######## graphics_number ########
--- config.mk ---
export PLATFORM = sky130hd
export DESIGN_NAME = graphics_number
export DESIGN_NICKNAME = d
export VERILOG_FILES = /design/src/rtl/graphics_pkg.sv /design/src/rtl/bin2bcd_seq.sv /design/src/rtl/image.sv /design/src/rtl/graphics_number.sv
export SDC_FILE = /design/constraint.sdc
export NUM_CORES = 1
export LEC_CHECK = 0
export ABC_AREA = 1
export CAP_MARGIN = 20
export CORE_UTILIZATION = 35
export DETAILED_ROUTE_END_ITERATION = 16
export PLACE_DENSITY = 0.54
export SYNTH_ARGS = -nofsm -noshare
export SYNTH_HDL_FRONTEND = slang
export SYNTH_HIERARCHICAL = 1
export SYNTH_SLANG_ARGS = --single-unit
--- constraint.sdc ---
create_clock -name clk -period 23.4 [get_ports clk]
set_clock_uncertainty 0.05 [all_clocks]
set_input_delay 5.85 -clock clk [delete_from_list [all_inputs] [get_ports clk]]
set_output_delay 5.85 -clock clk [all_outputs]
set_load 0.02 [all_outputs]
--- src/rtl/graphics_pkg.sv ---
// Shared colours, glyph count, BCD digit type and converter states for graphics_number.
package graphics_pkg;

    localparam logic [2:0] COL_BLACK  = 3'b000;
    localparam logic [2:0] COL_BLUE   = 3'b001;
    localparam logic [2:0] COL_GREEN  = 3'b010;
    localparam logic [2:0] COL_RED    = 3'b100;
    localparam logic [2:0] COL_YELLOW = 3'b110;
    localparam logic [2:0] COL_WHITE  = 3'b111;

    localparam int GLYPH_COUNT = 10;

    typedef logic [3:0] bcd_digit_t;

    typedef enum logic [1:0] {
        ST_IDLE   = 2'd0,
        ST_SHIFT  = 2'd1,
        ST_COMMIT = 2'd2
    } conv_state_t;

    function automatic bcd_digit_t dabble_adj(input bcd_digit_t d);
        return (d >= 4'd5) ? bcd_digit_t'(d + 4'd3) : d;
    endfunction

endpackage

--- src/rtl/bin2bcd_seq.sv ---
// Sequential double-dabble converter with saturation to all nines.
// state     | meaning
// ST_IDLE   | waiting for load; value latched on load
// ST_SHIFT  | one add-3/shift step per cycle, VALUE_W cycles
// ST_COMMIT | publish (possibly saturated) BCD result and pulse done
module bin2bcd_seq
    import graphics_pkg::*;
#(
    parameter int DIGITS  = 4,
    parameter int VALUE_W = 14
) (
    input  logic                  clk,
    input  logic                  clr,
    input  logic                  load,
    input  logic [VALUE_W-1:0]    value,
    output logic                  busy,
    output logic [4*DIGITS-1:0]   bcd,
    output logic                  done
);
    localparam int BCD_W   = 4 * DIGITS;
    localparam int CNT_W   = $clog2(VALUE_W + 1);
    localparam int MAX_VAL = 10 ** DIGITS - 1;

    conv_state_t        state_q, state_d;
    logic [VALUE_W-1:0] bin_q, bin_d;
    logic [BCD_W-1:0]   acc_q, acc_d;
    logic [BCD_W-1:0]   adj;
    logic [BCD_W-1:0]   bcd_q, bcd_d;
    logic [CNT_W-1:0]   cnt_q, cnt_d;
    logic               sat_q, sat_d;
    logic               done_q, done_d;

    always_comb begin
        state_d = state_q;
        bin_d   = bin_q;
        acc_d   = acc_q;
        bcd_d   = bcd_q;
        cnt_d   = cnt_q;
        sat_d   = sat_q;
        done_d  = 1'b0;
        for (int k = 0; k < DIGITS; k++) begin
            adj[4*k +: 4] = dabble_adj(acc_q[4*k +: 4]);
        end
        case (state_q)
            ST_IDLE: begin
                // done_q still counts as busy, so a load in that cycle is dropped
                if (load && !done_q) begin
                    bin_d   = value;
                    acc_d   = '0;
                    cnt_d   = CNT_W'(VALUE_W - 1);
                    sat_d   = 32'(value) > 32'(MAX_VAL);
                    state_d = ST_SHIFT;
                end
            end
            ST_SHIFT: begin
                acc_d = BCD_W'({adj, bin_q[VALUE_W-1]});
                bin_d = bin_q << 1;
                if (cnt_q == '0) begin
                    state_d = ST_COMMIT;
                end else begin
                    cnt_d = cnt_q - 1'b1;
                end
            end
            ST_COMMIT: begin
                bcd_d   = sat_q ? {DIGITS{4'd9}} : acc_q;
                done_d  = 1'b1;
                state_d = ST_IDLE;
            end
            default: state_d = ST_IDLE;
        endcase
    end

    always_ff @(posedge clk) begin
        if (!clr) begin
            state_q <= ST_IDLE;
            bin_q   <= '0;
            acc_q   <= '0;
            bcd_q   <= '0;
            cnt_q   <= '0;
            sat_q   <= 1'b0;
            done_q  <= 1'b0;
        end else begin
            state_q <= state_d;
            bin_q   <= bin_d;
            acc_q   <= acc_d;
            bcd_q   <= bcd_d;
            cnt_q   <= cnt_d;
            sat_q   <= sat_d;
            done_q  <= done_d;
        end
    end

    assign busy = (state_q != ST_IDLE) || done_q;
    assign bcd  = bcd_q;
    assign done = done_q;

endmodule

--- src/rtl/image.sv ---
// Digit-glyph ROM: glyphs 0-9 stacked vertically, seven-segment strokes, 1-cycle registered read.
module image
    import graphics_pkg::*;
#(
    parameter int WIDTH  = 21,
    parameter int HEIGHT = 23
) (
    input  logic       clk,
    input  logic [7:0] x_img,
    input  logic [7:0] y_img,
    output logic       pixel
);
    localparam int T     = 3;
    localparam int MID   = (HEIGHT - T) / 2;
    localparam int RIGHT = WIDTH - T;

    logic [3:0] glyph;
    logic [7:0] row;
    logic [6:0] seg;
    logic       top, midr, bot, left, right, upper, lower, inx;
    logic       pixel_d, pixel_q;

    always_comb begin
        glyph = 4'd0;
        row   = y_img;
        for (int g = 1; g < GLYPH_COUNT; g++) begin
            if (y_img >= 8'(g * HEIGHT)) begin
                glyph = 4'(g);
                row   = y_img - 8'(g * HEIGHT);
            end
        end
        // segment order {a,b,c,d,e,f,g}
        case (glyph)
            4'd0:    seg = 7'b1111110;
            4'd1:    seg = 7'b0110000;
            4'd2:    seg = 7'b1101101;
            4'd3:    seg = 7'b1111001;
            4'd4:    seg = 7'b0110011;
            4'd5:    seg = 7'b1011011;
            4'd6:    seg = 7'b1011111;
            4'd7:    seg = 7'b1110000;
            4'd8:    seg = 7'b1111111;
            4'd9:    seg = 7'b1111011;
            default: seg = 7'b0000000;
        endcase
        inx   = x_img < 8'(WIDTH);
        left  = x_img < 8'(T);
        right = (x_img >= 8'(RIGHT)) && inx;
        top   = row < 8'(T);
        midr  = (row >= 8'(MID)) && (row < 8'(MID + T));
        bot   = (row >= 8'(HEIGHT - T)) && (row < 8'(HEIGHT));
        upper = row < 8'(MID + T);
        lower = (row >= 8'(MID)) && (row < 8'(HEIGHT));
        pixel_d = (seg[6] && top   && inx)
                | (seg[5] && right && upper)
                | (seg[4] && right && lower)
                | (seg[3] && bot   && inx)
                | (seg[2] && left  && lower)
                | (seg[1] && left  && upper)
                | (seg[0] && midr  && inx);
    end

    always_ff @(posedge clk) begin
        pixel_q <= pixel_d;
    end

    assign pixel = pixel_q;

endmodule

--- src/rtl/graphics_number.sv ---
// Multi-digit decimal renderer: converter, atomic display register, 2-stage pixel pipeline.
// Optional leading-zero blanking via `GRAPHICS_NUMBER_LZB_EN.
module graphics_number
    import graphics_pkg::*;
#(
    parameter int         DIGITS       = 4,
    parameter int         VALUE_W      = 14,
    parameter int         WIDTH_DIGIT  = 21,
    parameter int         HEIGHT_DIGIT = 23,
    parameter int         SPACING      = 2,
    parameter logic [2:0] INK          = COL_YELLOW,
    parameter logic [2:0] BACKGROUND   = COL_BLACK,
    parameter logic [2:0] BG_NUMBER    = COL_BLACK
) (
    input  logic               clk,
    input  logic               clr,
    input  logic [9:0]         x_px,
    input  logic [9:0]         y_px,
    input  logic [9:0]         x_pos,
    input  logic [9:0]         y_pos,
    input  logic [VALUE_W-1:0] value,
    input  logic               load,
    output logic               busy,
    output logic [2:0]         color_px
);
    localparam int PITCH = WIDTH_DIGIT + SPACING;
    localparam int BOX_W = DIGITS * WIDTH_DIGIT + (DIGITS - 1) * SPACING;
    localparam int BCD_W = 4 * DIGITS;

    logic [BCD_W-1:0] conv_bcd;
    logic             conv_done;
    logic [BCD_W-1:0] disp_q, disp_d;

    bin2bcd_seq #(
        .DIGITS  (DIGITS),
        .VALUE_W (VALUE_W)
    ) u_conv (
        .clk   (clk),
        .clr   (clr),
        .load  (load),
        .value (value),
        .busy  (busy),
        .bcd   (conv_bcd),
        .done  (conv_done)
    );

    always_comb begin
        disp_d = conv_done ? conv_bcd : disp_q;
    end

    logic [10:0]      x_end, y_end;
    logic             in_box, gap, blank;
    logic [9:0]       dx;
    logic [7:0]       col, x_img, y_img;
    bcd_digit_t       digit_val;
    logic [DIGITS-1:0] lead_zero;
    logic             zero_run;

    always_comb begin
        x_end  = {1'b0, x_pos} + 11'(BOX_W);
        y_end  = {1'b0, y_pos} + 11'(HEIGHT_DIGIT);
        in_box = (x_px >= x_pos) && ({1'b0, x_px} < x_end)
              && (y_px >= y_pos) && ({1'b0, y_px} < y_end);
        dx     = x_px - x_pos;

        zero_run  = 1'b1;
        lead_zero = '0;
`ifdef GRAPHICS_NUMBER_LZB_EN
        for (int k = 0; k < DIGITS; k++) begin
            zero_run     = zero_run && (disp_q[BCD_W-1-4*k -: 4] == 4'd0);
            lead_zero[k] = zero_run && (k != DIGITS - 1);
        end
`endif

        col       = dx[7:0];
        digit_val = disp_q[BCD_W-1 -: 4];
        blank     = lead_zero[0];
        // comparator chain picks the right-most digit slot whose start is <= dx
        for (int k = 1; k < DIGITS; k++) begin
            if (dx >= 10'(k * PITCH)) begin
                col       = 8'(dx - 10'(k * PITCH));
                digit_val = disp_q[BCD_W-1-4*k -: 4];
                blank     = lead_zero[k];
            end
        end
        gap   = col >= 8'(WIDTH_DIGIT);
        x_img = col;
        y_img = 8'(y_px - y_pos) + 8'({4'd0, digit_val} * 8'(HEIGHT_DIGIT));
    end

    logic rom_px;

    image #(
        .WIDTH  (WIDTH_DIGIT),
        .HEIGHT (HEIGHT_DIGIT)
    ) u_image (
        .clk   (clk),
        .x_img (x_img),
        .y_img (y_img),
        .pixel (rom_px)
    );

    logic       in_q, gap_q, blank_q;
    logic [2:0] color_q, color_d;

    always_comb begin
        if (!in_q) begin
            color_d = BACKGROUND;
        end else if (gap_q || blank_q || !rom_px) begin
            color_d = BG_NUMBER;
        end else begin
            color_d = INK;
        end
    end

    always_ff @(posedge clk) begin
        if (!clr) begin
            disp_q  <= '0;
            in_q    <= 1'b0;
            gap_q   <= 1'b0;
            blank_q <= 1'b0;
            color_q <= BACKGROUND;
        end else begin
            disp_q  <= disp_d;
            in_q    <= in_box;
            gap_q   <= gap;
            blank_q <= blank;
            color_q <= color_d;
        end
    end

    assign color_px = color_q;

endmodule

######## data_distributor ########
File: src/rtl/data_distributor_pkg.sv
// Shared definitions for the 1-to-2 data distributor.
// Holds the default word width and the matching word type.
package data_distributor_pkg;

  localparam int DATA_W_DEFAULT = 8;

  typedef logic [DATA_W_DEFAULT-1:0] dist_word_t;

endpackage : data_distributor_pkg

File: src/rtl/data_distributor_lane.sv
// One registered output lane.
// It captures din while lane_en is high and clears to zero otherwise.
module data_distributor_lane
  import data_distributor_pkg::*;
#(
  parameter int DATA_W = DATA_W_DEFAULT
) (
  input  logic              clk,
  input  logic              rst_n,
  input  logic              lane_en,
  input  logic [DATA_W-1:0] din,
  output logic [DATA_W-1:0] dout
);

  logic [DATA_W-1:0] dout_d;
  logic [DATA_W-1:0] dout_q;

  // A disabled lane loads zero, so din (even X/Z) never reaches the flop.
  always_comb begin
    dout_d = '0;
    if (lane_en) begin
      dout_d = din;
    end
  end

  always_ff @(posedge clk or negedge rst_n) begin
    if (!rst_n) begin
      dout_q <= '0;
    end else begin
      dout_q <= dout_d;
    end
  end

  assign dout = dout_q;

endmodule : data_distributor_lane

File: src/rtl/data_distributor.sv
// 1-to-2 demultiplexer with registered outputs.
// At most one lane carries data per cycle; the other lane is cleared.
module data_distributor
  import data_distributor_pkg::*;
#(
  parameter int DATA_W = DATA_W_DEFAULT
) (
  input  logic              clk,
  input  logic              rst_n,
  input  logic              enable,
  input  logic              select_line,
  input  logic [DATA_W-1:0] input_data,
  output logic [DATA_W-1:0] out0,
  output logic [DATA_W-1:0] out1
);

  logic lane0_en;
  logic lane1_en;

  // The two enables are mutually exclusive, which keeps the lanes exclusive.
  assign lane0_en = enable & ~select_line;
  assign lane1_en = enable &  select_line;

  data_distributor_lane #(
    .DATA_W (DATA_W)
  ) u_lane0 (
    .clk     (clk),
    .rst_n   (rst_n),
    .lane_en (lane0_en),
    .din     (input_data),
    .dout    (out0)
  );

  data_distributor_lane #(
    .DATA_W (DATA_W)
  ) u_lane1 (
    .clk     (clk),
    .rst_n   (rst_n),
    .lane_en (lane1_en),
    .din     (input_data),
    .dout    (out1)
  );

endmodule : data_distributor

File: config.mk
export PLATFORM = sky130hd
export DESIGN_NAME = data_distributor
export DESIGN_NICKNAME = d
export VERILOG_FILES = /design/src/rtl/data_distributor_pkg.sv /design/src/rtl/data_distributor_lane.sv /design/src/rtl/data_distributor.sv
export SDC_FILE = /design/constraint.sdc
export NUM_CORES = 1
export LEC_CHECK = 0
export ABC_CLOCK_PERIOD_IN_PS = 800
export CORE_MARGIN = 2
export CORE_UTILIZATION = 38
export CTS_CLUSTER_SIZE = 12
export DETAILED_ROUTE_END_ITERATION = 8
export MAX_ROUTING_LAYER = met4
export PLACE_DENSITY = 0.9
export SLEW_MARGIN = 40
export SYNTH_ARGS = -nofsm -noshare
export SYNTH_HDL_FRONTEND = slang
export SYNTH_HIERARCHICAL = 1
export SYNTH_SLANG_ARGS = --single-unit
export TNS_END_PERCENT = 10
File: constraint.sdc
create_clock -name clk -period 0.8 [get_ports clk]
set_input_delay 0.16 -clock clk [delete_from_list [all_inputs] [get_ports clk]]
set_output_delay 0.16 -clock clk [all_outputs]
set_load 0.05 [all_outputs]
######## mem_port_scheduler ########
**src/rtl/mem_port_scheduler.sv**
```systemverilog
`default_nettype none
// ============================================================================
// Module   : mem_port_scheduler
// Purpose  : Round-robin scheduler granting byte-capped memory slots to four
//            write ports and four read ports, with per-slot timeout.
// Revision : 1.0 - initial release
// ============================================================================
module mem_port_scheduler #(
  parameter int MAX_BURST = 64,
  parameter int TIMEOUT   = 4096
) (
  input  logic        clk,
  input  logic        reset,
  input  logic        enable,
  input  logic [7:0]  port_mask,
  input  logic [87:0] pend_counts,
  output logic        grant_valid,
  output logic [2:0]  grant_port,
  output logic        grant_dir,
  output logic [10:0] grant_len,
  input  logic        grant_ready,
  input  logic        xfer_done,
  output logic        abort,
  output logic        timeout_err,
  input  logic        err_clear,
  output logic        busy
);

  localparam logic [1:0] S_IDLE  = 2'd0;
  localparam logic [1:0] S_SCAN  = 2'd1;
  localparam logic [1:0] S_OFFER = 2'd2;
  localparam logic [1:0] S_BUSY  = 2'd3;

  localparam logic [10:0] C_MAX_BURST    = 11'(MAX_BURST);
  localparam logic [15:0] C_TIMEOUT_LAST = 16'(TIMEOUT - 1);

  logic [1:0]  r_state;
  logic [1:0]  w_next_state;
  logic [2:0]  r_rr_ptr;
  logic [15:0] r_timer;
  logic [2:0]  r_grant_port;
  logic        r_grant_dir;
  logic [10:0] r_grant_len;
  logic        r_abort;
  logic        r_timeout_err;

  logic [10:0] w_pend [8];
  logic        w_found;
  logic [2:0]  w_sel;
  logic        w_timeout;
  logic        w_slot_end;
  logic        w_latch;

  for (genvar g = 0; g < 8; g++) begin : g_unpack
    assign w_pend[g] = pend_counts[11*g +: 11];
  end

  // Walk from the farthest offset back to rr_ptr so the nearest eligible port wins.
  always_comb begin
    w_found = 1'b0;
    w_sel   = 3'd0;
    for (int i = 7; i >= 0; i--) begin
      if (port_mask[r_rr_ptr + 3'(i)] && (w_pend[r_rr_ptr + 3'(i)] != 11'd0)) begin
        w_found = 1'b1;
        w_sel   = r_rr_ptr + 3'(i);
      end
    end
  end

  // A coinciding xfer_done always takes precedence over the timeout.
  assign w_timeout  = (r_state == S_BUSY) && (r_timer == C_TIMEOUT_LAST) && !xfer_done;
  assign w_slot_end = (r_state == S_BUSY) && (xfer_done || w_timeout);
  assign w_latch    = (r_state == S_SCAN) && enable && w_found;

  always_ff @(posedge clk or negedge reset) begin
    if (!reset) begin
      r_state <= S_IDLE;
    end else begin
      r_state <= w_next_state;
    end
  end

  always_comb begin
    w_next_state = r_state;
    case (r_state)
      S_IDLE:  if (enable) w_next_state = S_SCAN;
      S_SCAN: begin
        if (!enable)      w_next_state = S_IDLE;
        else if (w_found) w_next_state = S_OFFER;
      end
      S_OFFER: begin
        if (grant_ready)  w_next_state = S_BUSY;
        else if (!enable) w_next_state = S_IDLE;
      end
      S_BUSY:  if (w_slot_end) w_next_state = enable ? S_SCAN : S_IDLE;
      default: w_next_state = S_IDLE;
    endcase
  end

  always_comb begin
    grant_valid = (r_state == S_OFFER);
    busy        = (r_state == S_OFFER) || (r_state == S_BUSY);
    grant_port  = r_grant_port;
    grant_dir   = r_grant_dir;
    grant_len   = r_grant_len;
    abort       = r_abort;
    timeout_err = r_timeout_err;
  end

  always_ff @(posedge clk or negedge reset) begin
    if (!reset) begin
      r_rr_ptr      <= 3'd0;
      r_timer       <= 16'd0;
      r_grant_port  <= 3'd0;
      r_grant_dir   <= 1'b0;
      r_grant_len   <= 11'd0;
      r_abort       <= 1'b0;
      r_timeout_err <= 1'b0;
    end else begin
      if (w_latch) begin
        r_grant_port <= w_sel;
        r_grant_dir  <= ~w_sel[2];
        r_grant_len  <= (w_pend[w_sel] > C_MAX_BURST) ? C_MAX_BURST : w_pend[w_sel];
      end
      if (w_slot_end) begin
        r_rr_ptr <= r_grant_port + 3'd1;
      end
      if ((r_state == S_OFFER) && grant_ready) begin
        r_timer <= 16'd0;
      end else if ((r_state == S_BUSY) && (r_timer != 16'hFFFF)) begin
        r_timer <= r_timer + 16'd1;
      end
      r_abort <= w_timeout;
      if (w_timeout) begin
        r_timeout_err <= 1'b1;
      end else if (err_clear) begin
        r_timeout_err <= 1'b0;
      end
    end
  end

endmodule
`default_nettype wire

```
**config.mk**
```make
export PLATFORM = sky130hd
export DESIGN_NAME = mem_port_scheduler
export DESIGN_NICKNAME = d
export VERILOG_FILES = /design/src/rtl/mem_port_scheduler.sv
export SDC_FILE = /design/constraint.sdc
export NUM_CORES = 1
export LEC_CHECK = 0
export CORE_UTILIZATION = 48
export CTS_BUF_LIST = sky130_fd_sc_hd__clkbuf_16
export DETAILED_ROUTE_END_ITERATION = 7
export GPL_TIMING_DRIVEN = 0
export PLACE_DENSITY = 0.93
export REMOVE_ABC_BUFFERS = 1
export SYNTH_ARGS = -nofsm -noshare
export SYNTH_HDL_FRONTEND = slang
export SYNTH_SLANG_ARGS = --single-unit
```
**constraint.sdc**
```tcl
create_clock -name clk -period 5.1 [get_ports clk]
set_clock_uncertainty 0.15 [all_clocks]
set_input_delay 0.51 -clock clk [delete_from_list [all_inputs] [get_ports clk]]
set_output_delay 0.51 -clock clk [all_outputs]
set_load 0.01 [all_outputs]
```
######## apb_cmd_master ########
### config.mk
export PLATFORM = sky130hd
export DESIGN_NAME = apb_cmd_master
export DESIGN_NICKNAME = d
export VERILOG_FILES = /design/src/rtl/apb_pkg.sv /design/src/rtl/cmd_fifo.sv /design/src/rtl/apb_cmd_master.sv
export SDC_FILE = /design/constraint.sdc
export NUM_CORES = 1
export LEC_CHECK = 0
export ABC_CLOCK_PERIOD_IN_PS = 2700
export CORE_MARGIN = 8
export CORE_UTILIZATION = 48
export DETAILED_ROUTE_END_ITERATION = 8
export GPL_ROUTABILITY_DRIVEN = 0
export PLACE_DENSITY = 0.75
export SYNTH_ARGS = -nofsm -noshare
export SYNTH_HDL_FRONTEND = slang
export SYNTH_HIERARCHICAL = 1
export SYNTH_SLANG_ARGS = --single-unit
### constraint.sdc
create_clock -name clk -period 2.7 [get_ports clk]
set_input_delay 0.405 -clock clk [delete_from_list [all_inputs] [get_ports clk]]
set_output_delay 0.405 -clock clk [all_outputs]
set_load 0.01 [all_outputs]
### src/rtl/apb_pkg.sv
// ---------------------------------------------------------------------------
// apb_pkg
// Shared types for the APB command master and its command queue.
//   apb_state_t : transfer FSM states (IDLE, SETUP, ACCESS)
//   apb_cmd_t   : one queued command {write, addr, wdata}
//   APB_AW/DW   : APB address and data widths
// ---------------------------------------------------------------------------
package apb_pkg;

   localparam int APB_AW = 32;
   localparam int APB_DW = 32;

   typedef enum logic [1:0] {
      IDLE,
      SETUP,
      ACCESS
   } apb_state_t;

   typedef struct packed {
      logic              write;
      logic [APB_AW-1:0] addr;
      logic [APB_DW-1:0] wdata;
   } apb_cmd_t;

endpackage

### src/rtl/cmd_fifo.sv
// ---------------------------------------------------------------------------
// cmd_fifo
// Synchronous FIFO of apb_cmd_t used as the command queue of the APB master.
// Ports:
//   clk, reset  : clock, synchronous active-high reset (flushes the queue)
//   push        : write push_data this cycle (ignored when full)
//   push_data   : command to enqueue
//   pop         : drop the head entry this cycle (ignored when empty)
//   head        : current head entry, valid whenever empty is low
//   full, empty : occupancy flags, derived from the registered count
//   count       : number of stored entries
// ---------------------------------------------------------------------------
module cmd_fifo
   import apb_pkg::*;
#(
   parameter int DEPTH = 4
) (
   input  logic                   clk,
   input  logic                   reset,
   input  logic                   push,
   input  apb_cmd_t               push_data,
   input  logic                   pop,
   output apb_cmd_t               head,
   output logic                   full,
   output logic                   empty,
   output logic [$clog2(DEPTH):0] count
);

   localparam int PW = $clog2(DEPTH);

   apb_cmd_t        mem [DEPTH];
   logic [PW-1:0]   wr_ptr;
   logic [PW-1:0]   rd_ptr;
   logic            do_push;
   logic            do_pop;

   // A push is refused while full, even when a pop frees a slot in the same
   // cycle, so cmd_ready depends only on registered state.
   assign do_push = push && !full;
   assign do_pop  = pop && !empty;

   assign full  = (count == ($clog2(DEPTH)+1)'(DEPTH));
   assign empty = (count == '0);
   assign head  = mem[rd_ptr];

   // Storage array needs no reset: entries are only read once counted.
   always_ff @(posedge clk) begin
      if (do_push) begin
         mem[wr_ptr] <= push_data;
      end
   end

   // Pointers wrap naturally because DEPTH is a power of two.
   always_ff @(posedge clk) begin
      if (reset) begin
         wr_ptr <= '0;
         rd_ptr <= '0;
         count  <= '0;
      end else begin
         if (do_push) begin
            wr_ptr <= wr_ptr + 1'b1;
         end
         if (do_pop) begin
            rd_ptr <= rd_ptr + 1'b1;
         end
         if (do_push && !do_pop) begin
            count <= count + 1'b1;
         end else if (!do_push && do_pop) begin
            count <= count - 1'b1;
         end
      end
   end

endmodule

### src/rtl/apb_cmd_master.sv
// ---------------------------------------------------------------------------
// apb_cmd_master
// APB initiator fed by a queued command stream. Write/read commands arrive
// over valid/ready, run as fixed-length APB transfers (1 SETUP cycle plus
// ACCESS_CYCLES ACCESS cycles, no pready), and read data returns through a
// single-entry response slot over valid/ready.
// Ports:
//   clk, reset                       : clock, synchronous active-high reset
//   cmd_valid/ready/write/addr/wdata : command input handshake and payload
//   rsp_valid/ready/rdata/addr       : read response handshake and payload
//   psel/penable/paddr/pwrite/pwdata : APB request outputs (registered)
//   prdata                           : APB read data from the responder
//   busy                             : queue non-empty or transfer in flight
// ---------------------------------------------------------------------------
module apb_cmd_master
   import apb_pkg::*;
#(
   parameter int FIFO_DEPTH    = 4,
   parameter int ACCESS_CYCLES = 1
) (
   input  logic              clk,
   input  logic              reset,
   input  logic              cmd_valid,
   output logic              cmd_ready,
   input  logic              cmd_write,
   input  logic [APB_AW-1:0] cmd_addr,
   input  logic [APB_DW-1:0] cmd_wdata,
   output logic              rsp_valid,
   input  logic              rsp_ready,
   output logic [APB_DW-1:0] rsp_rdata,
   output logic [APB_AW-1:0] rsp_addr,
   output logic              psel,
   output logic              penable,
   output logic [APB_AW-1:0] paddr,
   output logic              pwrite,
   output logic [APB_DW-1:0] pwdata,
   input  logic [APB_DW-1:0] prdata,
   output logic              busy
);

   localparam int ACW = (ACCESS_CYCLES > 1) ? $clog2(ACCESS_CYCLES) : 1;

   apb_state_t                  state;
   apb_cmd_t                    push_cmd;
   apb_cmd_t                    head;
   logic                        fifo_full;
   logic                        fifo_empty;
   logic [$clog2(FIFO_DEPTH):0] fifo_count;
   logic                        pop;
   logic [ACW-1:0]              acc_cnt;
   logic                        last_access;
   logic                        start_ok;
   logic                        chain_ok;

   assign push_cmd = '{write: cmd_write, addr: cmd_addr, wdata: cmd_wdata};

   cmd_fifo #(
      .DEPTH (FIFO_DEPTH)
   ) u_cmd_fifo (
      .clk       (clk),
      .reset     (reset),
      .push      (cmd_valid && cmd_ready),
      .push_data (push_cmd),
      .pop       (pop),
      .head      (head),
      .full      (fifo_full),
      .empty     (fifo_empty),
      .count     (fifo_count)
   );

   assign cmd_ready   = !fifo_full;
   assign pop         = (state == SETUP);
   assign last_access = (state == ACCESS) && (acc_cnt == '0);
   assign busy        = (fifo_count != '0) || (state != IDLE);

   // A queued read may only start while the response slot is empty; writes
   // can always go, but still only from the head so order is preserved.
   assign start_ok = !fifo_empty && (head.write || !rsp_valid);

   // Chaining straight out of ACCESS: a read finishing now fills the slot on
   // the next cycle, so a following read must not be launched behind it.
   assign chain_ok = !fifo_empty && (head.write || (!rsp_valid && pwrite));

   // Transfer FSM with registered APB outputs and the response slot.
   // The next command's address/data are loaded on entry to SETUP so paddr
   // is already valid while psel rises; the queue pops during SETUP.
   always_ff @(posedge clk) begin
      if (reset) begin
         state     <= IDLE;
         psel      <= 1'b0;
         penable   <= 1'b0;
         pwrite    <= 1'b0;
         paddr     <= '0;
         pwdata    <= '0;
         acc_cnt   <= '0;
         rsp_valid <= 1'b0;
         rsp_rdata <= '0;
         rsp_addr  <= '0;
      end else begin
         if (rsp_valid && rsp_ready) begin
            rsp_valid <= 1'b0;
         end

         case (state)
            IDLE: begin
               psel    <= 1'b0;
               penable <= 1'b0;
               if (start_ok) begin
                  state  <= SETUP;
                  psel   <= 1'b1;
                  paddr  <= head.addr;
                  pwrite <= head.write;
                  pwdata <= head.wdata;
               end
            end

            SETUP: begin
               state   <= ACCESS;
               penable <= 1'b1;
               acc_cnt <= ACW'(ACCESS_CYCLES - 1);
            end

            ACCESS: begin
               if (!last_access) begin
                  acc_cnt <= acc_cnt - 1'b1;
               end else begin
                  // The slot is guaranteed empty here, so a capture never
                  // collides with a consumer handshake.
                  if (!pwrite) begin
                     rsp_valid <= 1'b1;
                     rsp_rdata <= prdata;
                     rsp_addr  <= paddr;
                  end
                  penable <= 1'b0;
                  if (chain_ok) begin
                     state  <= SETUP;
                     paddr  <= head.addr;
                     pwrite <= head.write;
                     pwdata <= head.wdata;
                  end else begin
                     state <= IDLE;
                     psel  <= 1'b0;
                  end
               end
            end

            default: begin
               state   <= IDLE;
               psel    <= 1'b0;
               penable <= 1'b0;
            end
         endcase
      end
   end

endmodule

### Supply network, apb_cmd_master

Pins as bars on the die edge.
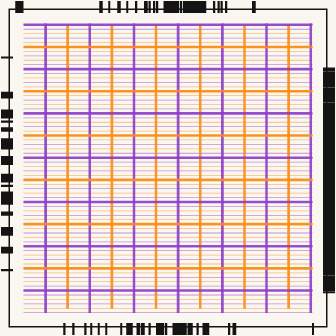
net	colour
VSS	purple
VDD	orange
signal pins	235
met5 straps	13
rows	65
met1 rails	66
met4 straps	13
Die Ht: 194 um

### Routed clock nets over the placement, apb_cmd_master

Scale bar: 50 um.
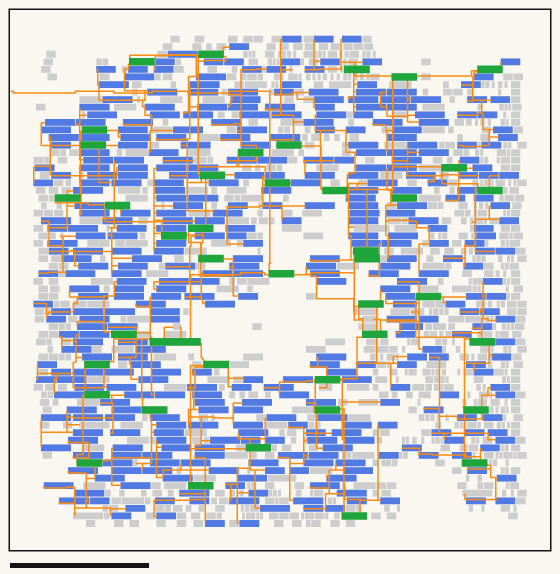
[cells driving clock nets] green | count: 42
[clock wires] orange | length: 4360 um
[flip-flops] blue | count: 404
routed clock nets	43
flops lie	spread over the die

==> run notes, apb_cmd_master <==
Flow results.

- The run finished with clean final reports.
- The area fraction in mux cells is 0.140.
- The synthesis report lists the most area-consuming cells as edfxtp_1 (51%), dfxtp_1 (19%), mux4_2 (9.6%), nand2b_1 (5.5%), mux2i_1 (4.4%).
- The floorplan step defined a die boundary enclosing 37700 um^2.
- The class occupying the most area after layout is reported as sequential cells.
- The post-layout instance count excluding filler cells is 1653.
- Once synthesis finished, the tally of register bits stood at 404.
- In the layout the commonest cells are edfxtp_1 (260), clkdlybuf4s50_1 (233), dfxtp_1 (142).
- Per the GRT congestion report, total overflow comes to 0.
- Per the synthesis report, the simple-gate share of the synthesized area is 0.0980.
- The synthesis log from Yosys contains 6 warnings.
- The number of design-rule violations left by the first detailed-router iteration is 469.
- The most common logic cell in the final layout is edfxtp_1.
- The number of buffers created by CTS is 42.
- As reported, the later end of the worst-skew pair has a clock insertion delay of 520 ps.
- Across all checked pins, the minimum headroom to the slew limit is 0.175.
- Entering global routing, the biggest net connects 84 pins.
## apb_cmd_master: Yosys cell counts, drive strengths merged
cell type / instances
ha: 5
or4b: 1
xor2: 4
o311ai: 1
inv: 6
a31oi: 2
buf: 23
o31ai: 1
mux2i: 67
and2: 4
nand2b: 134
or3: 3
dfxtp: 144
o41a: 1
mux4: 65
o21ai: 3
fa: 1
clkbuf: 35
nand2: 130
nor3: 4
nor2b: 4
nor3b: 2
nor2: 9
edfxtp: 260
a21oi: 68
a21o: 1
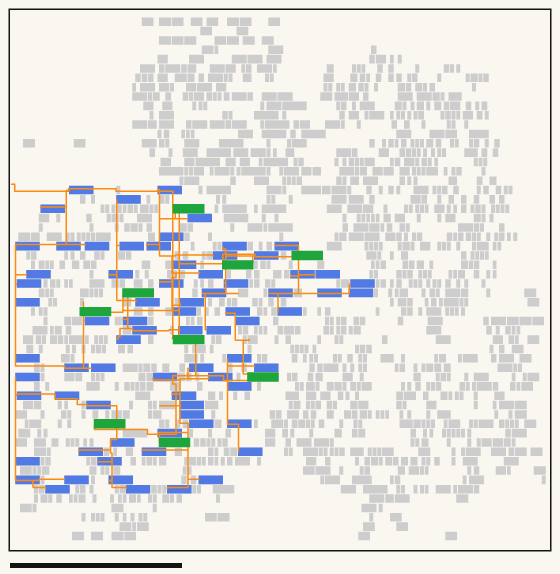
*Routed clock nets over the placement, graphics_number*
Scale bar: 50 um.
[cells driving clock nets] green | count: 9
[clock wires] orange | length: 1000 um
[flip-flops] blue | count: 74
routed clock nets	10

### Cells coloured by class, graphics_number

Scale bar: 50 um.
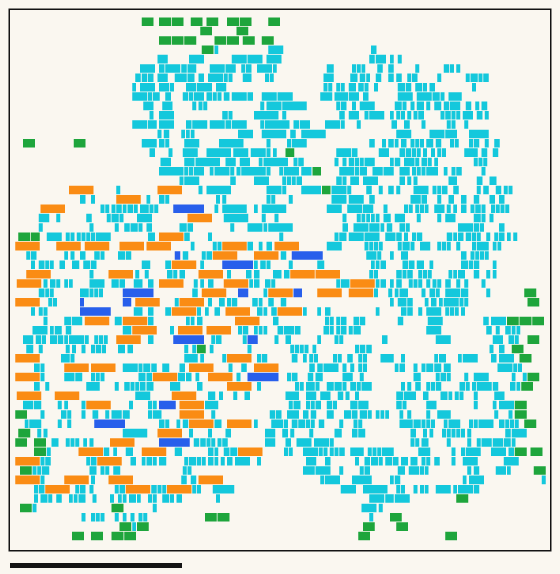
class	colour	cells
all other logic	cyan	1174
flip-flops	orange	74
other buffers and delay cells	green	64
clock drivers and dummy loads	blue	16

==> run notes, graphics_number <==
Flow results.

- The critical path in the final layout is reported with a setup slack of 9250 ps.
- The overflow left after global routing is 0.
- Port buffering added 59 buffers.
- The flow inserted 319 tap cells.
- The routing layer with the top usage in global route is met2.
- The flow ran to the end, and the final reports show no timing, DRC or antenna violations.
- The synthesis-to-finish area growth is 12.7%.
- 0 antenna diodes ended up in the layout.
- Looking at the area split, the leading class of cells is combinational gates.
- The total DRC errors in the routed layout is 0.
- The final timing report counts setup violations totalling 0.
- When the netlist entered floorplanning its net count stood at 1452.
- The met3 demand-to-capacity share in global routing is 0.0223.
- In the setup report, the worst path falls into the class in -> reg.
- The post-layout instance count excluding filler cells is 1647.
- The required time at the endpoint of the critical path is 23620 ps.
- The placed wire-length estimate after detailed placement is 16.7 mm.
- In the final layout, the fill cell count is 2541.
- The mean instance size in the synthesized netlist is 6.56 um^2.
graphics_number: cell usage after synthesis (8+ instances only):
library cell  count
nor2_2           14
xnor2_1          10
inv_2            15
a21oi_1          85
nand4_1          21
nand3_1          92
nand2_1         327
ha_1             95
inv_1           145
buf_6             9
nor3_1           11
a21oi_2          15
xor2_1           32
nand2_2          33
buf_4             8
a31oi_1          13
nand3_2          10
dfxtp_1          74
o21ai_0          67
fa_1             17
nor2_1          110
clkbuf_1          9
o21ai_1           8
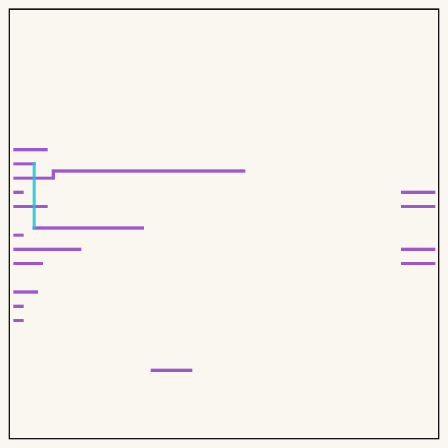
*Wiring by layer, data_distributor*
Two of the layers only.
layer	colour	wire length
met4	cyan	6.10 um
met3	purple	69.9 um

==> run notes, data_distributor <==
Flow results.

- The cell count after placement is 78.
- The via count of the first global-routing pass came to 401.
- For reference, the placement row count at floorplan is 13.
- In this run the remaining antenna-violating nets after routing total 0.
- The area fraction in mux cells is 0.
- Recorded from the global router log, the overflow total was 0.
- The worst setup slack after layout is -217 ps.
- Per the OpenROAD floorplan log, the width of the die is 40.9 um.
- The flow ran to the end, but the final reports show violations.
- After clock tree synthesis, the setup repair step added 0 buffers.
- The min-delay analysis places its worst path in the category in -> async.
- The count of boundary I/O pins is 28.
- For this run, the script counts the antenna cells in the layout as 0.
- The simple-gate area share of the yosys netlist is 0.225.
- The final setup violation count is 16.
- The final estimated routing congestion in global placement is 0.616.
- The number of flops mapped to enable cells by yosys is 0.
- The checks that failed: negative setup slack.
- The minimum setup slack after placement is -368 ps.
- Per the synthesis report, the AND-OR/OR-AND share of the synthesized area is 0.
- The slowest stage of the critical path belongs to the cell dfrtp_1.
- The max-slew violation count is 0.
- The flip-flop cell with the highest count after synthesis is dfrtp_1.
- The post-synth register bit count is 16.
- The stat command in Yosys gives a chip area of 517 um^2.
- For reference, the most critical setup path is categorized as reg -> out.
- Entering global routing, the biggest net connects 10 pins.
- dfrtp_1 takes more of the synthesized area than any other cell.
[data_distributor: cell type report]
cell class | instances | share of cell area
timing repair buffer | 29 | 0.437
sequential | 16 | 0.392
multi-input combinational | 18 | 0.116
clock buffer | 4 | 0.0355
tap | 15 | 0.0184
### Cells coloured by class, mem_port_scheduler

Scale bar: 20 um.
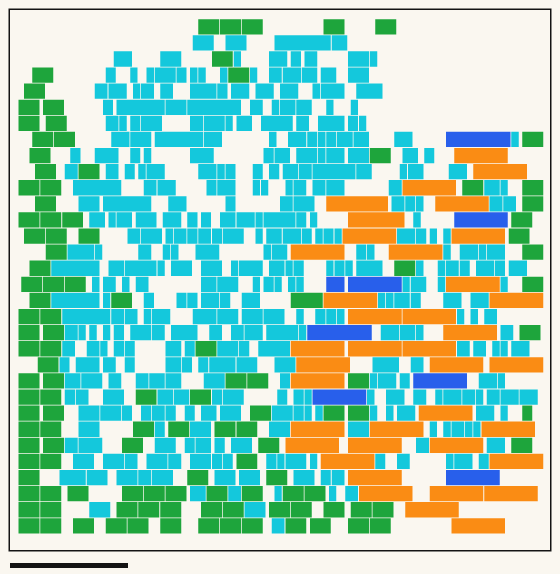
class	colour	cells
all other logic	cyan	393
clock drivers and dummy loads	blue	8
flip-flops	orange	38
other buffers and delay cells	green	121

==> run notes, mem_port_scheduler <==
Flow results.

- Yosys reports the multiplexer fraction of the synthesized area as 0.180.
- The remaining antenna violation count is 0.
- Setup slack on the worst reg-to-reg path comes out at 220 ps.
- The number of design-rule violations left by the first detailed-router iteration is 365.
- The placed wire-length estimate after detailed placement is 10.2 mm.
- The run finished with clean final reports.
- The stage-log warning count is 26.
- For this run, design rule violations remaining after detail routing come to 0.
- The number of buffers created by CTS is 5.
- The number of hold violations in the final report is 0.
- Per the timing report, the most critical flop-to-flop path originates at r_rr_ptr[1].
- The number of combinational gates with multiple inputs is 377.
- The cell-mix breakdown from Yosys lists the adder-cell area share as 0.0131.
- The plain and repair buffers instantiated in the layout total 121.
- In the final layout, the fill cell count is 580.
- The clock tree root driver cell is clkbuf_16.
- The post-route clock period utilization is 0.957.
- The utilization after layout is 0.683.
- The kind of cell adding the most delay to the critical path is AND-OR/OR-AND gates.
- The cell-mix breakdown from Yosys lists the simple-gate area share as 0.254.
- At the worst endpoint, the required time is 5120 ps.
- Setup total negative slack on the finished layout was measured at 0 ps.
- Measured on the final layout, buffering overhead outside the clock network stands at 0.229.
- Of all flip-flops after synthesis, the portion carrying an async set or reset was 1.00.
- The worst setup path is of the reg -> reg kind.
- Setup repair after global routing left no endpoint under its margin.
- The placed instance area is 5050 um^2.
## mem_port_scheduler: sequential cells by signal, indices dropped and copies added, names as in the netlist
register     cells
grant_len       11
r_state          2
r_timer         16
grant_dir        1
timeout_err      1
r_rr_ptr         3
grant_port       3
abort            1
## mem_port_scheduler: layer usage
layer | wire (um) | track usage | up-vias
li1 | - | - | 1946
met1 | 5280 | 0.386 | 2046
met2 | 6430 | 0.545 | 227
met3 | 824 | 0.0410 | 54
met4 | 624 | 0.138 | 0
met5 | 0 | 0 | -

==> notes/layouts.md <==
Pictures saved along the way, in no particular order.

Clock routing.
(a)
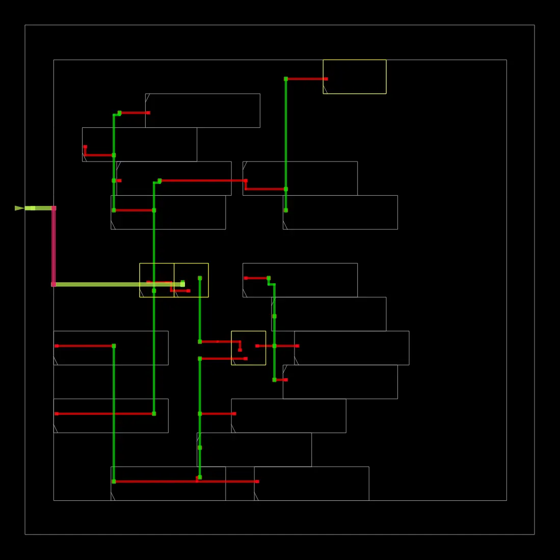
(b)
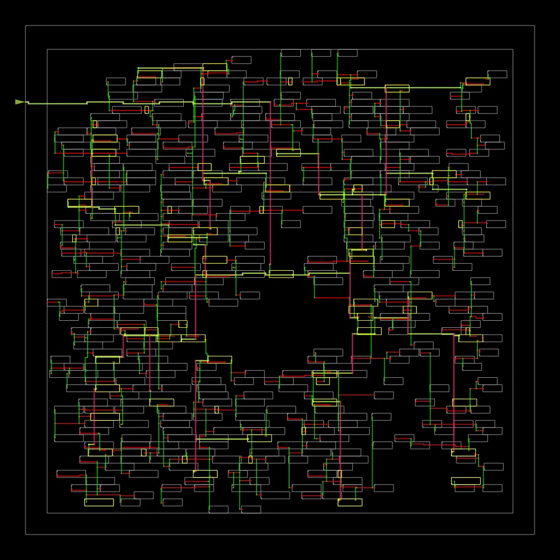
(c)
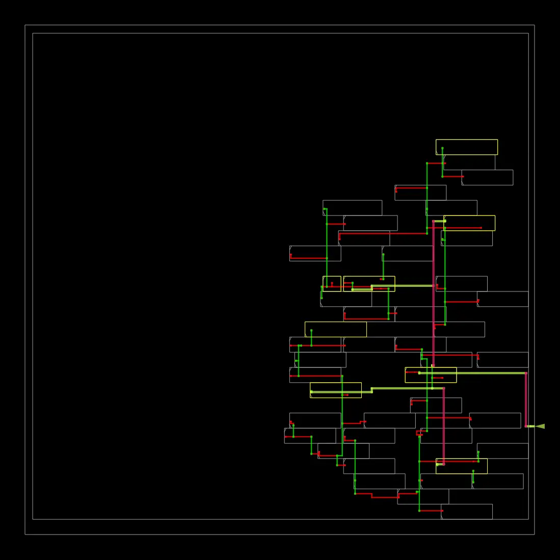
(d)
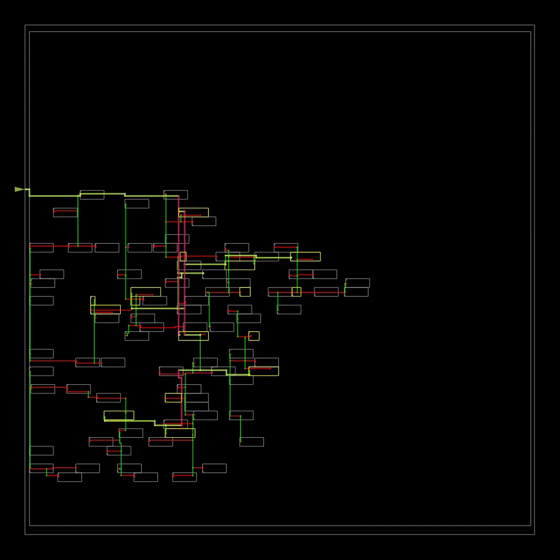
- data_distributor = (a)
- mem_port_scheduler = (c)
- graphics_number = (d)
- apb_cmd_master = (b)
The one with the fewest sequential cells is (a).


######## dbus_arbiter ########
### Supply network, dbus_arbiter

Pins as bars on the die edge.
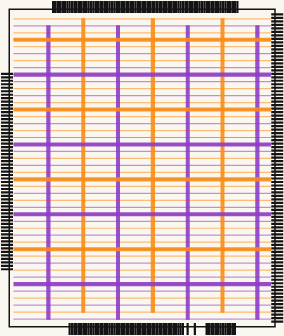

<file path="src/rtl/dbus_arbiter_pkg.sv">
// dbus_arbiter_pkg: shared encodings for the data-bus arbiter
// Provides size codes, owner ids, grant FSM states and the in-flight entry type.
package dbus_arbiter_pkg;
  localparam logic [1:0] SZ_BYTE = 2'd0;
  localparam logic [1:0] SZ_HALF = 2'd1;
  localparam logic [1:0] SZ_WORD = 2'd2;
  localparam logic ID_PIPE = 1'b0;
  localparam logic ID_SB = 1'b1;
  typedef enum logic {IDLE, HOLD} state_t;
  typedef struct packed {
    logic id;
    logic killed;
  } entry_t;
endpackage

</file>
<file path="src/rtl/dbus_inflight_fifo.sv">
// dbus_inflight_fifo: in-order queue of {id, killed} for accepted bus transactions
// Ports: clk, rst (sync, active-low); push/push_entry on bus accept; pop on response;
// flush_kill marks every pipe entry (stored or being pushed) killed; head/count out.
module dbus_inflight_fifo
  import dbus_arbiter_pkg::*;
#(
  parameter int DEPTH = 2
) (
  input  logic                   clk,
  input  logic                   rst,
  input  logic                   push,
  input  entry_t                 push_entry,
  input  logic                   pop,
  input  logic                   flush_kill,
  output entry_t                 head,
  output logic [$clog2(DEPTH):0] count
);
  localparam int PW = $clog2(DEPTH);
  localparam int CW = PW + 1;
  entry_t mem [DEPTH];
  logic [PW-1:0] wp, rp;
  logic pop_ok;
  // a response with nothing in flight is a bus protocol error and is dropped
  assign pop_ok = pop & (count != '0);
  assign head = mem[rp];
  always_ff @(posedge clk) begin
    if (!rst) begin
      wp <= '0;
      rp <= '0;
      count <= '0;
      for (int i = 0; i < DEPTH; i++) mem[i] <= '0;
    end else begin
      for (int i = 0; i < DEPTH; i++) if (flush_kill && mem[i].id == ID_PIPE) mem[i].killed <= 1'b1;
      if (push) begin
        mem[wp] <= '{id: push_entry.id, killed: push_entry.killed | (flush_kill & (push_entry.id == ID_PIPE))};
        wp <= wp + PW'(1);
      end
      if (pop_ok) rp <= rp + PW'(1);
      count <= count + CW'(push) - CW'(pop_ok);
    end
  end
  always_ff @(posedge clk) if (rst && pop) assert (count != '0);
endmodule

</file>
<file path="src/rtl/dbus_arbiter.sv">
// dbus_arbiter: shares the data bus between the pipeline and the store-buffer drain
// Ports: clk, rst (sync, active-low); pipe_* and sb_* requester sides; flush kills
// pipeline transactions; data_* bus side; busy when anything is latched or in flight.
module dbus_arbiter
  import dbus_arbiter_pkg::*;
#(
  parameter int OUTSTANDING = 2
) (
  input  logic        clk,
  input  logic        rst,
  input  logic        pipe_req,
  input  logic        pipe_wr,
  input  logic [1:0]  pipe_size,
  input  logic [31:0] pipe_addr,
  input  logic [31:0] pipe_wdata,
  input  logic [3:0]  pipe_wstrb,
  output logic        pipe_addr_ok,
  output logic        pipe_data_ok,
  output logic [31:0] pipe_rdata,
  input  logic        sb_req,
  input  logic [1:0]  sb_size,
  input  logic [31:0] sb_addr,
  input  logic [3:0]  sb_wstrb,
  input  logic [31:0] sb_wdata,
  output logic        sb_addr_ok,
  output logic        sb_data_ok,
  input  logic        flush,
  output logic        data_req,
  output logic        data_wr,
  output logic [1:0]  data_size,
  output logic [31:0] data_addr,
  output logic [3:0]  data_wstrb,
  output logic [31:0] data_wdata,
  input  logic        data_addr_ok,
  input  logic        data_data_ok,
  input  logic [31:0] data_rdata,
  output logic        busy
);
  localparam int CW = $clog2(OUTSTANDING) + 1;
  state_t state;
  logic hold, full, cur_id, cur_killed, accept, resp;
  logic h_wr, h_id, h_killed;
  logic [1:0] h_size, i_size;
  logic [31:0] h_addr, h_wdata, i_addr, i_wdata;
  logic [3:0] h_wstrb, i_wstrb;
  logic i_wr;
  logic [CW-1:0] count;
  entry_t head, push_entry;
  always_comb begin
    hold = state == HOLD;
    // a pop this cycle does not free a slot until the count register updates
    full = count == CW'(OUTSTANDING);
    // store buffer wins so older uncached stores reach the bus before younger loads
    data_req = rst & ~full & (hold | sb_req | (pipe_req & ~flush));
    i_wr = sb_req | pipe_wr;
    i_size = sb_req ? sb_size : pipe_size;
    i_addr = sb_req ? sb_addr : pipe_addr;
    i_wstrb = sb_req ? sb_wstrb : pipe_wstrb;
    i_wdata = sb_req ? sb_wdata : pipe_wdata;
    cur_id = hold ? h_id : (sb_req ? ID_SB : ID_PIPE);
    // a held pipe payload is still issued after a flush, but as a killed entry
    cur_killed = hold & (h_killed | (flush & (h_id == ID_PIPE)));
    accept = data_req & data_addr_ok;
    push_entry = '{id: cur_id, killed: cur_killed};
    data_wr = data_req & (hold ? h_wr : i_wr);
    data_size = data_req ? (hold ? h_size : i_size) : '0;
    data_addr = data_req ? (hold ? h_addr : i_addr) : '0;
    data_wstrb = data_req ? (hold ? h_wstrb : i_wstrb) : '0;
    data_wdata = data_req ? (hold ? h_wdata : i_wdata) : '0;
    pipe_addr_ok = accept & (cur_id == ID_PIPE) & ~cur_killed;
    sb_addr_ok = accept & (cur_id == ID_SB);
    resp = rst & data_data_ok & (count != '0);
    pipe_data_ok = resp & (head.id == ID_PIPE) & ~head.killed;
    sb_data_ok = resp & (head.id == ID_SB);
    pipe_rdata = pipe_data_ok ? data_rdata : '0;
    busy = hold | (count != '0);
  end
  always_ff @(posedge clk) begin
    if (!rst) begin
      state <= IDLE;
      h_wr <= 1'b0;
      h_id <= 1'b0;
      h_killed <= 1'b0;
      h_size <= '0;
      h_addr <= '0;
      h_wstrb <= '0;
      h_wdata <= '0;
    end else if (!hold) begin
      if (data_req && !data_addr_ok) begin
        state <= HOLD;
        h_wr <= i_wr;
        h_id <= cur_id;
        h_killed <= 1'b0;
        h_size <= i_size;
        h_addr <= i_addr;
        h_wstrb <= i_wstrb;
        h_wdata <= i_wdata;
      end
    end else begin
      h_killed <= cur_killed;
      if (accept) state <= IDLE;
    end
  end
  dbus_inflight_fifo #(.DEPTH(OUTSTANDING)) u_fifo (
    .clk(clk),
    .rst(rst),
    .push(accept),
    .push_entry(push_entry),
    .pop(data_data_ok),
    .flush_kill(flush),
    .head(head),
    .count(count)
  );
endmodule
</file>
<file path="config.mk">
export PLATFORM = sky130hd
export DESIGN_NAME = dbus_arbiter
export DESIGN_NICKNAME = d
export VERILOG_FILES = /design/src/rtl/dbus_arbiter_pkg.sv /design/src/rtl/dbus_inflight_fifo.sv /design/src/rtl/dbus_arbiter.sv
export SDC_FILE = /design/constraint.sdc
export NUM_CORES = 1
export LEC_CHECK = 0
export CORE_ASPECT_RATIO = 1.2
export CORE_UTILIZATION = 42
export DETAILED_ROUTE_END_ITERATION = 16
export GPL_TIMING_DRIVEN = 0
export HOLD_SLACK_MARGIN = 0.15
export PLACE_DENSITY = 0.87
export SLEW_MARGIN = 20
export SYNTH_ARGS = -nofsm -noshare
export SYNTH_HDL_FRONTEND = slang
export SYNTH_SLANG_ARGS = --single-unit
export TNS_END_PERCENT = 50
</file>
<file path="constraint.sdc">
create_clock -name clk -period 3.3 [get_ports clk]
set_input_delay 0.495 -clock clk [delete_from_list [all_inputs] [get_ports clk]]
set_output_delay 0.495 -clock clk [all_outputs]
set_load 0.01 [all_outputs]
</file>
######## timer_control_multi ########
File: config.mk
export PLATFORM = sky130hd
export DESIGN_NAME = timer_control_multi
export DESIGN_NICKNAME = d
export VERILOG_FILES = /design/src/rtl/timer_control_multi.sv
export SDC_FILE = /design/constraint.sdc
export NUM_CORES = 1
export LEC_CHECK = 0
export CAP_MARGIN = 20
export CORE_MARGIN = 4
export CORE_UTILIZATION = 25
export CTS_BUF_LIST = sky130_fd_sc_hd__clkbuf_8
export DETAILED_ROUTE_END_ITERATION = 10
export GPL_TIMING_DRIVEN = 0
export HOLD_SLACK_MARGIN = 0.12
export PLACE_DENSITY = 0.45
export SETUP_SLACK_MARGIN = 0.5
export SYNTH_ARGS = -nofsm -noshare
export SYNTH_HDL_FRONTEND = slang
export SYNTH_SLANG_ARGS = --single-unit
File: constraint.sdc
create_clock -name clk -period 6.6 [get_ports clk]
set_input_delay 1.32 -clock clk [delete_from_list [all_inputs] [get_ports clk]]
set_output_delay 1.32 -clock clk [all_outputs]
set_load 0.02 [all_outputs]
File: src/rtl/timer_control_multi.sv
// NDIG-digit BCD event timer: edit a preset with front-panel buttons, arm it,
// and hold S high for preset x TICK_DIV clocks after each evento edge.
module timer_control_multi #(
    parameter int NDIG        = 2,
    parameter int TICK_DIV    = 60000,
    parameter bit RETRIG      = 1'b0,
    parameter bit SEG_ACT_LOW = 1'b0
) (
    input  logic                clk,
    input  logic                reset,
    input  logic                btn_campo,
    input  logic                btn_set,
    input  logic                btn_dec,
    input  logic                btn_enable,
    input  logic                evento,
    output logic                S,
    output logic [7*NDIG-1:0]   seg,
    output logic [NDIG-1:0]     led_campo,
    output logic                led_estado,
    output logic                busy
);

    localparam int SEL_W = (NDIG > 1) ? $clog2(NDIG) : 1;
    localparam int PRE_W = $clog2(TICK_DIV);

    typedef enum logic [1:0] {EDIT, ARMED, RUNNING} state_t;
    typedef logic [NDIG-1:0][3:0] bcd_t;

    state_t             state;
    bcd_t               preset;
    bcd_t               remaining;
    logic [SEL_W-1:0]   sel;
    logic [PRE_W-1:0]   prescaler;

    logic [4:0] btn_cur;
    logic [4:0] btn_prev;
    logic [4:0] rise;
    logic       campo_rise, set_rise, dec_rise, enable_rise, evento_rise;

    // One registered sample per input, then compare against the previous sample
    always_ff @(posedge clk or posedge reset) begin
        if (reset) begin
            btn_cur  <= '0;
            btn_prev <= '0;
        end else begin
            btn_cur  <= {evento, btn_enable, btn_dec, btn_set, btn_campo};
            btn_prev <= btn_cur;
        end
    end

    assign rise        = btn_cur & ~btn_prev;
    assign campo_rise  = rise[0];
    assign set_rise    = rise[1];
    assign dec_rise    = rise[2];
    assign enable_rise = rise[3];
    assign evento_rise = rise[4];

    function automatic logic [3:0] digit_inc(input logic [3:0] v);
        return (v >= 4'd9) ? 4'd0 : v + 4'd1;
    endfunction

    function automatic logic [3:0] digit_dec(input logic [3:0] v);
        return (v == 4'd0 || v > 4'd9) ? 4'd9 : v - 4'd1;
    endfunction

    // Borrow ripples from the least significant digit (index NDIG-1) upwards
    function automatic bcd_t bcd_dec(input bcd_t v);
        bcd_t r;
        logic borrow;
        r      = v;
        borrow = 1'b1;
        for (int d = NDIG - 1; d >= 0; d--) begin
            if (borrow) begin
                if (v[d] == 4'd0) begin
                    r[d] = 4'd9;
                end else begin
                    r[d]   = v[d] - 4'd1;
                    borrow = 1'b0;
                end
            end
        end
        return r;
    endfunction

    function automatic logic bcd_is_one(input bcd_t v);
        logic one;
        one = (v[NDIG-1] == 4'd1);
        for (int d = 0; d < NDIG - 1; d++) begin
            if (v[d] != 4'd0) one = 1'b0;
        end
        return one;
    endfunction

    function automatic logic [6:0] seg7(input logic [3:0] v);
        case (v)
            4'd0:    return 7'b0111111;
            4'd1:    return 7'b0000110;
            4'd2:    return 7'b1011011;
            4'd3:    return 7'b1001111;
            4'd4:    return 7'b1100110;
            4'd5:    return 7'b1101101;
            4'd6:    return 7'b1111101;
            4'd7:    return 7'b0000111;
            4'd8:    return 7'b1111111;
            4'd9:    return 7'b1101111;
            default: return 7'b0000000;
        endcase
    endfunction

    always_ff @(posedge clk or posedge reset) begin
        if (reset) begin
            state      <= EDIT;
            preset     <= '0;
            remaining  <= '0;
            sel        <= '0;
            prescaler  <= '0;
            S          <= 1'b0;
            led_estado <= 1'b0;
        end else begin
            case (state)
                EDIT: begin
                    for (int d = 0; d < NDIG; d++) begin
                        if (sel == SEL_W'(d)) begin
                            if (set_rise && !dec_rise)
                                preset[d] <= digit_inc(preset[d]);
                            else if (dec_rise && !set_rise)
                                preset[d] <= digit_dec(preset[d]);
                        end
                    end
                    if (campo_rise)
                        sel <= (sel == SEL_W'(NDIG - 1)) ? '0 : sel + 1'b1;
                    if (enable_rise) begin
                        state      <= ARMED;
                        led_estado <= 1'b1;
                    end
                end
                ARMED: begin
                    if (enable_rise) begin
                        state      <= EDIT;
                        led_estado <= 1'b0;
                    end else if (evento_rise && preset != '0) begin
                        state     <= RUNNING;
                        remaining <= preset;
                        prescaler <= '0;
                        S         <= 1'b1;
                    end
                end
                RUNNING: begin
                    // Abort beats retrigger, and retrigger beats a coincident tick
                    if (enable_rise) begin
                        state      <= EDIT;
                        led_estado <= 1'b0;
                        S          <= 1'b0;
                        prescaler  <= '0;
                    end else if (RETRIG && evento_rise) begin
                        remaining <= preset;
                        prescaler <= '0;
                    end else if (prescaler == PRE_W'(TICK_DIV - 1)) begin
                        prescaler <= '0;
                        if (bcd_is_one(remaining)) begin
                            remaining <= '0;
                            S         <= 1'b0;
                            state     <= ARMED;
                        end else begin
                            remaining <= bcd_dec(remaining);
                        end
                    end else begin
                        prescaler <= prescaler + 1'b1;
                    end
                end
                default: begin
                    state      <= EDIT;
                    S          <= 1'b0;
                    led_estado <= 1'b0;
                end
            endcase
        end
    end

    always_comb begin
        seg       = '0;
        led_campo = '0;
        for (int d = 0; d < NDIG; d++) begin
            seg[7*(NDIG-1-d) +: 7] = seg7((state == RUNNING) ? remaining[d] : preset[d])
                                     ^ {7{SEG_ACT_LOW}};
            if (state == EDIT && sel == SEL_W'(d))
                led_campo[NDIG-1-d] = 1'b1;
        end
    end

    assign busy = (state == RUNNING);

endmodule
### Wiring by layer, dbus_arbiter

Two of the layers only.
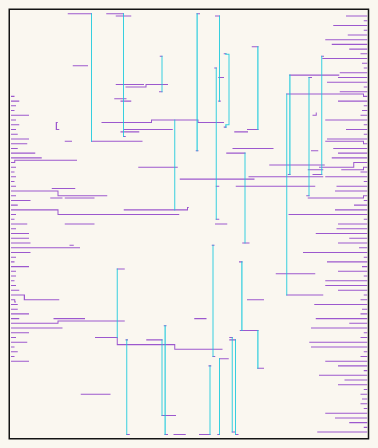
layer	colour	wire length
met4	cyan	701 um
met3	purple	1360 um
total wire length: 17.9 mm
Total Routing Usage GR: 0.280
wire length per cell after detailed routing: 15.9 um
vias after detailed routing: 5936

About 'Supply network' of dbus_arbiter:
net	colour
VSS	purple
VDD	orange
met1 rails	44
signal pins	289
rows	43
met4 straps	7
met5 straps	8

==> run notes, dbus_arbiter <==
Flow results.

- For reference, the top cells by area after synthesis are dfxtp_1 (31%), mux2i_1 (14%), o211a_1 (14%), nor2_1 (11%), a21oi_1 (7.3%).
- The internal power of the cells totals 2.60 mW.
- Measured along the y axis, the die boundary spans 123 um.
- The startpoint type of the worst setup path is an input pin.
- By instance count after routing, the leading logic cell types are clkdlybuf4s50_1 (287), nor2_1 (148), dfxtp_1 (79).
- The total of cells resized after clock tree synthesis is 10.
- The post-CTS setup buffer count is 0.
- After the last flow step, the layout net total stands at 1145.
- The total number of yosys warnings is 0.
- At the end of the flow the core is filled with cells to 0.730.
- The power report lists the sequential group at 1.28 mW.
- The number of flops mapped to enable cells by yosys is 4.
- The number of hold violations in the final report is 0.
- TritonRoute reported its final design rule violation total as 0.
- Of the cells placed in the final design, the portion with a size suffix greater than 1 is 0.0516.
- The number of design-rule violations left by the first detailed-router iteration is 292.
- The run finished with clean final reports.
- In the final layout, the multi-input gates occupy 3170 um^2.
- Signal nets in the final route climb as high as met4.
- Ranked by instance count, the synthesized netlist is headed by nor2_1 (149), dfxtp_1 (79), nand2_1 (76).
==> dbus_arbiter: final cells by class <==
cell class / instances / share of cell area
multi-input combinational: 516 / 0.370
timing repair buffer: 288 / 0.336
sequential: 83 / 0.199
clock buffer: 13 / 0.0340
buffer: 60 / 0.0327
tap: 157 / 0.0229
inverter: 6 / 0.00263
clock inverter: 3 / 0.00205
antenna: 1 / 0.000292
==> dbus_arbiter: cell families after synthesis <==
kind of cell / synth area share
and+or+nand+nor: 0.229
AOI/OAI and AO/OA: 0.234
DFF: 0.331
muxes: 0.147
buffers and inverters: 0.0529
xor gates and xnor gates: 0.00341
adders and majority gates: 0.00244
### Routed clock nets over the placement, timer_control_multi

Scale bar: 20 um.
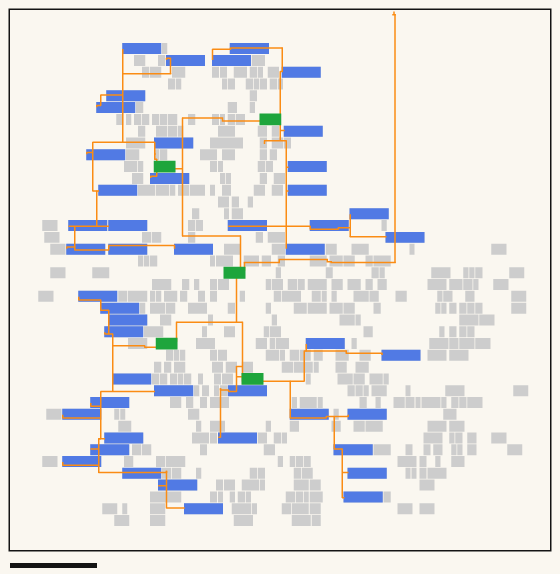
[clock wires] orange | length: 722 um
[flip-flops] blue | count: 47
[cells driving clock nets] green | count: 5
routed clock nets	6

==> run notes, timer_control_multi <==
Flow results.

- Per the finish-stage timing summary, setup violations number 0.
- dfrtp_1 is the most common cell in the netlist.
- The number of rows in the core area is 42.
- The register with the most flip-flops in the layout has 16 of them.
- The sequential cell power is 0.431 mW.
- The switching fraction of total power is 0.475.
- The area fraction in mux cells is 0.0376.
- The flip-flop and latch count is 47.
- The largest incremental delay on the critical path is 640 ps.
- The largest registers in the layout are prescaler x16, preset x8, remaining x8.
- The clock latency at the later pin of the worst-skew pair is 310 ps.
- The maximum net fanout on the critical path is 10.
- The number of buffers outside the clock class in the layout is 44.
- Clock tree synthesis found a total of 47 sinks.
- In this run the layout overhead on the synthesized area is reported as 17.0%.
- Using the TritonRoute via totals, the vias-per-cell ratio works out to 4.89.
- The count of inverters other than clock inverters in the layout is 21.
- After filler insertion, the fill cell instance count of the layout stands at 1435.
- The area of the mapped netlist is 3390 um^2.
- The flow ran to the end, and the final reports show no timing, DRC or antenna violations.
- By instance count after routing, the leading logic cell type is dfrtp_1.
- Of the total synthesized cell area, the portion taken by AND-OR and OR-AND cells is 0.232.
- The startpoint type of the worst setup path is a register.
## timer_control_multi: kinds of logic after synthesis
group                      Yosys count
AOI/OAI and AO/OA                  121
xor gates and xnor gates             3
adders and majority gates           27
buffers and inverters               39
DFF                                 47
muxes                               12
and+or+nand+nor                    139
## timer_control_multi: layer usage
layer | wire length (um) | up-vias | track usage
met2 | 3600 | 60 | 0.164
met4 | 57 | 0 | 0.0355
met1 | 4290 | 1381 | 0.162
met3 | 304 | 2 | 0.0184
li1 | - | 1480 | -
met5 | 0 | - | 0

==> notes/layouts.md <==
Pictures saved along the way, in no particular order.

Cells coloured by class.
Scale bar: 20 um.
image #1
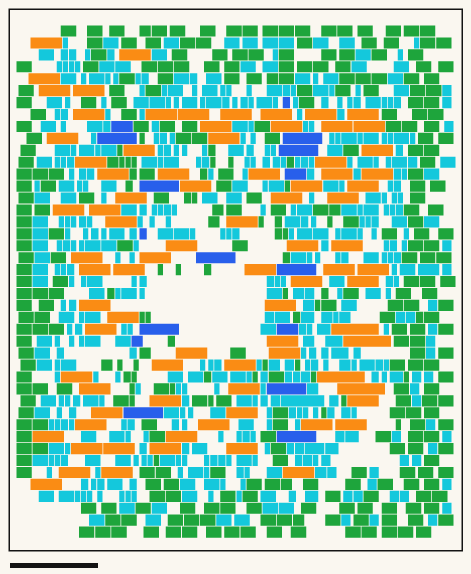
image #2
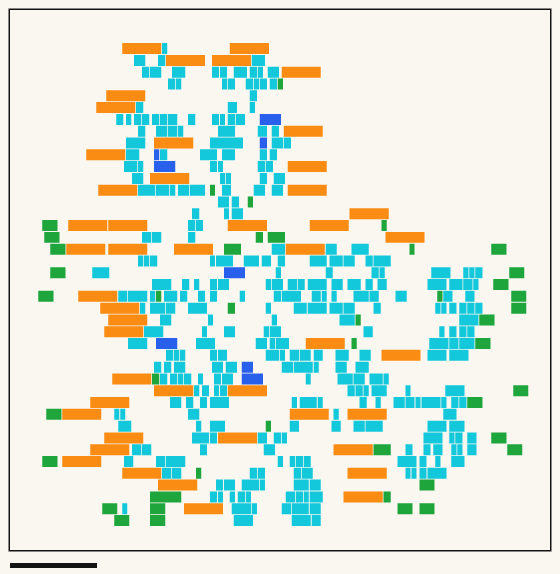
Image #2 is timer_control_multi.
Image #1 is dbus_arbiter.
The one with the most sequential cells is image #1.

Key to image #2:
class	colour	cells
flip-flops	orange	47
clock drivers and dummy loads	blue	8
all other logic	cyan	323
other buffers and delay cells	green	44


######## bcd_to_bin ########
### Routed clock nets over the placement, bcd_to_bin

Scale bar: 50 um.
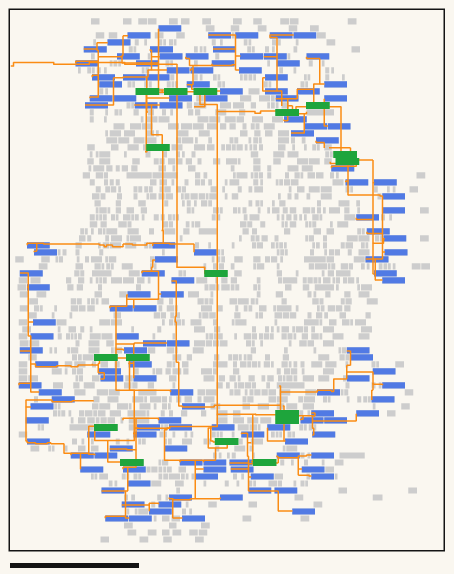

`config.mk`:
```
export PLATFORM = sky130hd
export DESIGN_NAME = bcd_to_bin
export DESIGN_NICKNAME = d
export VERILOG_FILES = /design/src/rtl/bcd_to_bin.sv
export SDC_FILE = /design/constraint.sdc
export NUM_CORES = 1
export LEC_CHECK = 0
export CORE_ASPECT_RATIO = 1.25
export CORE_MARGIN = 1.5
export CORE_UTILIZATION = 30
export CTS_CLUSTER_DIAMETER = 150
export CTS_CLUSTER_SIZE = 25
export DETAILED_ROUTE_END_ITERATION = 8
export GPL_TIMING_DRIVEN = 0
export PLACE_DENSITY = 0.54
export SKIP_LAST_GASP = 1
export SYNTH_ARGS = -nofsm -noshare
export SYNTH_HDL_FRONTEND = slang
export SYNTH_SLANG_ARGS = --single-unit
export TNS_END_PERCENT = 1
```
`constraint.sdc`:
```
create_clock -name clk -period 3.4 [get_ports clk]
set_clock_uncertainty 0.15 [all_clocks]
set_input_delay 0.34 -clock clk [delete_from_list [all_inputs] [get_ports clk]]
set_output_delay 0.34 -clock clk [all_outputs]
set_load 0.01 [all_outputs]
```
`src/rtl/bcd_to_bin.sv`:
```
// Digit-serial BCD-to-binary converter: accumulates value*10 + digit per accepted
// digit (MSD first) and presents the binary result, significant-digit count and error flags.
module bcd_to_bin #(
    parameter int W     = 64,
    parameter int CNT_W = 5
) (
    input  logic             clk,
    input  logic             rst_n,
    input  logic             in_valid,
    output logic             in_ready,
    input  logic [3:0]       in_digit,
    input  logic             in_last,
    output logic             out_valid,
    input  logic             out_ready,
    output logic [W-1:0]     out_bin,
    output logic [CNT_W-1:0] out_digit_count,
    output logic             out_err_digit,
    output logic             out_err_ovf
);

    typedef enum logic {ACCUM, OUT} state_t;

    state_t           state_q, state_d;
    logic [W-1:0]     acc_q, acc_d;
    logic [CNT_W-1:0] cnt_q, cnt_d;
    logic             errd_q, errd_d;
    logic             erro_q, erro_d;
    logic [W-1:0]     res_bin_q, res_bin_d;
    logic [CNT_W-1:0] res_cnt_q, res_cnt_d;
    logic             res_errd_q, res_errd_d;
    logic             res_erro_q, res_erro_d;

    logic             bad_digit;
    logic [3:0]       d_eff;
    logic [W+3:0]     ext;
    logic [W+3:0]     prod;

    always_comb begin
        bad_digit  = (in_digit > 4'd9);
        d_eff      = bad_digit ? 4'd0 : in_digit;
        ext        = {4'b0000, acc_q};
        // acc*10 as (acc<<3)+(acc<<1); the 4 extra bits catch overflow past W
        prod       = (ext << 3) + (ext << 1) + {{W{1'b0}}, d_eff};

        state_d    = state_q;
        acc_d      = acc_q;
        cnt_d      = cnt_q;
        errd_d     = errd_q;
        erro_d     = erro_q;
        res_bin_d  = res_bin_q;
        res_cnt_d  = res_cnt_q;
        res_errd_d = res_errd_q;
        res_erro_d = res_erro_q;

        case (state_q)
            ACCUM: begin
                if (in_valid) begin
                    acc_d  = prod[W-1:0];
                    errd_d = errd_q | bad_digit;
                    erro_d = erro_q | (prod[W+3:W] != 4'd0);
                    if ((acc_q != '0) || (d_eff != 4'd0)) begin
                        cnt_d = (cnt_q == '1) ? cnt_q : cnt_q + 1'b1;
                    end
                    if (in_last) begin
                        state_d    = OUT;
                        res_bin_d  = acc_d;
                        res_cnt_d  = cnt_d;
                        res_errd_d = errd_d;
                        res_erro_d = erro_d;
                    end
                end
            end
            OUT: begin
                if (out_ready) begin
                    state_d = ACCUM;
                    acc_d   = '0;
                    cnt_d   = '0;
                    errd_d  = 1'b0;
                    erro_d  = 1'b0;
                end
            end
            default: state_d = ACCUM;
        endcase
    end

    always_ff @(posedge clk or negedge rst_n) begin
        if (!rst_n) begin
            state_q    <= ACCUM;
            acc_q      <= '0;
            cnt_q      <= '0;
            errd_q     <= 1'b0;
            erro_q     <= 1'b0;
            res_bin_q  <= '0;
            res_cnt_q  <= '0;
            res_errd_q <= 1'b0;
            res_erro_q <= 1'b0;
        end else begin
            state_q    <= state_d;
            acc_q      <= acc_d;
            cnt_q      <= cnt_d;
            errd_q     <= errd_d;
            erro_q     <= erro_d;
            res_bin_q  <= res_bin_d;
            res_cnt_q  <= res_cnt_d;
            res_errd_q <= res_errd_d;
            res_erro_q <= res_erro_d;
        end
    end

    assign in_ready        = (state_q == ACCUM);
    assign out_valid       = (state_q == OUT);
    assign out_bin         = res_bin_q;
    assign out_digit_count = res_cnt_q;
    assign out_err_digit   = res_errd_q;
    assign out_err_ovf     = res_erro_q;

endmodule

```
######## tlc_phase_fsm ########
`src/rtl/tlc_phase_fsm.sv`:
```
// Traffic-light phase sequencer for a two-way intersection with pedestrian walk and night flashing.
// Optional lamp-fault flash input is enabled by defining TLC_FAULT_FLASH_EN.
module tlc_phase_fsm #(
    parameter int TW           = 16,
    parameter int GREEN_TICKS  = 8,
    parameter int YELLOW_TICKS = 3,
    parameter int ALLRED_TICKS = 2,
    parameter int PED_TICKS    = 5
) (
    input  logic       clk,
    input  logic       reset,
    input  logic       night_mode,
    input  logic       ped_req,
    input  logic       blink,
`ifdef TLC_FAULT_FLASH_EN
    input  logic       lamp_fault,
`endif
    output logic       blink_en,
    output logic [2:0] ns_light,
    output logic [2:0] ew_light,
    output logic       ped_walk,
    output logic [2:0] phase
);

    typedef enum logic [2:0] {
        ALL_RED_A = 3'd0,
        NS_GREEN  = 3'd1,
        NS_YELLOW = 3'd2,
        ALL_RED_B = 3'd3,
        EW_GREEN  = 3'd4,
        EW_YELLOW = 3'd5,
        PED_WALK  = 3'd6,
        NIGHT     = 3'd7
    } state_t;

    localparam logic [TW-1:0] GREEN_LOAD  = TW'(GREEN_TICKS - 1);
    localparam logic [TW-1:0] YELLOW_LOAD = TW'(YELLOW_TICKS - 1);
    localparam logic [TW-1:0] ALLRED_LOAD = TW'(ALLRED_TICKS - 1);
    localparam logic [TW-1:0] PED_LOAD    = TW'(PED_TICKS - 1);

    state_t          state_reg, state_next;
    logic [TW-1:0]   timer_reg, timer_next;
    logic            next_dir_reg, next_dir_next;
    logic            ped_pending_reg, ped_pending_next;
    logic            expired;
    logic            fault_force;

    // Timer value loaded on entry so the phase lasts exactly its duration.
    function automatic logic [TW-1:0] load_for(input state_t s);
        case (s)
            NS_GREEN, EW_GREEN:   load_for = GREEN_LOAD;
            NS_YELLOW, EW_YELLOW: load_for = YELLOW_LOAD;
            ALL_RED_A, ALL_RED_B: load_for = ALLRED_LOAD;
            PED_WALK:             load_for = PED_LOAD;
            default:              load_for = '0;
        endcase
    endfunction

`ifdef TLC_FAULT_FLASH_EN
    assign fault_force = lamp_fault;
`else
    assign fault_force = 1'b0;
`endif

    assign expired = (timer_reg == '0);

    always_ff @(posedge clk) begin
        if (reset) begin
            state_reg       <= ALL_RED_B;
            timer_reg       <= ALLRED_LOAD;
            next_dir_reg    <= 1'b0;
            ped_pending_reg <= 1'b0;
        end else begin
            state_reg       <= state_next;
            timer_reg       <= timer_next;
            next_dir_reg    <= next_dir_next;
            ped_pending_reg <= ped_pending_next;
        end
    end

    always_comb begin
        state_next       = state_reg;
        timer_next       = expired ? '0 : timer_reg - TW'(1);
        next_dir_next    = next_dir_reg;
        ped_pending_next = ped_pending_reg;

        if (ped_req && state_reg != PED_WALK && state_reg != NIGHT)
            ped_pending_next = 1'b1;

        case (state_reg)
            ALL_RED_A, ALL_RED_B: begin
                if (expired) begin
                    if (night_mode)           state_next = NIGHT;
                    else if (ped_pending_reg) state_next = PED_WALK;
                    else if (next_dir_reg)    state_next = EW_GREEN;
                    else                      state_next = NS_GREEN;
                end
            end
            NS_GREEN:  if (expired) state_next = NS_YELLOW;
            NS_YELLOW: if (expired) state_next = ALL_RED_B;
            EW_GREEN:  if (expired) state_next = EW_YELLOW;
            EW_YELLOW: if (expired) state_next = ALL_RED_A;
            PED_WALK:  if (expired) state_next = next_dir_reg ? EW_GREEN : NS_GREEN;
            NIGHT: begin
                timer_next = '0;
                if (!night_mode) state_next = ALL_RED_A;
            end
            default:   state_next = ALL_RED_B;
        endcase

        if (fault_force)
            state_next = NIGHT;

        // Entry actions: reload the timer, steer direction, consume the walk request.
        if (state_next != state_reg) begin
            timer_next = load_for(state_next);
            if (state_next == ALL_RED_B) next_dir_next = 1'b1;
            if (state_next == ALL_RED_A) next_dir_next = 1'b0;
            if (state_next == PED_WALK)  ped_pending_next = 1'b0;
        end
    end

    always_comb begin
        ns_light = 3'b100;
        ew_light = 3'b100;
        ped_walk = 1'b0;
        blink_en = 1'b0;
        phase    = state_reg;
        case (state_reg)
            NS_GREEN:  ns_light = 3'b001;
            NS_YELLOW: ns_light = 3'b010;
            EW_GREEN:  ew_light = 3'b001;
            EW_YELLOW: ew_light = 3'b010;
            PED_WALK:  ped_walk = 1'b1;
            NIGHT: begin
                ns_light = {1'b0, blink, 1'b0};
                ew_light = {1'b0, blink, 1'b0};
                blink_en = 1'b1;
            end
            default: ;
        endcase
    end

endmodule
```
`config.mk`:
```
export PLATFORM = sky130hd
export DESIGN_NAME = tlc_phase_fsm
export DESIGN_NICKNAME = d
export VERILOG_FILES = /design/src/rtl/tlc_phase_fsm.sv
export SDC_FILE = /design/constraint.sdc
export NUM_CORES = 1
export LEC_CHECK = 0
export CORE_MARGIN = 3
export CORE_UTILIZATION = 49
export CTS_CLUSTER_DIAMETER = 40
export DETAILED_ROUTE_END_ITERATION = 10
export PLACE_DENSITY_LB_ADDON = 0.05
export SLEW_MARGIN = 20
export SYNTH_ARGS = -nofsm -noshare
export SYNTH_HDL_FRONTEND = slang
export SYNTH_SLANG_ARGS = --single-unit
```
`constraint.sdc`:
```
create_clock -name clk -period 2.04 [get_ports clk]
set_input_delay 0.408 -clock clk [delete_from_list [all_inputs] [get_ports clk]]
set_output_delay 0.408 -clock clk [all_outputs]
set_load 0.02 [all_outputs]
```
######## pc_sequencer ########
**config.mk**
```make
export PLATFORM = sky130hd
export DESIGN_NAME = pc_sequencer
export DESIGN_NICKNAME = d
export VERILOG_FILES = /design/src/rtl/pc_seq_pkg.sv /design/src/rtl/branch_cond.sv /design/src/rtl/pc_sequencer.sv
export SDC_FILE = /design/constraint.sdc
export NUM_CORES = 1
export LEC_CHECK = 0
export CAP_MARGIN = 10
export CORE_ASPECT_RATIO = 1.1
export CORE_UTILIZATION = 41
export CTS_BUF_LIST = sky130_fd_sc_hd__clkbuf_4 sky130_fd_sc_hd__clkbuf_8 sky130_fd_sc_hd__clkbuf_16
export DETAILED_ROUTE_END_ITERATION = 6
export GPL_TIMING_DRIVEN = 0
export PLACE_DENSITY = 0.74
export SLEW_MARGIN = 10
export SYNTH_ARGS = -nofsm -noshare
export SYNTH_HDL_FRONTEND = slang
export SYNTH_HIERARCHICAL = 1
export SYNTH_SLANG_ARGS = --single-unit
```
**constraint.sdc**
```tcl
create_clock -name clk -period 6 [get_ports clk]
set_input_delay 1.2 -clock clk [delete_from_list [all_inputs] [get_ports clk]]
set_output_delay 1.2 -clock clk [all_outputs]
set_load 0.005 [all_outputs]
```
**src/rtl/pc_seq_pkg.sv**
```systemverilog
// Shared constants for the fetch PC sequencer: PCSrc codes, reset/trap vectors, FSM states.
// Used by both pc_sequencer and branch_cond; trap behaviour is selected by MISALIGN_TRAP_EN.
package pc_seq_pkg;

  localparam logic [31:0] RESET_PC = 32'h0000_0000;
  localparam logic [31:0] TRAP_VEC = 32'h0000_0100;
  localparam logic [31:0] PC_STEP  = 32'd4;

  localparam logic [2:0] PCSRC_SEQ  = 3'b000;
  localparam logic [2:0] PCSRC_BLT  = 3'b001;
  localparam logic [2:0] PCSRC_BGE  = 3'b010;
  localparam logic [2:0] PCSRC_BEQ  = 3'b011;
  localparam logic [2:0] PCSRC_BNE  = 3'b100;
  localparam logic [2:0] PCSRC_JAL  = 3'b101;
  localparam logic [2:0] PCSRC_JALR = 3'b110;
  localparam logic [2:0] PCSRC_RSVD = 3'b111;

  typedef enum logic [1:0] {
    ST_BOOT,
    ST_RUN,
    ST_HOLD,
    ST_DRAIN
  } state_t;

endpackage

```
**src/rtl/branch_cond.sv**
```systemverilog
// Resolves an EX-stage control-flow instruction into taken / target / misaligned.
// With MISALIGN_TRAP_EN a target with bit 1 set becomes TRAP_VEC; otherwise it is word-aligned.
module branch_cond
  import pc_seq_pkg::*;
(
  input  logic [2:0]  br_src,
  input  logic        br_zero,
  input  logic        br_less,
  input  logic [31:0] br_target,
  input  logic [31:0] jalr_target,
  output logic        taken,
  output logic [31:0] target,
  output logic        misaligned
);

  logic [31:0] raw_target;

  always_comb begin
    taken = 1'b0;
    case (br_src)
      PCSRC_BLT:            taken = br_less;
      PCSRC_BGE:            taken = !br_less;
      PCSRC_BEQ:            taken = br_zero;
      PCSRC_BNE:            taken = !br_zero;
      PCSRC_JAL, PCSRC_JALR: taken = 1'b1;
      default:              taken = 1'b0;
    endcase

    // jalr clears bit 0 of the computed address
    raw_target = (br_src == PCSRC_JALR) ? (jalr_target & ~32'h1) : br_target;

`ifdef MISALIGN_TRAP_EN
    misaligned = raw_target[1];
    target     = misaligned ? TRAP_VEC : raw_target;
`else
    misaligned = 1'b0;
    target     = raw_target & ~32'h3;
`endif
  end

endmodule

```
**src/rtl/pc_sequencer.sv**
```systemverilog
// Fetch PC owner: sequences PC updates, drives the fetch handshake and issues flush pulses.
// Optional misaligned-jump trap is enabled by defining MISALIGN_TRAP_EN.
module pc_sequencer
  import pc_seq_pkg::*;
(
  input  logic        clk,
  input  logic        rst,
  input  logic        br_valid,
  input  logic [2:0]  br_src,
  input  logic        br_zero,
  input  logic        br_less,
  input  logic [31:0] br_target,
  input  logic [31:0] jalr_target,
  input  logic        stall,
  output logic        if_req,
  output logic [31:0] if_addr,
  input  logic        if_ready,
  output logic        fetch_kill,
  output logic        redirect,
  output logic        misalign_trap,
  output logic [31:0] pc
);

  state_t      state;
  logic [31:0] pend;
  logic        blank;
  logic        taken;
  logic        misaligned;
  logic [31:0] target;
  logic        taken_ev;

  branch_cond u_cond (
    .br_src      (br_src),
    .br_zero     (br_zero),
    .br_less     (br_less),
    .br_target   (br_target),
    .jalr_target (jalr_target),
    .taken       (taken),
    .target      (target),
    .misaligned  (misaligned)
  );

  // EX holds a flushed bubble the cycle after a redirect, so its br_valid is ignored
  assign taken_ev      = !rst && br_valid && taken && !blank;
  assign redirect      = taken_ev;
  assign misalign_trap = taken_ev && misaligned;
  assign if_addr       = pc;

  always_comb begin
    if_req     = 1'b0;
    fetch_kill = 1'b0;
    case (state)
      ST_RUN:   if_req = !taken_ev && !stall;
      ST_HOLD: begin
        if_req     = 1'b1;
        fetch_kill = taken_ev && if_ready;
      end
      ST_DRAIN: begin
        if_req     = 1'b1;
        fetch_kill = if_ready;
      end
      default:  if_req = 1'b0;
    endcase
    if (rst) begin
      if_req     = 1'b0;
      fetch_kill = 1'b0;
    end
  end

  // An outstanding request is never retracted; a redirect seen meanwhile is parked in pend
  always_ff @(posedge clk) begin
    if (rst) begin
      state <= ST_BOOT;
      pc    <= RESET_PC;
      pend  <= 32'h0;
      blank <= 1'b0;
    end else begin
      blank <= taken_ev;
      case (state)
        ST_BOOT: begin
          state <= ST_RUN;
          if (taken_ev) pc <= target;
        end
        ST_RUN: begin
          if (taken_ev)                pc <= target;
          else if (if_req && if_ready) pc <= pc + PC_STEP;
          else if (if_req)             state <= ST_HOLD;
        end
        ST_HOLD: begin
          if (taken_ev && if_ready) begin
            pc    <= target;
            state <= ST_RUN;
          end else if (taken_ev) begin
            pend  <= target;
            state <= ST_DRAIN;
          end else if (if_ready) begin
            pc    <= pc + PC_STEP;
            state <= ST_RUN;
          end
        end
        ST_DRAIN: begin
          if (if_ready) begin
            pc    <= taken_ev ? target : pend;
            state <= ST_RUN;
          end else if (taken_ev) begin
            pend <= target;
          end
        end
        default: state <= ST_BOOT;
      endcase
    end
  end

endmodule

```
### Clock routing, pc_sequencer

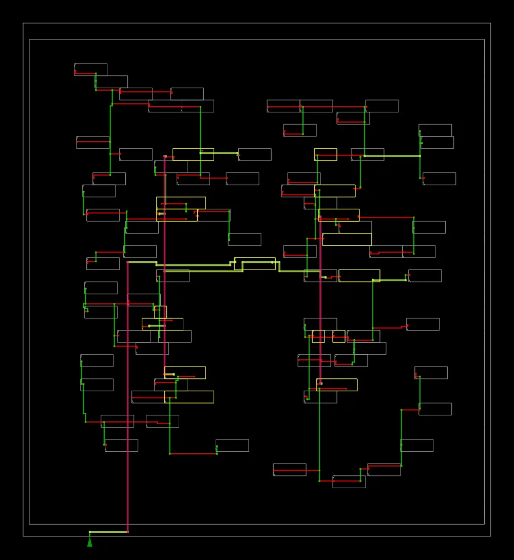
clock buffer count: 10
skew final: 8.14 ps

### Routed clock nets over the placement, pc_sequencer

Scale bar: 20 um.
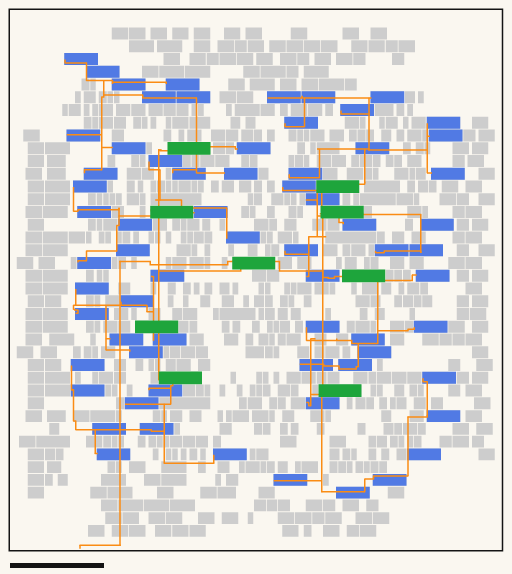
[cells driving clock nets] green | count: 9
[flip-flops] blue | count: 67
[clock wires] orange | length: 958 um
routed clock nets	10
flops lie	spread over the die
portion of total power attributed to the clock network: 0.433
clock group total power: 0.626 mW
clock latency on the worst-skew pair: 330 ps

==> run notes, pc_sequencer <==
Flow results.

- The proportion of layout cells with a drive suffix above 1 is 0.150.
- The routed wirelength on the met1 layer is recorded as 6.77 mm.
- The summed negative setup slack over all endpoints is 0 ps.
- After clock tree synthesis, the repair step resized 0 gates.
- The finished cells cover 6670 um^2.
- The clock sink count is 67.
- The y dimension of the die is 115 um.
- The power per cell area is 217 nW/um^2.
- The worst slew slack as a fraction of its limit is 0.503.
- Of the total power, registers draw 0.333.
- The global routing usage on met1 is 0.353.
- The transition time recorded at the tightest slew-check pin is 745 ps.
- The worst ir drop on vdd is 0.126 mV.
- The run finished with clean final reports.
- Sorting the Yosys area breakdown by cell type puts at the top dfxtp_1.
- The total of flip-flops plus latches after synthesis is 67.
- A synthesized cell averages 7.93 um^2.
- TritonCTS built the clock tree.
- Per the detail_route log, met2 wirelength is 7.51 mm.
- The power of the combinational group is 0.338 mW.
- The core region is 11100 um^2.
- The floorplan report lists the tap cell count as 147.
-- pc_sequencer: state kept, by name (all words and copies together) (netlist names) --
name,cells
state,2
if_addr,32
blank,1
pend,32
-- pc_sequencer: logic make-up after synthesis --
logic type	synth area share
adders and majority gates	0.00262
DFF	0.281
buffers and inverters	0.119
AOI/OAI and AO/OA	0.295
xor gates and xnor gates	0.00183
muxes	0.0985
other	0.000785
and+or+nand+nor	0.202
-- pc_sequencer: final timing paths --
check	to	cells after the start
hold reg to reg	pend[25]	2
setup / recovery	if_req	13
hold / removal	pend[25]	2
setup reg to reg	if_addr[28]	7
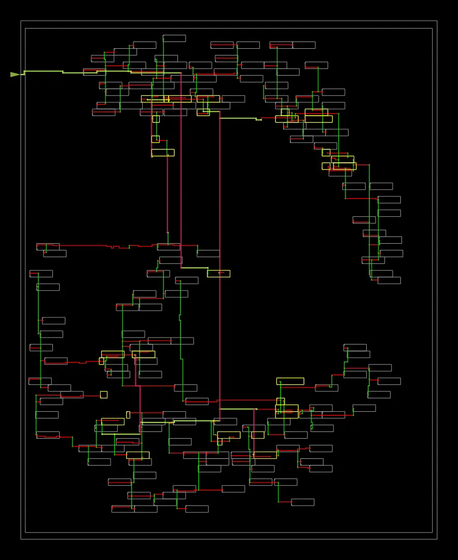
*Clock routing, bcd_to_bin*
clock latency on the worst-skew pair: 440 ps
clock buffer count: 20
clock group total power: 1.92 mW
final sequential cell count: 143
Clock Sinks: 143

## Picture notes: 'Routed clock nets over the placement' of bcd_to_bin
[flip-flops] blue | count: 143
[clock wires] orange | length: 2310 um
[cells driving clock nets] green | count: 17
flops lie	spread over the die
routed clock nets	18

==> run notes, bcd_to_bin <==
Flow results.

- The worst hold margin is 323 ps.
- In this run the most used layer during global routing was met2.
- Gates resized during post-CTS repair numbered 20.
- The checks that failed: negative setup slack.
- After synthesis, the share of cell area in mux cells is 0.0149.
- After layout, the worst setup slack is -476 ps.
- The max-slew violation count is 0.
- The global-route track usage on met2 is 0.332.
- Yosys instantiated no cell more often than nand2_1.
- The cell-mix breakdown from Yosys lists the XOR/XNOR area share as 0.0504.
- The final setup violation count is 70.
- The placed instance area is 11600 um^2.
- The largest incremental delay on the critical path is 540 ps.
- The top cell types in the final layout, fill and taps aside, are nand2_1 (192), o21ai_0 (145), dfrtp_1 (143).
- After clock tree synthesis, the flow added hold-fix buffers numbering 1.
- For this run, design rule violations remaining after detail routing come to 0.
- The worst hold-check path type is reg -> reg.
- During I/O placement, the number of pins put on the boundary was 82.
- The flow ran to the end, but the final reports show violations.
- The quantity of I/O buffers inserted on ports is 81.
- Summing over the stages, the warning tally comes to 29.
[bcd_to_bin: area by class of cell]
type                            count  area [um^2]  share of cell area
Multi-Input combinational cell    954         6490               0.523
Sequential cell                   143         3580               0.288
Timing Repair Buffer               93          921              0.0741
Tap cell                          423          529              0.0426
Clock buffer                       20          457              0.0367
Buffer                             58          235              0.0189
Clock inverter                     12          134              0.0108
Inverter                           21         78.8             0.00634
[bcd_to_bin: report_power, final]
group,switching (mW),internal [mW]
logic,4.67,3.12
registers,0.664,2.42
clock network,0.795,1.12
### Wiring by layer, tlc_phase_fsm

Two of the layers only.
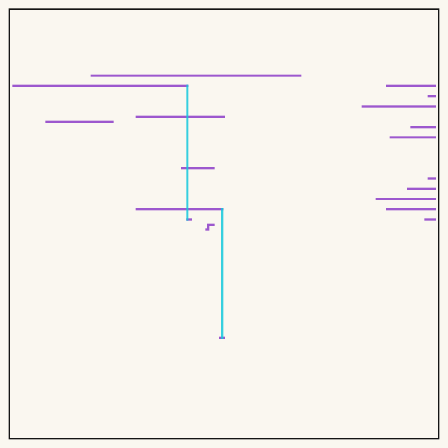
layer	colour	wire length
met3	purple	134 um
met4	cyan	34.7 um

### Supply network, tlc_phase_fsm

Pins as bars on the die edge.
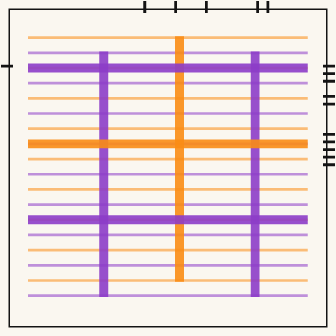
net	colour
VSS	purple
VDD	orange
met5 straps	3
met4 straps	3
met1 rails	18
signal pins	16

==> run notes, tlc_phase_fsm <==
Flow results.

- The flow ran to the end, but the final reports show violations.
- The final reports fail on negative setup slack.
- met1 track demand over resource after global routing is 0.278.
- The placed instance area is 1630 um^2.
- The minimum setup slack after placement is -244 ps.
- The overall power after layout is 3.24 mW.
- The share of flip-flops with an asynchronous set or reset after synthesis is 0.
- The report puts the hold buffer count at CTS at 0.
- The number of antenna violations at the first check in global routing is 0.
- The post-layout instance area is 1790 um^2.
- The wire-length estimate of the detail-placed layout is 2.35 mm.
- The layout report lists the non-clock buffer share of cell area as 0.237.
- Each instance of the synthesized netlist takes up on average 8.26 um^2.
- The final setup violation count is 6.
- The count of cells along the worst register-to-register path is 6.
- The worst setup slack after layout is -99.1 ps.
- The leakage power of the design is 0.799 nW.
- The power per cell area is 1810 nW/um^2.
- The layout clock buffer count is 3.
- The post-CTS clock slew at the launch and capture registers of the worst setup and hold paths is 140 ps.
- The y dimension of the die is 56.6 um.
- Per the synthesis report, the AND-OR/OR-AND share of the synthesized area is 0.160.
- The total area of multi-input combinational cells is 840 um^2.
- The floorplan report gives the top-level pin count as 16.
- In the final layout, flip-flops and latches occupy 427 um^2.
- The worst hold-check path type is reg -> reg.
[tlc_phase_fsm: report_power, final]
part | switching, mW | internal [mW]
Sequential | 0.183 | 0.572
Clock | 0.141 | 0.0750
Combinational | 1.10 | 1.17
[tlc_phase_fsm: repair_timing]
action	CTS	global route
setup buffers	2	3
pin swaps	1	5
setup endpoints to repair	14	10
resized	14	12
[tlc_phase_fsm: kinds of logic after synthesis]
group | Yosys count
simple gates | 77
compound gates | 25
flops | 21
buf+inv | 15
xor+xnor | 12
mux | 1
fa+ha+maj | 1


==> layout pictures side by side <==
Routed clock nets over the placement.
panel A
Scale bar: 20 um.
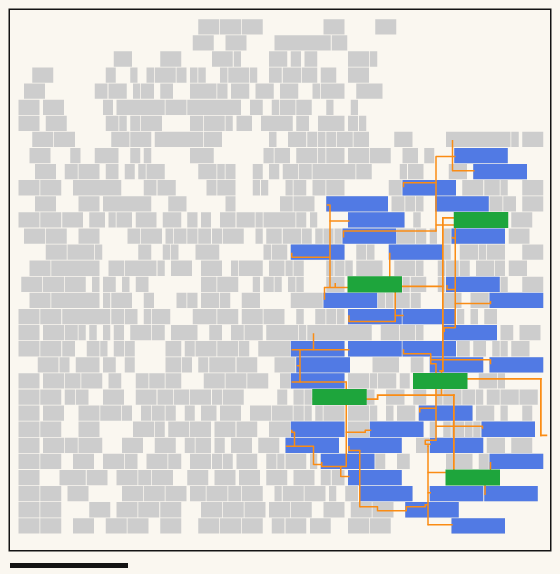
panel B
Scale bar: 20 um.
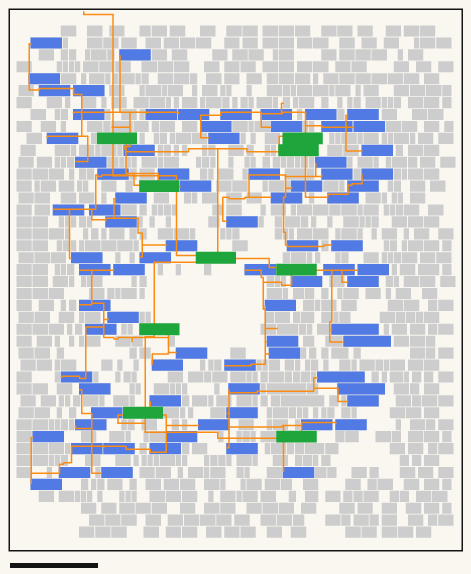
panel C
Scale bar: 10 um.
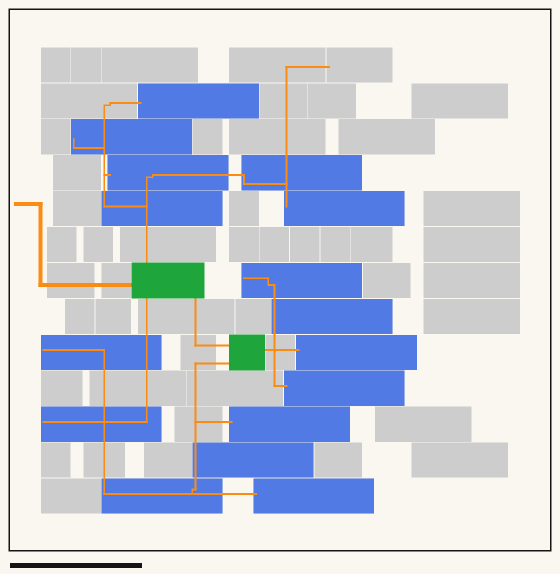
panel D
Scale bar: 20 um.
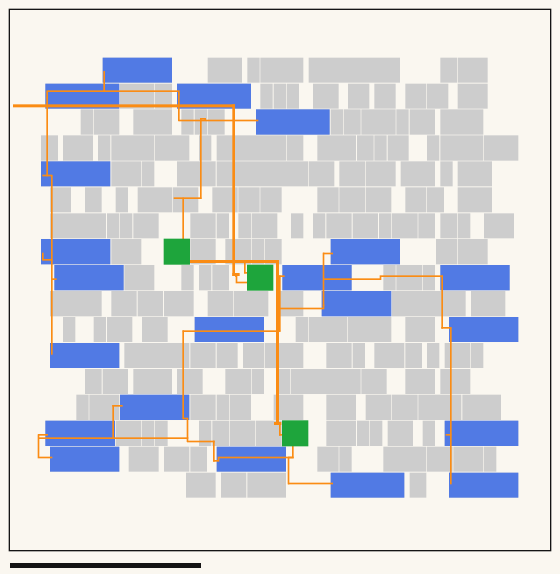
| from | picture |
|---|---|
| data_distributor | panel C |
| dbus_arbiter | panel B |
| mem_port_scheduler | panel A |
| tlc_phase_fsm | panel D |
- fewest sequential cells: panel C
- smallest die: panel C

Key to panel C:
[clock wires] orange | length: 158 um
[cells driving clock nets] green | count: 3
[flip-flops] blue | count: 16
routed clock nets	4


==> screenshots <==
Wiring by layer.
Two of the layers only.
picture 1
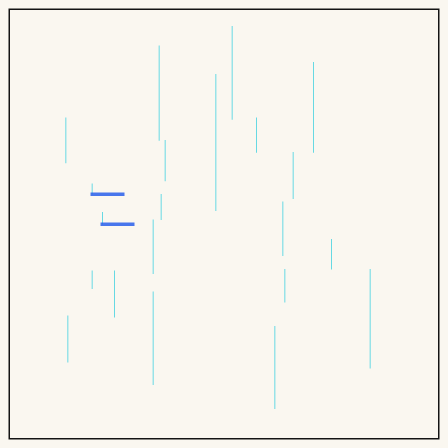
picture 2
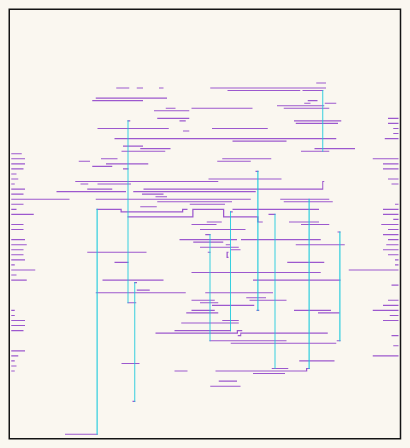
picture 3
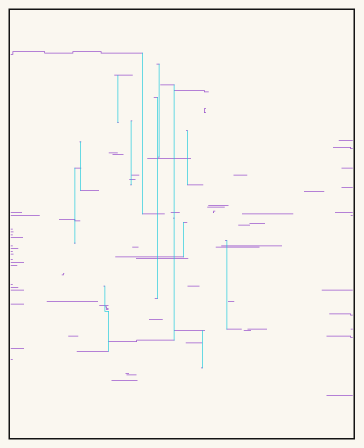
picture 4
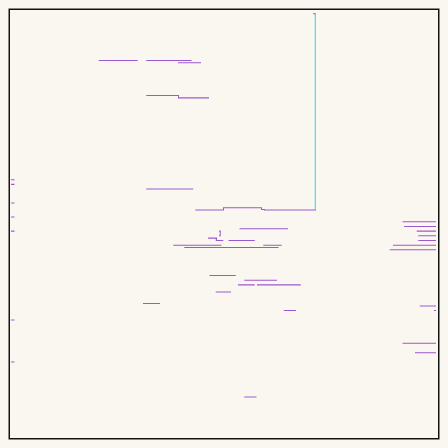
picture 5
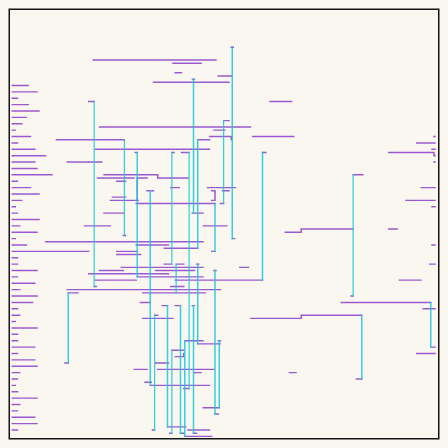
picture 6
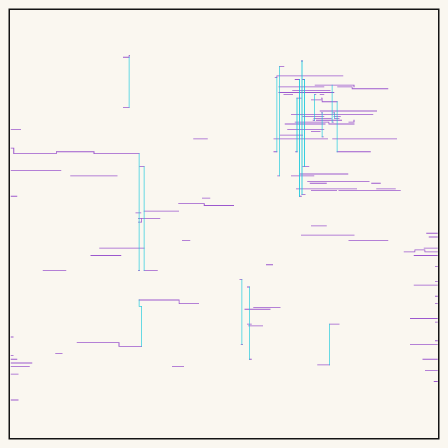
Picture 2 is pc_sequencer.
Picture 5 is mem_port_scheduler.
Picture 4 is timer_control_multi.
Picture 1 is apb_cmd_master.
Picture 6 is graphics_number.
Picture 3 is bcd_to_bin.

Key to picture 5:
layer	colour	wire length
met4	cyan	624 um
met3	purple	825 um

Power and IR drop assume default switching activity.
